=== block 1 ===
Block 1, the metal 1 layer:
Scale bar: 50 um.
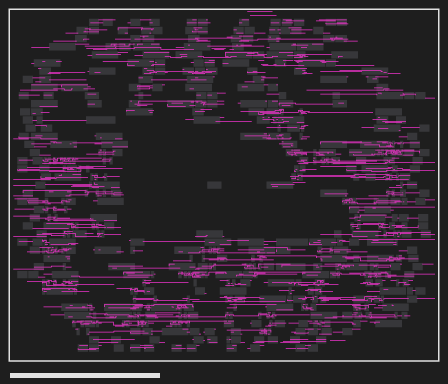

**config.mk**
```make
export PLATFORM = sky130hd
export DESIGN_NAME = sram_controller_flat
export DESIGN_NICKNAME = d
export VERILOG_FILES = /design/src/rtl/sram_controller_if.sv /design/src/rtl/sram_controller.sv /design/src/flat_wrapper.sv
export SDC_FILE = /design/constraint.sdc
export NUM_CORES = 1
export LEC_CHECK = 0
export CAP_MARGIN = 15
export CORE_AREA = 2 2 141 115
export CTS_BUF_LIST = sky130_fd_sc_hd__clkbuf_4 sky130_fd_sc_hd__clkbuf_8
export DETAILED_ROUTE_END_ITERATION = 8
export DIE_AREA = 0 0 143 117
export GPL_TIMING_DRIVEN = 0
export HOLD_SLACK_MARGIN = 0.1
export PLACE_DENSITY = 0.51
export REMOVE_ABC_BUFFERS = 1
export SLEW_MARGIN = 20
export SYNTH_ARGS = -nofsm -noshare
export SYNTH_HDL_FRONTEND = slang
export SYNTH_SLANG_ARGS = --single-unit
export TNS_END_PERCENT = 1
```
**constraint.sdc**
```tcl
create_clock -name clk -period 4.3 [get_ports clk]
set_input_delay 1.29 -clock clk [delete_from_list [all_inputs] [get_ports clk]]
set_output_delay 1.29 -clock clk [all_outputs]
set_load 0.01 [all_outputs]
```
**src/rtl/sram_controller_if.sv**
```systemverilog
// Pipeline-side and SRAM-side signals of the multi-cycle data-memory controller.
// master = pipeline/SRAM environment, slave = controller.
interface sram_controller_if;
  logic        wr_en;
  logic        rd_en;
  logic [31:0] address;
  logic [31:0] write_data;
  logic [31:0] read_data;
  logic        ready;
  logic        stall;
  logic [17:0] sram_addr;
  logic [15:0] sram_dq_out;
  logic        sram_dq_oe;
  logic [15:0] sram_dq_in;
  logic        sram_we_n;
  logic        sram_oe_n;

  modport master (
    output wr_en, rd_en, address, write_data, sram_dq_in,
    input  read_data, ready, stall, sram_addr, sram_dq_out, sram_dq_oe, sram_we_n, sram_oe_n
  );

  modport slave (
    input  wr_en, rd_en, address, write_data, sram_dq_in,
    output read_data, ready, stall, sram_addr, sram_dq_out, sram_dq_oe, sram_we_n, sram_oe_n
  );
endinterface

```
**src/rtl/sram_controller.sv**
```systemverilog
// Sequences each 32-bit load/store as two 16-bit SRAM phases (low half, then high half)
// with WAIT_CYCLES extra cycles per phase, stalling the pipeline while busy.
module sram_controller #(
  parameter int unsigned WAIT_CYCLES = 1,
  parameter logic [31:0] BASE_ADDR   = 32'd1024
) (
  input logic               clk,
  input logic               rst,
  sram_controller_if.slave  bus
);

  localparam int unsigned     CNT_W    = (WAIT_CYCLES > 0) ? $clog2(WAIT_CYCLES + 1) : 1;
  localparam logic [CNT_W-1:0] CNT_LAST = CNT_W'(WAIT_CYCLES);

  localparam logic [1:0] IDLE = 2'd0;
  localparam logic [1:0] LO   = 2'd1;
  localparam logic [1:0] HI   = 2'd2;
  localparam logic [1:0] DONE = 2'd3;

  logic [1:0]       state;
  logic [CNT_W-1:0] cnt;
  logic             op_wr_p0;
  logic [31:0]      off_p0;
  logic [31:0]      wdata_p0;
  logic [31:0]      rdata_p0;

  logic        req;
  logic        phase_end;
  logic        active;
  logic [31:0] off_full;

  assign req       = bus.rd_en | bus.wr_en;
  assign phase_end = (cnt == CNT_LAST);
  assign active    = (state == LO) | (state == HI);
  assign off_full  = bus.address - BASE_ADDR;

  // Acceptance latches op/offset/data; later input changes are ignored until the next IDLE.
  always_ff @(posedge clk or posedge rst) begin
    if (rst) begin
      state    <= IDLE;
      cnt      <= '0;
      op_wr_p0 <= 1'b0;
      off_p0   <= '0;
      wdata_p0 <= '0;
      rdata_p0 <= '0;
    end else begin
      case (state)
        IDLE: begin
          if (req) begin
            state    <= LO;
            cnt      <= '0;
            op_wr_p0 <= bus.wr_en;
            off_p0   <= off_full;
            wdata_p0 <= bus.write_data;
          end
        end
        LO: begin
          if (phase_end) begin
            state <= HI;
            cnt   <= '0;
            if (!op_wr_p0) rdata_p0[15:0] <= bus.sram_dq_in;
          end else begin
            cnt <= cnt + 1'b1;
          end
        end
        HI: begin
          if (phase_end) begin
            state <= DONE;
            cnt   <= '0;
            if (!op_wr_p0) rdata_p0[31:16] <= bus.sram_dq_in;
          end else begin
            cnt <= cnt + 1'b1;
          end
        end
        DONE: state <= IDLE;
      endcase
    end
  end

  // Moore decode: reset forces IDLE, so strobes drop as soon as rst rises.
  assign bus.stall       = active | ((state == IDLE) & req);
  assign bus.ready       = (state == DONE);
  assign bus.read_data   = rdata_p0;
  assign bus.sram_addr   = active ? {off_p0[18:2], (state == HI)} : '0;
  assign bus.sram_dq_out = (active & op_wr_p0) ?
                           ((state == HI) ? wdata_p0[31:16] : wdata_p0[15:0]) : '0;
  assign bus.sram_dq_oe  = active & op_wr_p0;
  assign bus.sram_we_n   = ~(active & op_wr_p0);
  assign bus.sram_oe_n   = ~(active & ~op_wr_p0);

endmodule

```
**src/flat_wrapper.sv**
```systemverilog
// flat-port wrapper written by rule: the top's interface ports become plain ports
module sram_controller_flat 
#(
  parameter int unsigned WAIT_CYCLES = 1,
  parameter logic [31:0] BASE_ADDR   = 32'd1024
)
  (clk, rst, bus_wr_en, bus_rd_en, bus_address, bus_write_data, bus_sram_dq_in, bus_read_data, bus_ready, bus_stall, bus_sram_addr, bus_sram_dq_out, bus_sram_dq_oe, bus_sram_we_n, bus_sram_oe_n);
  sram_controller_if bus_i ();
  input logic clk;
  input logic rst;
  input wire logic [$bits(bus_i.wr_en)-1:0] bus_wr_en;
  input wire logic [$bits(bus_i.rd_en)-1:0] bus_rd_en;
  input wire logic [$bits(bus_i.address)-1:0] bus_address;
  input wire logic [$bits(bus_i.write_data)-1:0] bus_write_data;
  input wire logic [$bits(bus_i.sram_dq_in)-1:0] bus_sram_dq_in;
  output wire logic [$bits(bus_i.read_data)-1:0] bus_read_data;
  output wire logic [$bits(bus_i.ready)-1:0] bus_ready;
  output wire logic [$bits(bus_i.stall)-1:0] bus_stall;
  output wire logic [$bits(bus_i.sram_addr)-1:0] bus_sram_addr;
  output wire logic [$bits(bus_i.sram_dq_out)-1:0] bus_sram_dq_out;
  output wire logic [$bits(bus_i.sram_dq_oe)-1:0] bus_sram_dq_oe;
  output wire logic [$bits(bus_i.sram_we_n)-1:0] bus_sram_we_n;
  output wire logic [$bits(bus_i.sram_oe_n)-1:0] bus_sram_oe_n;
  assign bus_i.wr_en = bus_wr_en;
  assign bus_i.rd_en = bus_rd_en;
  assign bus_i.address = bus_address;
  assign bus_i.write_data = bus_write_data;
  assign bus_i.sram_dq_in = bus_sram_dq_in;
  assign bus_read_data = bus_i.read_data;
  assign bus_ready = bus_i.ready;
  assign bus_stall = bus_i.stall;
  assign bus_sram_addr = bus_i.sram_addr;
  assign bus_sram_dq_out = bus_i.sram_dq_out;
  assign bus_sram_dq_oe = bus_i.sram_dq_oe;
  assign bus_sram_we_n = bus_i.sram_we_n;
  assign bus_sram_oe_n = bus_i.sram_oe_n;
  sram_controller #(.WAIT_CYCLES(WAIT_CYCLES), .BASE_ADDR(BASE_ADDR)) u_core (.clk(clk), .rst(rst), .bus(bus_i));
endmodule
```
=== block 2 ===
File: src/rtl/redun_to_axi.sv
// Converts one redundant-form Montgomery result into a stream of normalized
// AXI_LEN-bit beats, LSB first, resolving inter-word carries two words per beat.
module redun_to_axi #(
    parameter int WRD_BITS = 16,
    parameter int NUM_WRDS = 65,
    parameter int AXI_LEN  = 32
) (
    input  logic                             i_clk,
    input  logic                             i_rst,
    input  logic [NUM_WRDS*(WRD_BITS+1)-1:0] i_dat,
    input  logic                             i_val,
    output logic                             o_rdy,
    output logic [AXI_LEN-1:0]               o_dat,
    output logic                             o_val,
    input  logic                             i_rdy,
    output logic                             o_last,
    output logic [1:0]                       o_ovf
);
    localparam int RW   = WRD_BITS + 1;
    localparam int SW   = WRD_BITS + 2;
    localparam int IDXW = $clog2(NUM_WRDS + 1);

    typedef enum logic {IDLE, SEND} state_t;

    state_t          state_q;
    logic [IDXW-1:0] idx_q;
    logic [1:0]      carry_q;
    logic [RW-1:0]   wrd_q   [NUM_WRDS];
    logic [RW-1:0]   in_wrd  [NUM_WRDS];

    genvar gi;
    generate
        for (gi = 0; gi < NUM_WRDS; gi++) begin : g_unpack
            assign in_wrd[gi] = i_dat[gi*RW +: RW];
        end
    endgenerate

    logic capture;
    assign capture = (state_q == IDLE) && i_val;

    always_ff @(posedge i_clk or posedge i_rst) begin
        if (i_rst) begin
            for (int k = 0; k < NUM_WRDS; k++) wrd_q[k] <= '0;
        end else if (capture) begin
            wrd_q <= in_wrd;
        end
    end

    logic [IDXW-1:0] idx_hi;
    logic            has_hi;
    logic            last;
    logic [RW-1:0]   w_lo;
    logic [RW-1:0]   w_hi;
    logic [SW-1:0]   s0;
    logic [SW-1:0]   s1;
    logic [1:0]      carry_out;
    logic            send;

    assign idx_hi = idx_q + IDXW'(1);
    // With an odd word count the final beat carries only the top word.
    assign has_hi = idx_q < IDXW'(NUM_WRDS - 1);
    assign last   = idx_q >= IDXW'(NUM_WRDS - 2);
    assign w_lo   = wrd_q[idx_q];
    assign w_hi   = has_hi ? wrd_q[idx_hi] : '0;

    assign s0 = SW'(w_lo) + SW'(carry_q);
    assign s1 = SW'(w_hi) + SW'(s0[SW-1:WRD_BITS]);

    assign carry_out = has_hi ? s1[SW-1:WRD_BITS] : s0[SW-1:WRD_BITS];
    assign send      = (state_q == SEND);

    assign o_val  = send;
    assign o_rdy  = !send;
    assign o_last = send && last;
    assign o_ovf  = (send && last) ? carry_out : 2'b00;
    assign o_dat  = send ? {(has_hi ? s1[WRD_BITS-1:0] : {WRD_BITS{1'b0}}), s0[WRD_BITS-1:0]}
                         : '0;

    always_ff @(posedge i_clk or posedge i_rst) begin
        if (i_rst) begin
            state_q <= IDLE;
            idx_q   <= '0;
            carry_q <= '0;
        end else begin
            case (state_q)
                IDLE: begin
                    if (i_val) begin
                        idx_q   <= '0;
                        carry_q <= '0;
                        state_q <= SEND;
                    end
                end
                SEND: begin
                    if (i_rdy) begin
                        if (last) begin
                            state_q <= IDLE;
                        end else begin
                            idx_q   <= idx_q + IDXW'(2);
                            carry_q <= carry_out;
                        end
                    end
                end
                default: state_q <= IDLE;
            endcase
        end
    end
endmodule

File: config.mk
export PLATFORM = sky130hd
export DESIGN_NAME = redun_to_axi
export DESIGN_NICKNAME = d
export VERILOG_FILES = /design/src/rtl/redun_to_axi.sv
export SDC_FILE = /design/constraint.sdc
export NUM_CORES = 2
export LEC_CHECK = 0
export ABC_CLOCK_PERIOD_IN_PS = 48300
export CORE_AREA = 2 2 447 449
export DETAILED_ROUTE_END_ITERATION = 10
export DIE_AREA = 0 0 449 451
export PLACE_DENSITY = 0.46
export SYNTH_ARGS = -nofsm -noshare
export SYNTH_HDL_FRONTEND = slang
export SYNTH_SLANG_ARGS = --single-unit
File: constraint.sdc
create_clock -name i_clk -period 48.3 [get_ports i_clk]
set_input_delay 4.83 -clock i_clk [delete_from_list [all_inputs] [get_ports i_clk]]
set_output_delay 4.83 -clock i_clk [all_outputs]
set_load 0.01 [all_outputs]
=== block 3 ===
File: src/rtl/result_hex_display.sv
// Shows a captured 8-bit product on one 7-segment digit as alternating hex nibbles,
// high nibble with the decimal point lit, for a fixed number of passes before blanking.
//
// state   | meaning
// --------+-----------------------------------------------
// IDLE    | display blank, waiting for a result strobe
// SHOW_HI | high nibble shown with decimal point lit
// SHOW_LO | low nibble shown, decimal point off
module result_hex_display #(
    parameter logic [23:0] DWELL_CYCLES = 24'd10_000_000,
    parameter logic [3:0]  REPEATS      = 4'd3
) (
    input  logic       clk,
    input  logic       rst_n,
    input  logic       ena,
    input  logic [7:0] result_in,
    input  logic       result_valid,
    output logic [7:0] seg_out,
    output logic       busy
);

    typedef enum logic [1:0] {
        IDLE    = 2'd0,
        SHOW_HI = 2'd1,
        SHOW_LO = 2'd2
    } state_t;

    localparam logic [23:0] DWELL_LAST = DWELL_CYCLES - 24'd1;
    localparam logic [3:0]  PASS_LAST  = REPEATS - 4'd1;

    state_t      state_q, state_d;
    logic [7:0]  hold_q, hold_d;
    logic [23:0] dwell_q, dwell_d;
    logic [3:0]  pass_q, pass_d;
    logic [7:0]  seg_q, seg_d;
    logic        busy_q, busy_d;

    function automatic logic [6:0] hex7(input logic [3:0] nib);
        logic [6:0] seg;
        case (nib)
            4'h0: seg = 7'h3F;
            4'h1: seg = 7'h06;
            4'h2: seg = 7'h5B;
            4'h3: seg = 7'h4F;
            4'h4: seg = 7'h66;
            4'h5: seg = 7'h6D;
            4'h6: seg = 7'h7D;
            4'h7: seg = 7'h07;
            4'h8: seg = 7'h7F;
            4'h9: seg = 7'h6F;
            4'hA: seg = 7'h77;
            4'hB: seg = 7'h7C;
            4'hC: seg = 7'h39;
            4'hD: seg = 7'h5E;
            4'hE: seg = 7'h79;
            default: seg = 7'h71;
        endcase
        return seg;
    endfunction

    always_comb begin
        state_d = state_q;
        hold_d  = hold_q;
        dwell_d = dwell_q;
        pass_d  = pass_q;

        if (ena) begin
            // A strobe overrides any terminal count landing in the same cycle.
            if (result_valid) begin
                state_d = SHOW_HI;
                hold_d  = result_in;
                dwell_d = 24'd0;
                pass_d  = 4'd0;
            end else begin
                case (state_q)
                    SHOW_HI: begin
                        if (dwell_q == DWELL_LAST) begin
                            dwell_d = 24'd0;
                            state_d = SHOW_LO;
                        end else begin
                            dwell_d = dwell_q + 24'd1;
                        end
                    end
                    SHOW_LO: begin
                        if (dwell_q == DWELL_LAST) begin
                            dwell_d = 24'd0;
                            if ((REPEATS != 4'd0) && (pass_q == PASS_LAST)) begin
                                state_d = IDLE;
                            end else begin
                                pass_d  = pass_q + 4'd1;
                                state_d = SHOW_HI;
                            end
                        end else begin
                            dwell_d = dwell_q + 24'd1;
                        end
                    end
                    default: ;
                endcase
            end
        end

        // Outputs are decoded from the next state so they register alongside it.
        case (state_d)
            SHOW_HI: seg_d = {1'b1, hex7(hold_d[7:4])};
            SHOW_LO: seg_d = {1'b0, hex7(hold_d[3:0])};
            default: seg_d = 8'h00;
        endcase
        busy_d = (state_d == SHOW_HI) || (state_d == SHOW_LO);
    end

    always_ff @(posedge clk or negedge rst_n) begin
        if (!rst_n) begin
            state_q <= IDLE;
            hold_q  <= 8'h00;
            dwell_q <= 24'd0;
            pass_q  <= 4'd0;
            seg_q   <= 8'h00;
            busy_q  <= 1'b0;
        end else begin
            state_q <= state_d;
            hold_q  <= hold_d;
            dwell_q <= dwell_d;
            pass_q  <= pass_d;
            seg_q   <= seg_d;
            busy_q  <= busy_d;
        end
    end

    assign seg_out = seg_q;
    assign busy    = busy_q;

endmodule
File: config.mk
export PLATFORM = sky130hd
export DESIGN_NAME = result_hex_display
export DESIGN_NICKNAME = d
export VERILOG_FILES = /design/src/rtl/result_hex_display.sv
export SDC_FILE = /design/constraint.sdc
export NUM_CORES = 1
export LEC_CHECK = 0
export CAP_MARGIN = 30
export CORE_UTILIZATION = 63
export DETAILED_ROUTE_END_ITERATION = 7
export PLACE_DENSITY = 0.83
export SLEW_MARGIN = 0
export SYNTH_ARGS = -nofsm -noshare
export SYNTH_HDL_FRONTEND = slang
export SYNTH_SLANG_ARGS = --single-unit
File: constraint.sdc
create_clock -name clk -period 4.2 [get_ports clk]
set_input_delay 0.42 -clock clk [delete_from_list [all_inputs] [get_ports clk]]
set_output_delay 0.42 -clock clk [all_outputs]
set_load 0.1 [all_outputs]

==> screenshots <==
Wiring by layer.
(a)
Scale bar: 20 um. Only two layers are drawn.
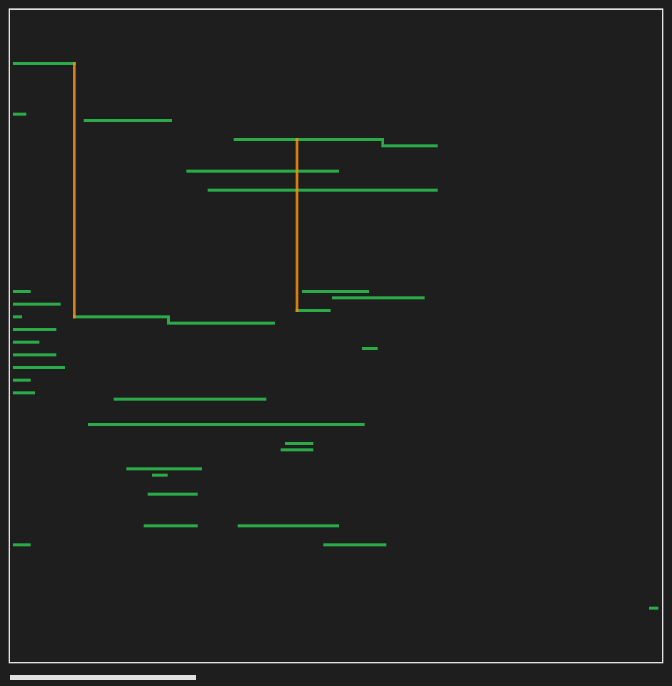
(b)
Scale bar: 50 um. Only two layers are drawn.
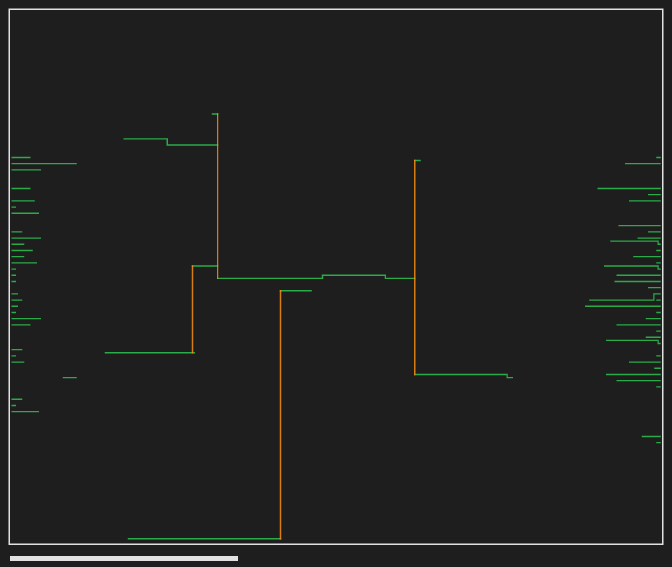
(c)
Scale bar: 100 um. Only two layers are drawn.
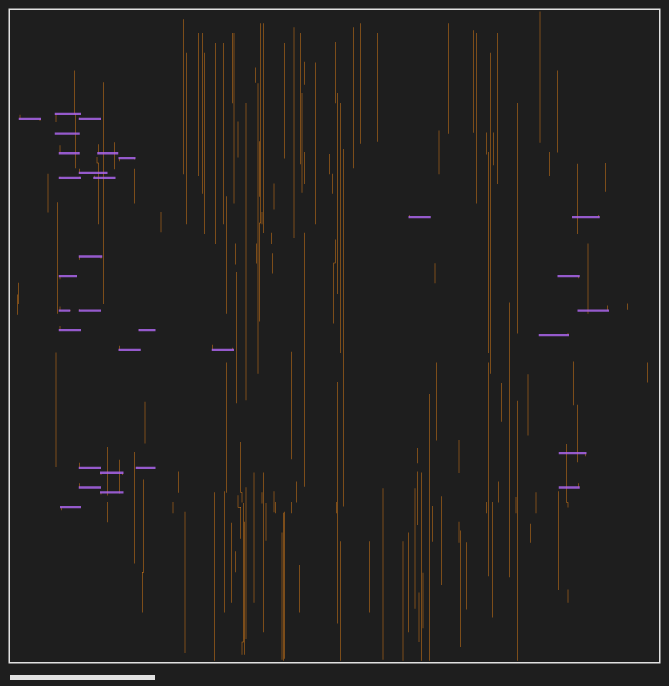
Of these, most wire: (c)
Of these, largest die: (c)
- block 3 = (a)
- block 1 = (b)
- block 2 = (c)

Block 3, congestion heat map:
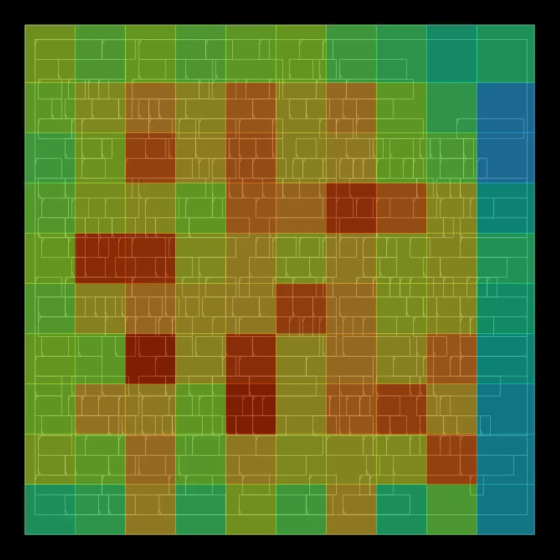
core utilization of the finished layout: 73.78%
met2 Resource Use GR: 39.21%
most congested layer reported by global routing: met2
global-route usage over all layers: 25.39%
met3 capacity usage during global routing: 4.329%

==> run summary, block 3 <==
Purpose: to document the outcome of synthesis and place and route.

Status
The flow ran to the end, and the final reports show no timing, DRC or antenna violations.

Finish
dwell_q holds more flip-flops than any other register. After the flow finishes, the layout carries non-filler instances totaling 372. The layout has 8 clock buffers. The clock tree cell share of total cell area is 3.073%.

Pwr
The sequential power is 563 uW. The static leakage is 1.387 nW. The script computed a power per unit cell area of 490.7 nW/um^2.

Routing
The routed design has around 5900 um of wire. The number of antenna-violating nets in the routed design is 0. The iteration-0 DRC count of the detailed router is 112.

Floorplan
The row count is 24.

STA
The pin closest to its max-slew limit shows a slew of 0.9812 ns. Per the final timing report, the hold violations number 0. For this run, the top clock speed supported by timing is 351.4 MHz.

Across all setup checks in the final design, the least slack found is 1.354 ns.

Clocking
The number of levels the H-tree was split into is 2. Clock latency on the worst-skew pair, taken at its later pin, is 0.30 ns.

Synthesis
In this run, the synthesized area fraction spent on adder and majority cells is recorded as roughly 7.3%.

Worst setup path
The critical register-to-register path startpoint is dwell_q[0].
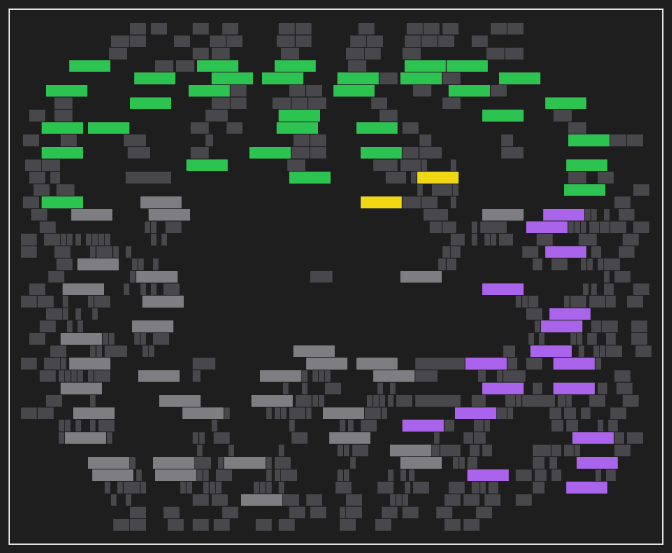
Block 1: sequential cells grouped by signal name
[yellow] `u_core.state` | flops: 2
[purple] `u_core.off_p0` | flops: 17
[green] `u_core.bus.read_data` | flops: 32 | where: a band across the top
core utilization of the finished layout: 36.57%
share of the final layout cell area in sequential cells: 37.67%
FF+latch area: 2127 sq um
reported sequential group power: 1.40 mW

## Picture notes: 'the metal 1 layer' of block 1
wire length on this layer: 4,340 um
share of all routed wire: 46%
main direction: horizontal
longest straight run: 30.8 um
nets with wire on the layer: 503
met1 demand-to-capacity share in global routing: 14.56%
via count: 2,975
sum of routed wire length over all layers: 9525 um

==> run summary, block 1 <==
Purpose: to document the outcome of synthesis and place and route.

Clocking
The root buffer cell is clkbuf_8. The number of buffers added by the clock tree synthesis step is 9. As reported, the later end of the worst-skew pair has a clock insertion delay of roughly 0.36 ns. The number of cells upsized or downsized after cts is 1.

Global routing
The total routing resource utilization after global routing is 11.86%. The via count of the first global-routing pass is between 3,000 and 4,000.

Worst setup path
The number of cell instances on the worst register-to-register path is 4. The highest net fanout along the worst path is 23. For this run, the slowest stage of the critical path takes 0.60 ns.

The launch point of the critical path was reported as bus_rd_en.

Pwr
The power per cell area is 740.7 nW/um^2.

Synthesis
After synthesis, the cell types taking the most area are dfrtp_1 (57%), nand2_1 (13%), mux2_2 (9.9%). The count of state elements after synthesis is 85. The post-synth tally of flip-flops with integrated enable is 0. Measured against the total synthesized area, the mux share comes to between 10% and 20%.

STA
The final count of pins violating max slew is 0. The worst pin sits at a relative slew slack of approximately 45%. Setup repair after global routing could not meet its margin everywhere.

At the pin with the least slew margin, the transition time is 0.8245 ns.

Status
The run finished with clean final reports.

Finish
Measured on the final layout, the clock distribution area share stands at 3.545%.
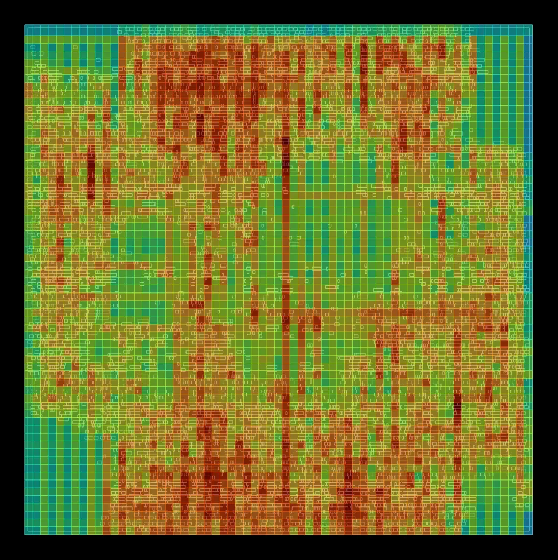
Block 2: congestion heat map
global-route usage over all layers: 25.56%
most congested layer reported by global routing: met2
met2 Resource Use GR: 42.82%
core utilization of the finished layout: 35.46%
routed wirelength normalized by instance count: 27.87 um

==> run summary, block 2 <==
Purpose: to document the outcome of synthesis and place and route.

Synthesis
The simple-gate portion of the synthesized area is 26.28%. Yosys stat counts ~5,700 cells in the synthesized netlist. The cell-mix breakdown from Yosys lists the compound-gate area share as 3.029%.

The fraction of synthesized cell area taken by the top area cell type is a little over half. Before any placement, the netlist area is recorded as 51,970 sq um.

Worst setup path
The largest individual stage delay along the critical path comes from the cell dfrtp_4. The critical path arrival is 8.57 ns. The worst setup path is captured at an output port.

Pwr
Of all power groups, the one with the highest power is combinational logic. The power per cell area is 71.51 nW/um^2. The total power of the final layout is 5.026 mW. The share of total power in the clock network is 21.7%.

The static leakage is 33.10 nW.

Hold path
For the worst min-delay path, the startpoint reported by OpenROAD is wrd_q[347]. The worst hold path belongs to the class reg -> reg.

Clocking
After clock tree synthesis, the flow added hold-fix buffers numbering 0. The number of setup buffers added after CTS is 0. The TritonCTS sink count is 1,114. The clock latency on the worst-skew pair is 0.79 ns.

STA
The achievable frequency is 74.61 MHz. The sum of negative setup slack is 0 ns. The slew at the pin closest to its max-slew limit is roughly 1.3 ns.

Clock skew on the completed layout was measured at 0.03149 ns.

Finish
Measured on the final layout, buffering overhead outside the clock network stands at 17.12%. Registers represent a cell area share of approximately two fifths. The largest register by flop count is wrd_q. The final non-filler cell total is approximately 9,500.

Status
The run finished with clean final reports.

Floorplan
Before placement the cells fill 26.22% of the core.

Routing
The wire length the detailed router placed on met1 is about 110,000 um.

=== block 4 ===
Block 4, routed metal per tile:
28 x 28 tiles, from white (low) to dark blue (high), scaled to the fullest tile. Values are wire area over tile area, all layers added.
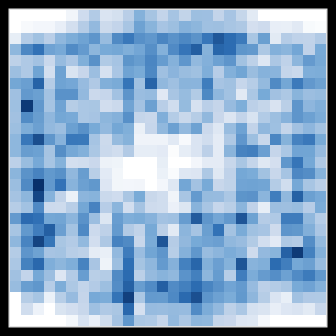

File: config.mk
export PLATFORM = sky130hd
export DESIGN_NAME = id_ex_stage_reg
export DESIGN_NICKNAME = d
export VERILOG_FILES = /design/src/rtl/id_ex_stage_reg_pkg.sv /design/src/rtl/id_ex_stage_reg_hazard_detect.sv /design/src/rtl/id_ex_stage_reg.sv
export SDC_FILE = /design/constraint.sdc
export NUM_CORES = 1
export LEC_CHECK = 0
export CAP_MARGIN = 20
export CORE_MARGIN = 4
export CORE_UTILIZATION = 42
export DETAILED_ROUTE_END_ITERATION = 10
export HOLD_SLACK_MARGIN = 0.05
export PLACE_DENSITY_LB_ADDON = 0.12
export SLEW_MARGIN = 20
export SYNTH_ARGS = -nofsm -noshare
export SYNTH_HDL_FRONTEND = slang
export SYNTH_SLANG_ARGS = --single-unit
export TNS_END_PERCENT = 50
File: constraint.sdc
create_clock -name clk -period 2.5 [get_ports clk]
set_input_delay 0.5 -clock clk [delete_from_list [all_inputs] [get_ports clk]]
set_output_delay 0.5 -clock clk [all_outputs]
set_load 0.005 [all_outputs]
File: src/rtl/id_ex_stage_reg_pkg.sv
// Shared MIPS pipeline definitions: widths, ALU/opcode constants, the control
// word layout and the bubble (NOP) values used by every pipeline register.
package id_ex_stage_reg_pkg;

  localparam int DATA_W     = 32;
  localparam int REG_ADDR_W = 5;
  localparam int FUNCT_W    = 6;

  localparam logic [1:0] ALU_OP_ADD   = 2'b00;
  localparam logic [1:0] ALU_OP_SUB   = 2'b01;
  localparam logic [1:0] ALU_OP_RTYPE = 2'b10;
  localparam logic [1:0] ALU_OP_IMM   = 2'b11;

  localparam logic [5:0] OP_RTYPE = 6'h00;
  localparam logic [5:0] OP_BEQ   = 6'h04;
  localparam logic [5:0] OP_ADDI  = 6'h08;
  localparam logic [5:0] OP_LW    = 6'h23;
  localparam logic [5:0] OP_SW    = 6'h2B;

  typedef struct packed {
    logic       reg_dst;
    logic       alu_src;
    logic       mem_read;
    logic       mem_write;
    logic       mem_to_reg;
    logic       reg_write;
    logic       branch;
    logic [1:0] alu_op;
  } ctrl_t;

  typedef struct packed {
    logic [DATA_W-1:0]     pc_plus4;
    logic [DATA_W-1:0]     rs_data;
    logic [DATA_W-1:0]     rt_data;
    logic [DATA_W-1:0]     imm;
    logic [REG_ADDR_W-1:0] rs;
    logic [REG_ADDR_W-1:0] rt;
    logic [REG_ADDR_W-1:0] rd;
    logic [FUNCT_W-1:0]    funct;
  } data_t;

  typedef struct packed {
    logic  valid;
    ctrl_t ctrl;
    data_t data;
  } stage_t;

  // Bubble control word: no register/memory write, no branch, neutral ALU op.
  localparam ctrl_t CTRL_NOP = '{reg_dst: 1'b0, alu_src: 1'b0, mem_read: 1'b0,
                                 mem_write: 1'b0, mem_to_reg: 1'b0, reg_write: 1'b0,
                                 branch: 1'b0, alu_op: ALU_OP_ADD};

  localparam data_t DATA_NOP = '{pc_plus4: 32'h0, rs_data: 32'h0, rt_data: 32'h0,
                                 imm: 32'h0, rs: 5'd0, rt: 5'd0, rd: 5'd0, funct: 6'd0};

  localparam stage_t STAGE_NOP = '{valid: 1'b0, ctrl: CTRL_NOP, data: DATA_NOP};

  // rt is a true source operand unless the instruction uses the immediate as
  // its second ALU input and neither stores rt nor compares it in a branch.
  function automatic logic uses_rt(input logic alu_src, input logic mem_write,
                                   input logic branch);
    return (~alu_src) | mem_write | branch;
  endfunction

endpackage

File: src/rtl/id_ex_stage_reg_hazard_detect.sv
// Combinational load-use hazard detector: an EX-stage load whose destination
// (rt, never $0) is read by the instruction currently in ID.
module hazard_detect
  import id_ex_stage_reg_pkg::*;
(
  input  logic                  ex_valid_i,
  input  logic                  ex_mem_read_i,
  input  logic [REG_ADDR_W-1:0] ex_rt_i,
  input  logic [REG_ADDR_W-1:0] id_rs_i,
  input  logic [REG_ADDR_W-1:0] id_rt_i,
  input  logic                  id_uses_rt_i,
  output logic                  hz_o
);

  logic load_in_ex_s;
  logic rs_match_s;
  logic rt_match_s;

  assign load_in_ex_s = ex_valid_i & ex_mem_read_i & (ex_rt_i != 5'd0);
  assign rs_match_s   = (ex_rt_i == id_rs_i);
  assign rt_match_s   = (ex_rt_i == id_rt_i) & id_uses_rt_i;
  assign hz_o         = load_in_ex_s & (rs_match_s | rt_match_s);

endmodule

File: src/rtl/id_ex_stage_reg.sv
// ID/EX pipeline register: captures the decoded instruction for EX, inserting
// a bubble on a taken-branch flush or a load-use hazard, and freezing on hold.
module id_ex_stage_reg
  import id_ex_stage_reg_pkg::*;
(
  input  logic                  clk,
  input  logic                  rst_n,
  input  logic                  hold_i,
  input  logic                  flush_i,
  input  logic                  id_reg_dst_i,
  input  logic                  id_alu_src_i,
  input  logic                  id_mem_read_i,
  input  logic                  id_mem_write_i,
  input  logic                  id_mem_to_reg_i,
  input  logic                  id_reg_write_i,
  input  logic                  id_branch_i,
  input  logic [1:0]            id_alu_op_i,
  input  logic [DATA_W-1:0]     id_pc_plus4_i,
  input  logic [DATA_W-1:0]     id_rs_data_i,
  input  logic [DATA_W-1:0]     id_rt_data_i,
  input  logic [DATA_W-1:0]     id_imm_i,
  input  logic [REG_ADDR_W-1:0] id_rs_i,
  input  logic [REG_ADDR_W-1:0] id_rt_i,
  input  logic [REG_ADDR_W-1:0] id_rd_i,
  input  logic [FUNCT_W-1:0]    id_funct_i,
  output logic                  ex_reg_dst_o,
  output logic                  ex_alu_src_o,
  output logic                  ex_mem_read_o,
  output logic                  ex_mem_write_o,
  output logic                  ex_mem_to_reg_o,
  output logic                  ex_reg_write_o,
  output logic                  ex_branch_o,
  output logic [1:0]            ex_alu_op_o,
  output logic [DATA_W-1:0]     ex_pc_plus4_o,
  output logic [DATA_W-1:0]     ex_rs_data_o,
  output logic [DATA_W-1:0]     ex_rt_data_o,
  output logic [DATA_W-1:0]     ex_imm_o,
  output logic [REG_ADDR_W-1:0] ex_rs_o,
  output logic [REG_ADDR_W-1:0] ex_rt_o,
  output logic [REG_ADDR_W-1:0] ex_rd_o,
  output logic [FUNCT_W-1:0]    ex_funct_o,
  output logic                  ex_valid_o,
  output logic                  stall_o
);

  stage_t stage_q;
  stage_t stage_d;
  stage_t id_stage_s;
  logic   hz_s;

  hazard_detect u_hazard_detect (
    .ex_valid_i    (stage_q.valid),
    .ex_mem_read_i (stage_q.ctrl.mem_read),
    .ex_rt_i       (stage_q.data.rt),
    .id_rs_i       (id_rs_i),
    .id_rt_i       (id_rt_i),
    .id_uses_rt_i  (uses_rt(id_alu_src_i, id_mem_write_i, id_branch_i)),
    .hz_o          (hz_s)
  );

  assign id_stage_s = '{
    valid: 1'b1,
    ctrl:  '{reg_dst: id_reg_dst_i, alu_src: id_alu_src_i, mem_read: id_mem_read_i,
             mem_write: id_mem_write_i, mem_to_reg: id_mem_to_reg_i,
             reg_write: id_reg_write_i, branch: id_branch_i, alu_op: id_alu_op_i},
    data:  '{pc_plus4: id_pc_plus4_i, rs_data: id_rs_data_i, rt_data: id_rt_data_i,
             imm: id_imm_i, rs: id_rs_i, rt: id_rt_i, rd: id_rd_i, funct: id_funct_i}
  };

  // Next-state priority: hold > flush > load-use bubble > capture ID.
  always_comb begin
    stage_d = stage_q;
    if (hold_i) begin
      stage_d = stage_q;
    end else if (flush_i) begin
      stage_d = STAGE_NOP;
    end else if (hz_s) begin
      stage_d = STAGE_NOP;
    end else begin
      stage_d = id_stage_s;
    end
  end

  // Stage register; reset empties EX with a bubble.
  always_ff @(posedge clk or negedge rst_n) begin
    if (!rst_n) begin
      stage_q <= STAGE_NOP;
    end else begin
      stage_q <= stage_d;
    end
  end

  // A flush discards the dependent instruction, so it must not also freeze IF/ID.
  assign stall_o = hz_s & ~flush_i & ~hold_i;

  assign ex_valid_o      = stage_q.valid;
  assign ex_reg_dst_o    = stage_q.ctrl.reg_dst;
  assign ex_alu_src_o    = stage_q.ctrl.alu_src;
  assign ex_mem_read_o   = stage_q.ctrl.mem_read;
  assign ex_mem_write_o  = stage_q.ctrl.mem_write;
  assign ex_mem_to_reg_o = stage_q.ctrl.mem_to_reg;
  assign ex_reg_write_o  = stage_q.ctrl.reg_write;
  assign ex_branch_o     = stage_q.ctrl.branch;
  assign ex_alu_op_o     = stage_q.ctrl.alu_op;
  assign ex_pc_plus4_o   = stage_q.data.pc_plus4;
  assign ex_rs_data_o    = stage_q.data.rs_data;
  assign ex_rt_data_o    = stage_q.data.rt_data;
  assign ex_imm_o        = stage_q.data.imm;
  assign ex_rs_o         = stage_q.data.rs;
  assign ex_rt_o         = stage_q.data.rt;
  assign ex_rd_o         = stage_q.data.rd;
  assign ex_funct_o      = stage_q.data.funct;

endmodule

=== block 5 ===
File: config.mk
export PLATFORM = sky130hd
export DESIGN_NAME = traffic_light_ctrl_flat
export DESIGN_NICKNAME = d
export VERILOG_FILES = /design/src/rtl/traffic_pkg.sv /design/src/rtl/traffic_light_ctrl_if.sv /design/src/rtl/sec_tick.sv /design/src/rtl/traffic_light_ctrl.sv /design/src/flat_wrapper.sv
export SDC_FILE = /design/constraint.sdc
export NUM_CORES = 1
export LEC_CHECK = 0
export CAP_MARGIN = 10
export CORE_ASPECT_RATIO = 1.5
export CORE_MARGIN = 8
export CORE_UTILIZATION = 28
export CTS_CLUSTER_DIAMETER = 40
export DETAILED_ROUTE_END_ITERATION = 10
export PLACE_DENSITY = 0.54
export REMOVE_ABC_BUFFERS = 1
export SYNTH_ARGS = -nofsm -noshare
export SYNTH_HDL_FRONTEND = slang
export SYNTH_SLANG_ARGS = --single-unit
File: constraint.sdc
create_clock -name Sys_CLK -period 1.8 [get_ports Sys_CLK]
set_input_delay 0.36 -clock Sys_CLK [delete_from_list [all_inputs] [get_ports Sys_CLK]]
set_output_delay 0.36 -clock Sys_CLK [all_outputs]
set_load 0.01 [all_outputs]
File: src/rtl/traffic_pkg.sv
// Shared definitions for the traffic light controller: phase encodings,
// lamp encodings, default durations and small helpers.
// Ports: none (package).
package traffic_pkg;

  // Controller phases; FLASH is the night-time blinking-yellow mode.
  typedef enum logic [1:0] {
    PH_GREEN  = 2'd0,
    PH_YELLOW = 2'd1,
    PH_RED    = 2'd2,
    PH_FLASH  = 2'd3
  } phase_t;

  // Lamp drive encodings, bit order {R,Y,G}.
  localparam logic [2:0] LIGHT_OFF    = 3'b000;
  localparam logic [2:0] LIGHT_GREEN  = 3'b001;
  localparam logic [2:0] LIGHT_YELLOW = 3'b010;
  localparam logic [2:0] LIGHT_RED    = 3'b100;

  // Default timing: one tick per second of a 50 MHz clock.
  localparam int DEF_CLK_HZ     = 50_000_000;
  localparam int DEF_GREEN_SEC  = 30;
  localparam int DEF_YELLOW_SEC = 3;
  localparam int DEF_RED_SEC    = 30;

  // Durations never exceed 99, so 7 bits hold the live countdown; the
  // display-facing count is zero-extended to 20 bits.
  localparam int CNT_W   = 7;
  localparam int COUNT_W = 20;

  // Normal-mode rotation order.
  function automatic phase_t next_phase(input phase_t p);
    case (p)
      PH_GREEN:  return PH_YELLOW;
      PH_YELLOW: return PH_RED;
      default:   return PH_GREEN;
    endcase
  endfunction

  // Steady lamp pattern of a normal-mode phase.
  function automatic logic [2:0] phase_light(input phase_t p);
    case (p)
      PH_GREEN:  return LIGHT_GREEN;
      PH_YELLOW: return LIGHT_YELLOW;
      PH_RED:    return LIGHT_RED;
      default:   return LIGHT_YELLOW;
    endcase
  endfunction

  // Narrow a duration in seconds to the countdown width.
  function automatic logic [CNT_W-1:0] sec_to_cnt(input int sec);
    return sec[CNT_W-1:0];
  endfunction

endpackage

File: src/rtl/traffic_light_ctrl_if.sv
// Control/status bundle between the traffic light controller and its user.
// Ports: Pause, Night (user -> controller); count, state, Light, Sec_Tick
// (controller -> user). master = user side, slave = controller side.
interface traffic_light_ctrl_if;

  logic        Pause;     // freeze countdown and phase
  logic        Night;     // select flashing-yellow mode
  logic [19:0] count;     // seconds remaining, binary, 0 in flash mode
  logic        state;     // 1 = normal cycling, 0 = flash (blank display)
  logic [2:0]  Light;     // lamp drive {R,Y,G}
  logic        Sec_Tick;  // one-cycle pulse per counted second

  modport master (
    output Pause,
    output Night,
    input  count,
    input  state,
    input  Light,
    input  Sec_Tick
  );

  modport slave (
    input  Pause,
    input  Night,
    output count,
    output state,
    output Light,
    output Sec_Tick
  );

endinterface

File: src/rtl/sec_tick.sv
// One-second prescaler: counts 0..CLK_HZ-1 and flags the last count.
// Latency: Tick is combinational from the registered prescaler (no extra cycle).
// Hold freezes the prescaler and masks Tick; Clr zeroes it and wins over Hold.
// Ports: Sys_CLK, Sys_RST (sync, active-high), Hold, Clr in; Tick out.
module sec_tick #(
  parameter int CLK_HZ = 50_000_000
) (
  input  logic Sys_CLK,
  input  logic Sys_RST,
  input  logic Hold,
  input  logic Clr,
  output logic Tick
);

  // A 1 Hz clock still needs a 1-bit register to keep the code uniform.
  localparam int         PW   = (CLK_HZ > 1) ? $clog2(CLK_HZ) : 1;
  localparam logic [PW-1:0] LAST = PW'(CLK_HZ - 1);

  logic [PW-1:0] presc;

  always_ff @(posedge Sys_CLK) begin
    if (Sys_RST) begin
      presc <= '0;
    end else if (Clr) begin
      presc <= '0;
    end else if (!Hold) begin
      presc <= (presc == LAST) ? '0 : presc + 1'b1;
    end
  end

  assign Tick = (presc == LAST) && !Hold;

endmodule

File: src/rtl/traffic_light_ctrl.sv
// Traffic light controller: GREEN->YELLOW->RED rotation with per-second
// countdown, pause, and a night flashing-yellow mode.
// Latency: count/state/Light change on the same edge that sees the tick or
// mode input; Sec_Tick is combinational from the prescaler register.
// Ports: Sys_CLK, Sys_RST (sync, active-high) plain; bus (slave modport)
// carries Pause, Night in and count, state, Light, Sec_Tick out.
module traffic_light_ctrl
  import traffic_pkg::*;
#(
  parameter int CLK_HZ     = DEF_CLK_HZ,
  parameter int GREEN_SEC  = DEF_GREEN_SEC,
  parameter int YELLOW_SEC = DEF_YELLOW_SEC,
  parameter int RED_SEC    = DEF_RED_SEC
) (
  input  logic                 Sys_CLK,
  input  logic                 Sys_RST,
  traffic_light_ctrl_if.slave  bus
);

  localparam logic [CNT_W-1:0] GREEN_CNT  = sec_to_cnt(GREEN_SEC);
  localparam logic [CNT_W-1:0] YELLOW_CNT = sec_to_cnt(YELLOW_SEC);
  localparam logic [CNT_W-1:0] RED_CNT    = sec_to_cnt(RED_SEC);

  phase_t           phase_q, phase_d;
  logic [CNT_W-1:0] cnt_q,   cnt_d;
  logic [2:0]       light_q, light_d;
  logic             state_q, state_d;
  logic             blink_q, blink_d;   // 1 = lamp dark in the current flash second

  logic in_flash;
  logic hold;
  logic clr;
  logic tick;
  phase_t nxt;

  function automatic logic [CNT_W-1:0] phase_dur(input phase_t p);
    case (p)
      PH_GREEN:  return GREEN_CNT;
      PH_YELLOW: return YELLOW_CNT;
      default:   return RED_CNT;
    endcase
  endfunction

  assign in_flash = (phase_q == PH_FLASH);

  // Night outranks Pause, so the prescaler keeps running in flash mode even
  // with Pause asserted; otherwise the lamp could never blink.
  assign hold = bus.Pause && !bus.Night;

  // The prescaler restarts on every mode change (entering or leaving flash),
  // which is exactly when Night disagrees with the current mode.
  assign clr = bus.Night ^ in_flash;

  sec_tick #(
    .CLK_HZ (CLK_HZ)
  ) u_sec_tick (
    .Sys_CLK (Sys_CLK),
    .Sys_RST (Sys_RST),
    .Hold    (hold),
    .Clr     (clr),
    .Tick    (tick)
  );

  always_ff @(posedge Sys_CLK) begin
    if (Sys_RST) begin
      phase_q <= PH_GREEN;
      cnt_q   <= GREEN_CNT;
      light_q <= LIGHT_GREEN;
      state_q <= 1'b1;
      blink_q <= 1'b0;
    end else begin
      phase_q <= phase_d;
      cnt_q   <= cnt_d;
      light_q <= light_d;
      state_q <= state_d;
      blink_q <= blink_d;
    end
  end

  always_comb begin
    phase_d = phase_q;
    cnt_d   = cnt_q;
    light_d = light_q;
    state_d = state_q;
    blink_d = blink_q;
    nxt     = next_phase(phase_q);

    if (bus.Night) begin
      if (!in_flash) begin
        // Enter flash from any phase: lamp starts lit, display blanked.
        phase_d = PH_FLASH;
        cnt_d   = '0;
        light_d = LIGHT_YELLOW;
        state_d = 1'b0;
        blink_d = 1'b0;
      end else if (tick) begin
        blink_d = !blink_q;
        light_d = blink_q ? LIGHT_YELLOW : LIGHT_OFF;
      end
    end else if (in_flash) begin
      // Leaving night mode always resumes the rotation at RED.
      phase_d = PH_RED;
      cnt_d   = RED_CNT;
      light_d = LIGHT_RED;
      state_d = 1'b1;
      blink_d = 1'b0;
    end else if (tick) begin
      // tick is already masked while paused.
      if (cnt_q > CNT_W'(1)) begin
        cnt_d = cnt_q - 1'b1;
      end else begin
        // Load the next phase's full duration on the same edge, so the
        // display runs N..1 and never shows 0 in normal mode.
        phase_d = nxt;
        cnt_d   = phase_dur(nxt);
        light_d = phase_light(nxt);
      end
    end
  end

  assign bus.count    = {{(COUNT_W - CNT_W){1'b0}}, cnt_q};
  assign bus.state    = state_q;
  assign bus.Light    = light_q;
  assign bus.Sec_Tick = tick;

endmodule
File: src/flat_wrapper.sv
// flat-port wrapper written by rule: the top's interface ports become plain ports
module traffic_light_ctrl_flat import traffic_pkg::*;
#(
  parameter int CLK_HZ     = DEF_CLK_HZ,
  parameter int GREEN_SEC  = DEF_GREEN_SEC,
  parameter int YELLOW_SEC = DEF_YELLOW_SEC,
  parameter int RED_SEC    = DEF_RED_SEC
)
  (Sys_CLK, Sys_RST, bus_Pause, bus_Night, bus_count, bus_state, bus_Light, bus_Sec_Tick);
  traffic_light_ctrl_if bus_i ();
  input  logic Sys_CLK;
  input  logic Sys_RST;
  input wire logic [$bits(bus_i.Pause)-1:0] bus_Pause;
  input wire logic [$bits(bus_i.Night)-1:0] bus_Night;
  output wire logic [$bits(bus_i.count)-1:0] bus_count;
  output wire logic [$bits(bus_i.state)-1:0] bus_state;
  output wire logic [$bits(bus_i.Light)-1:0] bus_Light;
  output wire logic [$bits(bus_i.Sec_Tick)-1:0] bus_Sec_Tick;
  assign bus_i.Pause = bus_Pause;
  assign bus_i.Night = bus_Night;
  assign bus_count = bus_i.count;
  assign bus_state = bus_i.state;
  assign bus_Light = bus_i.Light;
  assign bus_Sec_Tick = bus_i.Sec_Tick;
  traffic_light_ctrl #(.CLK_HZ(CLK_HZ), .GREEN_SEC(GREEN_SEC), .YELLOW_SEC(YELLOW_SEC), .RED_SEC(RED_SEC)) u_core (.Sys_CLK(Sys_CLK), .Sys_RST(Sys_RST), .bus(bus_i));
endmodule
=== block 6 ===
===== config.mk =====
export PLATFORM = sky130hd
export DESIGN_NAME = tdc_chan_mux
export DESIGN_NICKNAME = d
export VERILOG_FILES = /design/src/rtl/tdc_mux_pkg.sv /design/src/rtl/tdc_rr_pick.sv /design/src/rtl/tdc_chan_mux.sv
export SDC_FILE = /design/constraint.sdc
export NUM_CORES = 1
export LEC_CHECK = 0
export ABC_AREA = 0
export CAP_MARGIN = 15
export CORE_AREA = 3 3 40 42
export CTS_BUF_LIST = sky130_fd_sc_hd__clkbuf_8
export CTS_CLUSTER_DIAMETER = 30
export CTS_CLUSTER_SIZE = 28
export DETAILED_ROUTE_END_ITERATION = 8
export DIE_AREA = 0 0 43 45
export MAX_ROUTING_LAYER = met4
export PLACE_DENSITY = 0.67
export SETUP_SLACK_MARGIN = 0.2
export SYNTH_ARGS = -nofsm -noshare
export SYNTH_HDL_FRONTEND = slang
export SYNTH_SLANG_ARGS = --single-unit

===== constraint.sdc =====
create_clock -name clk -period 1.2 [get_ports clk]
set_input_delay 0.24 -clock clk [delete_from_list [all_inputs] [get_ports clk]]
set_output_delay 0.24 -clock clk [all_outputs]
set_load 0.03 [all_outputs]

===== src/rtl/tdc_mux_pkg.sv =====
// tdc_mux_pkg: shared FSM state and mode constants for the TDC channel multiplexer.
// Scan support in the multiplexer is selected with the TDC_MUX_SCAN_EN macro.
package tdc_mux_pkg;

    typedef logic [0:0] state_t;

    localparam state_t EMPTY = 1'b0;
    localparam state_t FULL  = 1'b1;

    localparam logic MODE_MANUAL = 1'b0;
    localparam logic MODE_SCAN   = 1'b1;

endpackage


===== src/rtl/tdc_rr_pick.sv =====
// tdc_rr_pick: combinational rotating first-one finder.
// Searches req starting at ptr, wrapping past NCH-1 back to 0.
// Used by tdc_chan_mux only when TDC_MUX_SCAN_EN is defined.
module tdc_rr_pick
    import tdc_mux_pkg::*;
#(
    parameter  int NCH   = 4,
    localparam int SEL_W = $clog2(NCH)
) (
    input  logic [NCH-1:0]   req,
    input  logic [SEL_W-1:0] ptr,
    output logic             grant_valid,
    output logic [SEL_W-1:0] grant_idx
);

    // Walk offsets from farthest to nearest so the request closest to ptr is the last one written.
    always_comb begin
        int               idx;
        logic [SEL_W-1:0] pos;
        grant_valid = 1'b0;
        grant_idx   = '0;
        idx         = 0;
        pos         = '0;
        for (int k = NCH - 1; k >= 0; k--) begin
            idx = int'(ptr) + k;
            if (idx >= NCH) begin
                idx = idx - NCH;
            end
            pos = idx[SEL_W-1:0];
            if (req[pos]) begin
                grant_valid = 1'b1;
                grant_idx   = pos;
            end
        end
    end

endmodule


===== src/rtl/tdc_chan_mux.sv =====
// tdc_chan_mux: registered NCH:1 channel multiplexer with a valid/ready output register.
// Define TDC_MUX_SCAN_EN to add round-robin scanning (mode=1) and its ptr register;
// without it the block is manual-select only and mode is ignored.
module tdc_chan_mux
    import tdc_mux_pkg::*;
#(
    parameter  int NCH   = 4,
    parameter  int W     = 1,
    localparam int SEL_W = $clog2(NCH)
) (
    input  logic               clk,
    input  logic               rst,
    input  logic [NCH*W-1:0]   din,
    input  logic [NCH-1:0]     ch_valid,
    output logic [NCH-1:0]     ch_ack,
    input  logic               mode,
    input  logic [SEL_W-1:0]   sel,
    output logic               sel_err,
    output logic [W-1:0]       out_data,
    output logic [SEL_W-1:0]   out_ch,
    output logic               out_valid,
    input  logic               out_ready
);

    localparam logic [SEL_W:0] NCH_V = NCH[SEL_W:0];

    state_t           state_q, state_d;
    logic [W-1:0]     out_data_q, out_data_d;
    logic [SEL_W-1:0] out_ch_q, out_ch_d;
    logic [NCH-1:0]   ch_ack_q, ch_ack_d;
    logic             sel_err_q, sel_err_d;

    logic             mode_eff;
    logic             scan_valid;
    logic [SEL_W-1:0] scan_idx;
    logic             sel_ok;
    logic             man_valid;
    logic             grant_valid;
    logic [SEL_W-1:0] grant_idx;
    logic             load;
    logic             capture;

`ifdef TDC_MUX_SCAN_EN
    logic [SEL_W-1:0] ptr_q, ptr_d;

    tdc_rr_pick #(
        .NCH (NCH)
    ) u_rr_pick (
        .req         (ch_valid),
        .ptr         (ptr_q),
        .grant_valid (scan_valid),
        .grant_idx   (scan_idx)
    );

    assign mode_eff = mode;

    // Advance the scan pointer past whichever channel was just captured; hold otherwise.
    always_comb begin
        ptr_d = ptr_q;
        if (capture) begin
            ptr_d = ({1'b0, grant_idx} == NCH_V - 1'b1) ? '0 : grant_idx + 1'b1;
        end
    end

    // Scan pointer register, cleared only by reset so mode changes keep the rotation position.
    always_ff @(posedge clk) begin
        if (rst) begin
            ptr_q <= '0;
        end else begin
            ptr_q <= ptr_d;
        end
    end
`else
    logic unused_mode;

    assign unused_mode = mode;
    assign mode_eff    = MODE_MANUAL;
    assign scan_valid  = 1'b0;
    assign scan_idx    = '0;
`endif

    // Pick the granted channel for the active mode and decide whether the output register can load.
    always_comb begin
        sel_ok    = ({1'b0, sel} < NCH_V);
        man_valid = sel_ok && ch_valid[sel];
        if (mode_eff == MODE_SCAN) begin
            grant_valid = scan_valid;
            grant_idx   = scan_idx;
        end else begin
            grant_valid = man_valid;
            grant_idx   = sel;
        end
        load    = (state_q == EMPTY) || out_ready;
        capture = load && grant_valid;
    end

    // Next output register contents, acknowledge pulse and sticky select error.
    always_comb begin
        state_d    = state_q;
        out_data_d = out_data_q;
        out_ch_d   = out_ch_q;
        ch_ack_d   = '0;
        sel_err_d  = sel_err_q || ((mode_eff == MODE_MANUAL) && load && !sel_ok);
        if (load) begin
            state_d = capture ? FULL : EMPTY;
        end
        if (capture) begin
            out_data_d          = din[int'(grant_idx) * W +: W];
            out_ch_d            = grant_idx;
            ch_ack_d[grant_idx] = 1'b1;
        end
    end

    // Output register and FSM; reset discards any held word and suppresses the acknowledge.
    always_ff @(posedge clk) begin
        if (rst) begin
            state_q    <= EMPTY;
            out_data_q <= '0;
            out_ch_q   <= '0;
            ch_ack_q   <= '0;
            sel_err_q  <= 1'b0;
        end else begin
            state_q    <= state_d;
            out_data_q <= out_data_d;
            out_ch_q   <= out_ch_d;
            ch_ack_q   <= ch_ack_d;
            sel_err_q  <= sel_err_d;
        end
    end

    assign out_valid = (state_q == FULL);
    assign out_data  = out_data_q;
    assign out_ch    = out_ch_q;
    assign ch_ack    = ch_ack_q;
    assign sel_err   = sel_err_q;

endmodule

=== block 7 ===
## src/rtl/dibu_pkg.sv

```systemverilog
// Shared definitions for the Dibu processor: control-vector layout, opcode
// constants, ALU op encodings and control-unit states.
package dibu_pkg;

    localparam int signals_size = 12;

    typedef logic [signals_size-1:0] signals_t;

    // Control-vector bit positions
    localparam int s_pc_inc     = 0;
    localparam int s_mar_w_en   = 1;
    localparam int s_reg_rw     = 2;
    localparam int s_alu_out_en = 3;
    localparam int s_flags_en   = 4;
    localparam int s_imm_en     = 5;
    localparam int s_dar_w_en   = 6;
    localparam int s_mdr_w_en   = 7;
    localparam int s_mem_w_en   = 8;
    localparam int s_mdr_out_en = 9;
    localparam int s_reg_to_mar = 10;
    localparam int s_flags_w_en = 11;

    localparam logic [1:0] OP_ALU_PREFIX = 2'b00;
    localparam logic [4:0] OP_MOVI       = 5'b01000;
    localparam logic [4:0] OP_LOAD       = 5'b01001;
    localparam logic [4:0] OP_STORE      = 5'b01010;
    localparam logic [4:0] OP_RDFLAGS    = 5'b01011;
    localparam logic [4:0] OP_HALT       = 5'b11111;

    // ALU operation carried in opcode[2:0]; decoded by the ALU block itself
    typedef enum logic [2:0] {
        ALU_ADD = 3'd0,
        ALU_SUB = 3'd1,
        ALU_AND = 3'd2,
        ALU_OR  = 3'd3,
        ALU_XOR = 3'd4,
        ALU_NOT = 3'd5,
        ALU_SHL = 3'd6,
        ALU_SHR = 3'd7
    } alu_op_e;

    typedef enum logic [2:0] {
        ST_F0   = 3'd0,
        ST_F1   = 3'd1,
        ST_EX1  = 3'd2,
        ST_LD2  = 3'd3,
        ST_LD3  = 3'd4,
        ST_LD4  = 3'd5,
        ST_ST2  = 3'd6,
        ST_HALT = 3'd7
    } state_e;

    typedef enum logic [2:0] {
        CLS_ALU,
        CLS_MOVI,
        CLS_LOAD,
        CLS_STORE,
        CLS_RDFLAGS,
        CLS_HALT,
        CLS_NOP
    } op_class_e;

    function automatic op_class_e decode_class(input logic [4:0] opcode);
        op_class_e cls;
        if (opcode[4:3] == OP_ALU_PREFIX) begin
            cls = CLS_ALU;
        end else begin
            case (opcode)
                OP_MOVI:    cls = CLS_MOVI;
                OP_LOAD:    cls = CLS_LOAD;
                OP_STORE:   cls = CLS_STORE;
                OP_RDFLAGS: cls = CLS_RDFLAGS;
                OP_HALT:    cls = CLS_HALT;
                default:    cls = CLS_NOP;
            endcase
        end
        return cls;
    endfunction

    function automatic signals_t sig_bit(input int idx);
        return signals_t'(1) << idx;
    endfunction

endpackage

```

## src/rtl/dibu_ctrl_unit_if.sv

```systemverilog
// Control-unit bus: advance enable and opcode in, control vector and halt
// status out.
interface dibu_ctrl_unit_if;
    import dibu_pkg::*;

    logic       run;
    logic [4:0] opcode;
    signals_t   signals;
    logic       halted;

    // Sequencer-facing side (drives run/opcode, consumes the control vector)
    modport master (
        output run,
        output opcode,
        input  signals,
        input  halted
    );

    // Control unit side
    modport slave (
        input  run,
        input  opcode,
        output signals,
        output halted
    );

endinterface

```

## src/rtl/dibu_microcode_rom.sv

```systemverilog
// Combinational microcode: maps (state, opcode) to the control vector and the
// next micro-state. Opcode only matters in EX1.
module dibu_microcode_rom
    import dibu_pkg::*;
(
    input  state_e     state,
    input  logic [4:0] opcode,
    output signals_t   signals,
    output state_e     next_state
);

    op_class_e op_class;

    assign op_class = decode_class(opcode);

    always_comb begin
        // NOTE: every output gets a default before the case so no path can
        // leave it unassigned and infer a latch.
        signals    = '0;
        next_state = ST_F0;

        case (state)
            ST_F0: begin
                signals    = sig_bit(s_mar_w_en) | sig_bit(s_pc_inc);
                next_state = ST_F1;
            end

            // Code memory read in flight; IR becomes valid at the end of F1
            ST_F1: begin
                next_state = ST_EX1;
            end

            ST_EX1: begin
                case (op_class)
                    CLS_ALU: begin
                        signals = sig_bit(s_alu_out_en) | sig_bit(s_reg_rw)
                                | sig_bit(s_flags_w_en);
                    end
                    CLS_MOVI: begin
                        signals = sig_bit(s_imm_en) | sig_bit(s_reg_rw);
                    end
                    CLS_RDFLAGS: begin
                        signals = sig_bit(s_flags_en) | sig_bit(s_reg_rw);
                    end
                    CLS_LOAD: begin
                        signals    = sig_bit(s_dar_w_en);
                        next_state = ST_LD2;
                    end
                    CLS_STORE: begin
                        signals    = sig_bit(s_dar_w_en) | sig_bit(s_mdr_w_en)
                                   | sig_bit(s_reg_to_mar);
                        next_state = ST_ST2;
                    end
                    CLS_HALT: begin
                        next_state = ST_HALT;
                    end
                    default: begin
                        next_state = ST_F0;
                    end
                endcase
            end

            // Data memory read latency
            ST_LD2: begin
                next_state = ST_LD3;
            end

            // reg_to_mar stays low so the MDR captures memory data, not a register
            ST_LD3: begin
                signals    = sig_bit(s_mdr_w_en);
                next_state = ST_LD4;
            end

            ST_LD4: begin
                signals    = sig_bit(s_mdr_out_en) | sig_bit(s_reg_rw);
                next_state = ST_F0;
            end

            ST_ST2: begin
                signals    = sig_bit(s_mem_w_en);
                next_state = ST_F0;
            end

            ST_HALT: begin
                next_state = ST_HALT;
            end

            default: begin
                next_state = ST_F0;
            end
        endcase
    end

endmodule

```

## src/rtl/dibu_ctrl_unit.sv

```systemverilog
// Dibu control unit: micro-state register with synchronous reset and run
// gating around the microcode ROM.
module dibu_ctrl_unit
    import dibu_pkg::*;
(
    input  logic            clk,
    input  logic            rst,
    dibu_ctrl_unit_if.slave bus
);

    state_e   state_q;
    state_e   state_d;
    state_e   rom_next;
    signals_t rom_signals;
    signals_t signals_out;

    dibu_microcode_rom u_rom (
        .state      (state_q),
        .opcode     (bus.opcode),
        .signals    (rom_signals),
        .next_state (rom_next)
    );

    always_ff @(posedge clk) begin
        // NOTE: state registers use non-blocking assignment so every flop
        // samples the pre-edge value regardless of process ordering.
        if (rst) begin
            state_q <= ST_F0;
        end else begin
            state_q <= state_d;
        end
    end

    // run low freezes the state and suppresses every write strobe; reset
    // forces the vector to zero so an abandoned instruction issues nothing.
    always_comb begin
        state_d     = state_q;
        signals_out = '0;
        if (bus.run) begin
            state_d     = rom_next;
            signals_out = rom_signals;
        end
        if (rst) begin
            signals_out = '0;
        end
    end

    assign bus.signals = signals_out;
    // Decoded straight from the state flop, so it rises the cycle after the
    // EX1 that saw HALT and is masked while reset is held.
    assign bus.halted  = (state_q == ST_HALT) && !rst;

endmodule

```

## src/flat_wrapper.sv

```systemverilog
// flat-port wrapper written by rule: the top's interface ports become plain ports
module dibu_ctrl_unit_flat import dibu_pkg::*;
  (clk, rst, bus_run, bus_opcode, bus_signals, bus_halted);
  dibu_ctrl_unit_if bus_i ();
  input  logic clk;
  input  logic rst;
  input wire logic [$bits(bus_i.run)-1:0] bus_run;
  input wire logic [$bits(bus_i.opcode)-1:0] bus_opcode;
  output wire logic [$bits(bus_i.signals)-1:0] bus_signals;
  output wire logic [$bits(bus_i.halted)-1:0] bus_halted;
  assign bus_i.run = bus_run;
  assign bus_i.opcode = bus_opcode;
  assign bus_signals = bus_i.signals;
  assign bus_halted = bus_i.halted;
  dibu_ctrl_unit u_core (.clk(clk), .rst(rst), .bus(bus_i));
endmodule
```

## config.mk

```make
export PLATFORM = sky130hd
export DESIGN_NAME = dibu_ctrl_unit_flat
export DESIGN_NICKNAME = d
export VERILOG_FILES = /design/src/rtl/dibu_pkg.sv /design/src/rtl/dibu_ctrl_unit_if.sv /design/src/rtl/dibu_microcode_rom.sv /design/src/rtl/dibu_ctrl_unit.sv /design/src/flat_wrapper.sv
export SDC_FILE = /design/constraint.sdc
export NUM_CORES = 1
export LEC_CHECK = 0
export ABC_AREA = 0
export ABC_CLOCK_PERIOD_IN_PS = 4460
export CAP_MARGIN = 20
export CORE_AREA = 3 3 40 42
export DETAILED_ROUTE_END_ITERATION = 7
export DIE_AREA = 0 0 43 45
export PLACE_DENSITY = 0.61
export SETUP_SLACK_MARGIN = 0.15
export SYNTH_ARGS = -nofsm -noshare
export SYNTH_HDL_FRONTEND = slang
export SYNTH_SLANG_ARGS = --single-unit
```

## constraint.sdc

```tcl
create_clock -name clk -period 4.46 [get_ports clk]
set_clock_uncertainty 0.2 [all_clocks]
set_input_delay 1.338 -clock clk [delete_from_list [all_inputs] [get_ports clk]]
set_output_delay 1.338 -clock clk [all_outputs]
set_load 0.01 [all_outputs]
```

Block 7, a small window of the routed layout:
Scale bar: 5 um. Window x 22 to 42, y 24 to 44 um. Cells in grey, sequential cells in the stronger grey; small squares are vias.
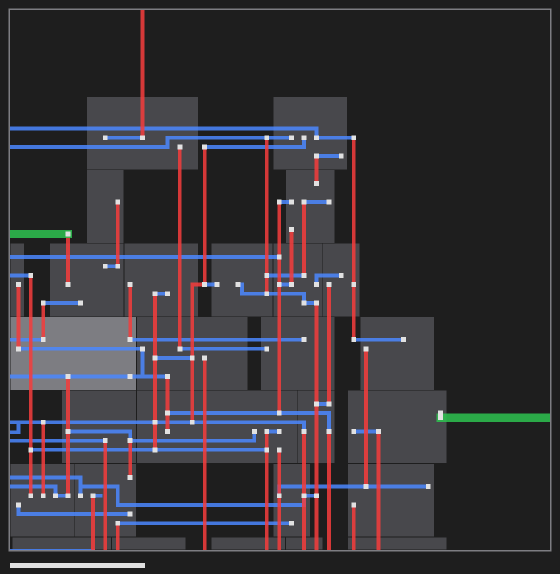
[red] metal 2
[blue] metal 1
[green] metal 3
most frequent: buf_4 (4), nand2_1 (3)
cells with their middle in the window: 21
netlist names of flops here include: `u_core.state_q` (1)
sequential cells in the window: 1

==> run summary, block 7 <==
Purpose: to document the outcome of synthesis and place and route.

Floorplan
The flow inserted 15 tap cells. The die width is around 43 um.

Finish
The top cell class by occupied area is combinational gates. The final non-filler cell total is 102. The most common logic cell in the final layout is buf_4. The relative area change from synthesis to final layout is 73.44%.

The clock tree cell share of total cell area is 3.784%.

Synthesis
Ranked by total cell area, the synthesized netlist is headed by dfxtp_1 (15%), nor3_1 (6.3%), nand2_1 (5.6%). The distinct cell type count of the synthesized netlist is 30. The compound-cell area share of the yosys netlist is 18.13%.

Pwr
Overall power consumption after layout is estimated at 116.5 uW. The power attributed to combinational cells is 37.4 uW.

Worst setup path
Along the critical path, the tally of buffer and inverter instances is 2. Per the STA report, the cell with the highest stage delay on the worst path is or4_4.

Global routing
The via count of the first global-routing pass is 488. The global-route track usage on met1 is between 10% and 20%.

Status
The flow ran to the end, and the final reports show no timing, DRC or antenna violations.

Clocking
CTS added clock buffers totalling 3.
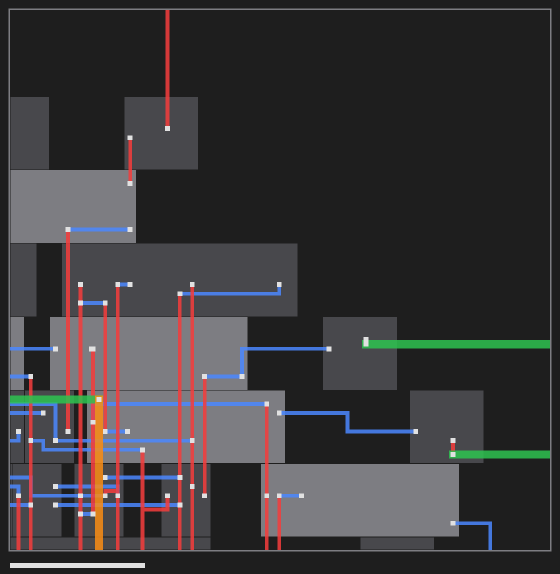
Block 6: a small window of the routed layout
Scale bar: 5 um. Window x 22 to 42, y 24 to 44 um. Cells in grey, sequential cells in the stronger grey; small squares are vias.
[orange] metal 4
[blue] metal 1
[red] metal 2
[green] metal 3
cells with their middle in the window: 12
sequential cells in the window: 4
most frequent: dfxtp_1 (4), buf_4 (3), nand3_1 (2)
netlist names of flops here include: `ch_ack` (2)

==> run summary, block 6 <==
Purpose: to document the outcome of synthesis and place and route.

Status
The run finished with clean final reports.

Finish
The count of flip-flops and latches is 8. The register area is 163.9 sq um. Clock cells make up 6.283% of the layout cell area. In the final layout, the fill cell count is 124.

The relative area change from synthesis to final layout is 87.26%. The non-clock buffer area fraction after layout is 31.76%. The final layout report lists a clock buffer count of 3.

Synthesis
In the synthesized netlist, the cells that appear most often are dfxtp_1 (8), a21oi_1 (4), nand3_1 (3), o21ai_0 (3). The most used flip-flop cell after synthesis is dfxtp_1. The post-synthesis sequential area ratio is 41.83%.

Pwr
Sequential cells consume a total of 287 uW.

Clocking
The number of levels the H-tree was split into is 1. On the reported timing paths, the clock transition at the registers reads 0.04 ns.

Worst setup path
Per STA, the worst path is made up of nor2b_4 > or3_4 > nor4b_4. The standard cell with the maximum stage delay on the critical path is or3_4.

Placement
Routability-driven placement finished with a final weighted congestion of 0.7611.

Global routing
The number of antenna violations at the first check in global routing is 0.

STA
Setup slack on the critical path of the routed design comes to 0.03097 ns.
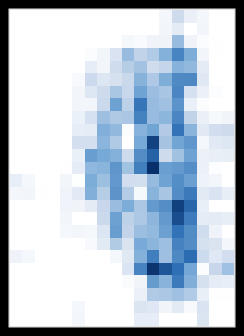
Block 5: routed metal per tile
18 x 25 tiles, from white (low) to dark blue (high), scaled to the fullest tile. Values are wire area over tile area, all layers added.
emptiest ninth of the die: north-west
tiles over half the peak: 13%
nearly empty tiles: 44%
densest ninth of the die: centre
global-route usage over all layers: 11.70%
via count: 2,199
sum of routed wire length over all layers: 6215 um
routed wirelength normalized by instance count: 13.48 um

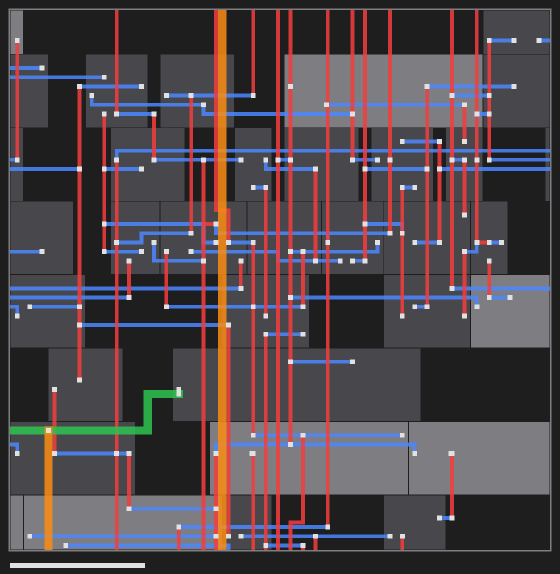
Block 5: a small window of the routed layout
Scale bar: 5 um. Window x 57 to 77, y 85 to 105 um. Cells in grey, sequential cells in the stronger grey; small squares are vias.
[orange] metal 4
[blue] metal 1
[red] metal 2
[green] metal 3
netlist names of flops here include: `u_core.u_sec_tick.presc` (3), `u_core.bus.state` (1)
sequential cells in the window: 4
cells with their middle in the window: 28
most frequent: buf_4 (7), dfxtp_1 (4)

==> run summary, block 5 <==
Purpose: to document the outcome of synthesis and place and route.

Status
The flow ran to the end, but the final reports show violations. The final reports fail on negative setup slack.

Floorplan
The number of placed I/O pins is 29. For reference, the placement row count at floorplan is 40. Before placement the cells fill 28.55% of the core. The overall chip area is around 11,000 sq um.

Finish
The count of filler cells inserted in the layout is 787. The fraction of layout instances using a drive strength above 1 is 38.76%. The number of nets in the final layout is 364.

The combinational fraction of the cell area is between 40% and 50%. The top cell class by occupied area is combinational gates.

STA
The final timing report gives a worst setup slack of -0.1109 ns. The final timing report lists a max-slew violation count of 0. The last timing report of the flow puts the setup violation total at 9. The period utilization is 106.2%.

Pwr
The clock network is responsible for approximately 44% of the overall power. The largest power group is the clock network.

Synthesis
In the synthesized netlist the async set-or-reset flop fraction comes to 0%. The fraction of synthesized cell area taken by the top area cell type is 35.24%.

Global routing
For this run, global-route usage on met1 was measured as 11.85%.

Worst setup path
The category of the most critical setup path is reg -> out.

Clocking
The H-tree was split into 2 levels. As reported, the later end of the worst-skew pair has a clock insertion delay of 0.28 ns. The maximum root-to-sink buffer count is 2.

Placement
The HPWL after detailed placement is 4470 um. The final weighted congestion recorded by global placement is a little over 0.8.

Routing
The routed length on met3 is 198 um.
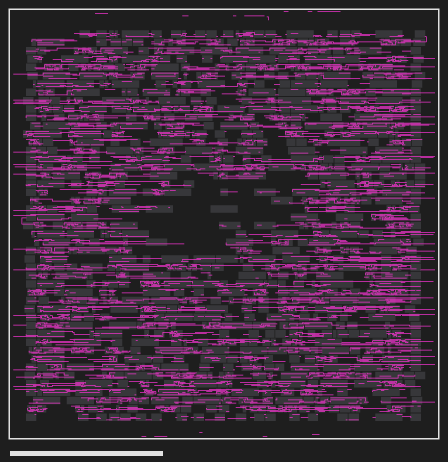
Block 4: the metal 1 layer
Scale bar: 50 um.
longest straight run: 45.5 um
share of all routed wire: 42%
nets with wire on the layer: 1,056
via count: 7,200
sum of routed wire length over all layers: 24,900 um
met1 demand-to-capacity share in global routing: 31.69%

About 'routed metal per tile' of block 4:
nearly empty tiles: 4.3%
tiles over half the peak: 31%
densest ninth of the die: south
global-route usage over all layers: 24.36%
routed wirelength normalized by instance count: 19.70 um

==> run summary, block 4 <==
Purpose: to document the outcome of synthesis and place and route.

Finish
Non-clock buffers make up a little under a third of the layout cell area. The count of antenna diodes in the layout is 0. The count of filler cells inserted in the layout is between 1,000 and 1,500. The combinational gate count is 497.

With fillers left out, the area of the finished cells amounts to between 10,000 and 15,000 sq um. The library cell used most frequently in the layout, excluding fill and tap cells, is clkdlybuf4s50_1.

Routing
The iteration-0 DRC count of the detailed router is about 610. The top routing layer in use is met4.

Clocking
Clock tree synthesis found a total of approximately 160 sinks. In this run, post-CTS repair resized a total of 6 instances.

STA
The worst setup margin is around 0.059 ns.

Pwr
The sequential group share of total power is 39.6%. The analysis reports a worst IR drop on VDD of 0.0004829 V. The flow reports that the clock network draws a little over a third of the design power. The largest power group is registers.

Synthesis
The gate-level netlist out of Yosys references 20 unique cell types. After synthesis the cells add up to 7292 sq um. Of all flip-flops after synthesis, the portion carrying an async set or reset was 100.0%.

Hold path
The class of the tightest hold or removal check is in -> reg.

Worst setup path
The end point of the critical path is stall_o. The critical register-to-register path startpoint is ex_rt_o[2].

Placement
Detailed placement ended at an HPWL of 15,800 um. Buffers placed on the I/O ports in this run total 321.

Status
The run finished with clean final reports.

Floorplan
For this design the top-level I/O count stands at 322.

Global routing
The number of antenna violations at the first check in global routing was 0.


==> layout pictures side by side <==
The metal 1 layer.
Plate I
Scale bar: 100 um.
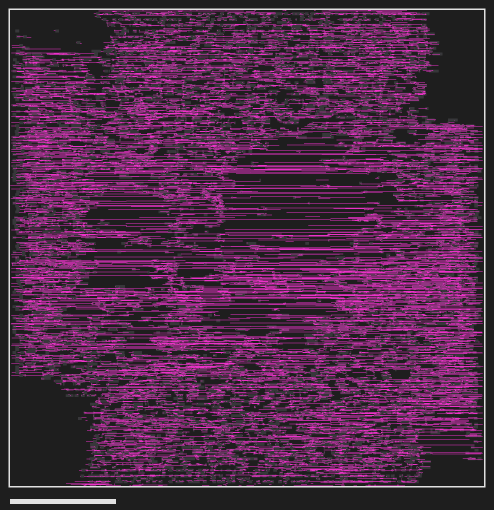
Plate II
Scale bar: 10 um.
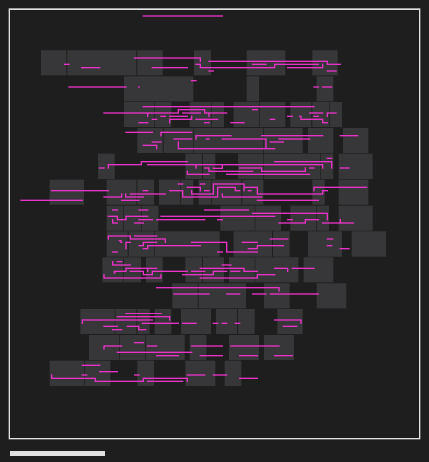
Plate III
Scale bar: 20 um.
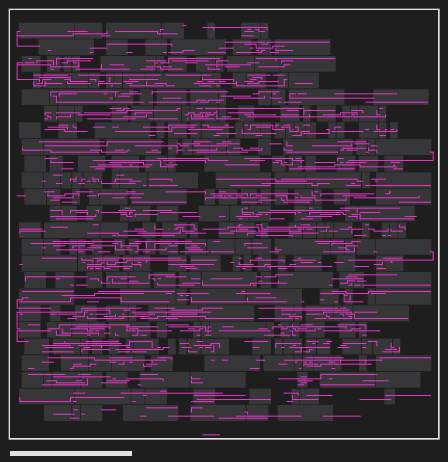
Plate IV
Scale bar: 10 um.
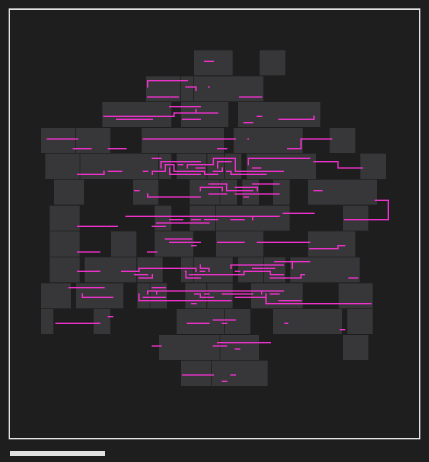
Plate V
Scale bar: 20 um.
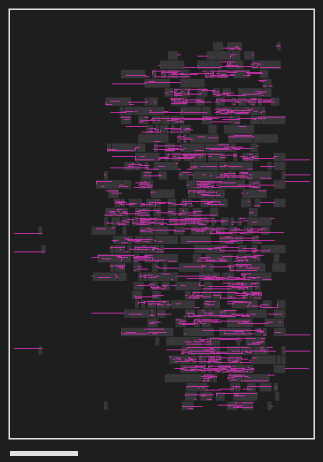
Block 6 is Plate IV.
Block 5 is Plate V.
Block 7 is Plate II.
Block 3 is Plate III.
Block 2 is Plate I.
- largest die: Plate I

Key to Plate III:
wire length on this layer: 2,770 um
main direction: horizontal
nets with wire on the layer: 310


==> gallery <==
Wiring by layer.
panel A
Scale bar: 10 um. Only two layers are drawn.
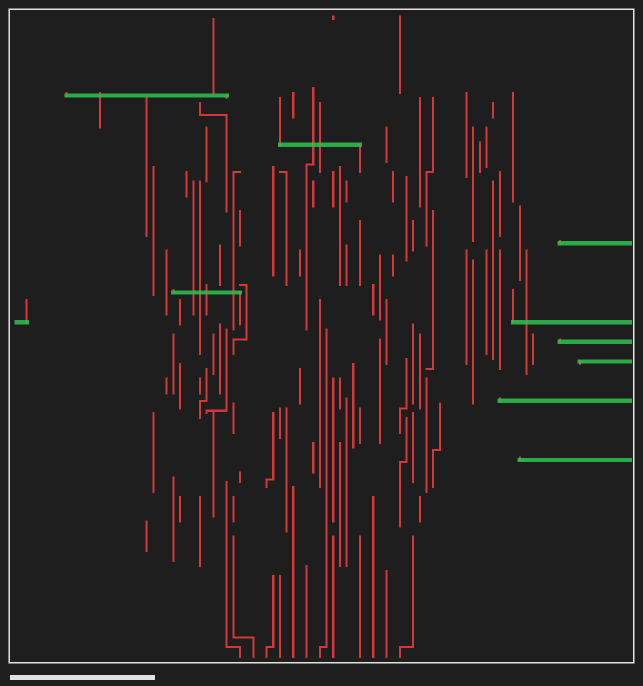
panel B
Scale bar: 10 um. Only two layers are drawn.
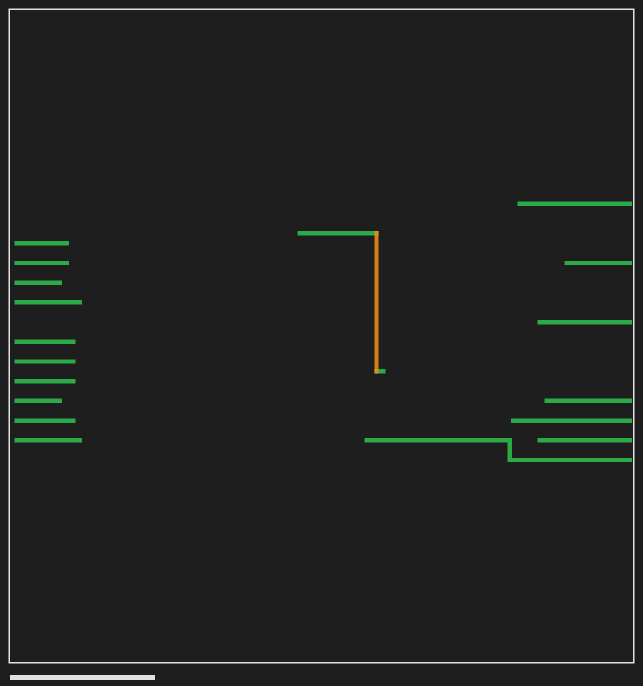
panel C
Scale bar: 50 um. Only two layers are drawn.
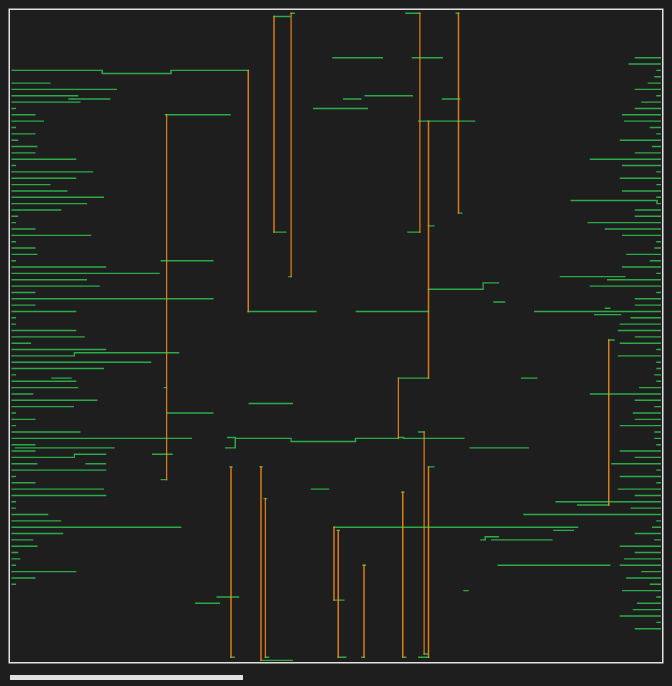
panel D
Scale bar: 20 um. Only two layers are drawn.
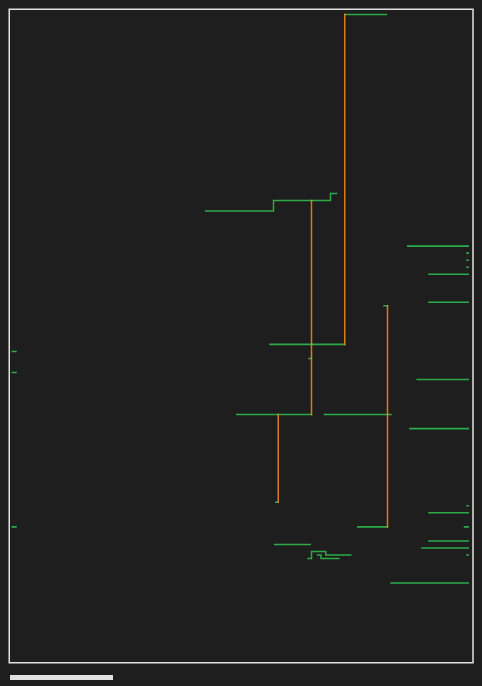
panel A -> block 7
panel D -> block 5
panel C -> block 4
panel B -> block 6
- least wire: panel B

No activity file was given, so power comes from the tool's default toggle rates.
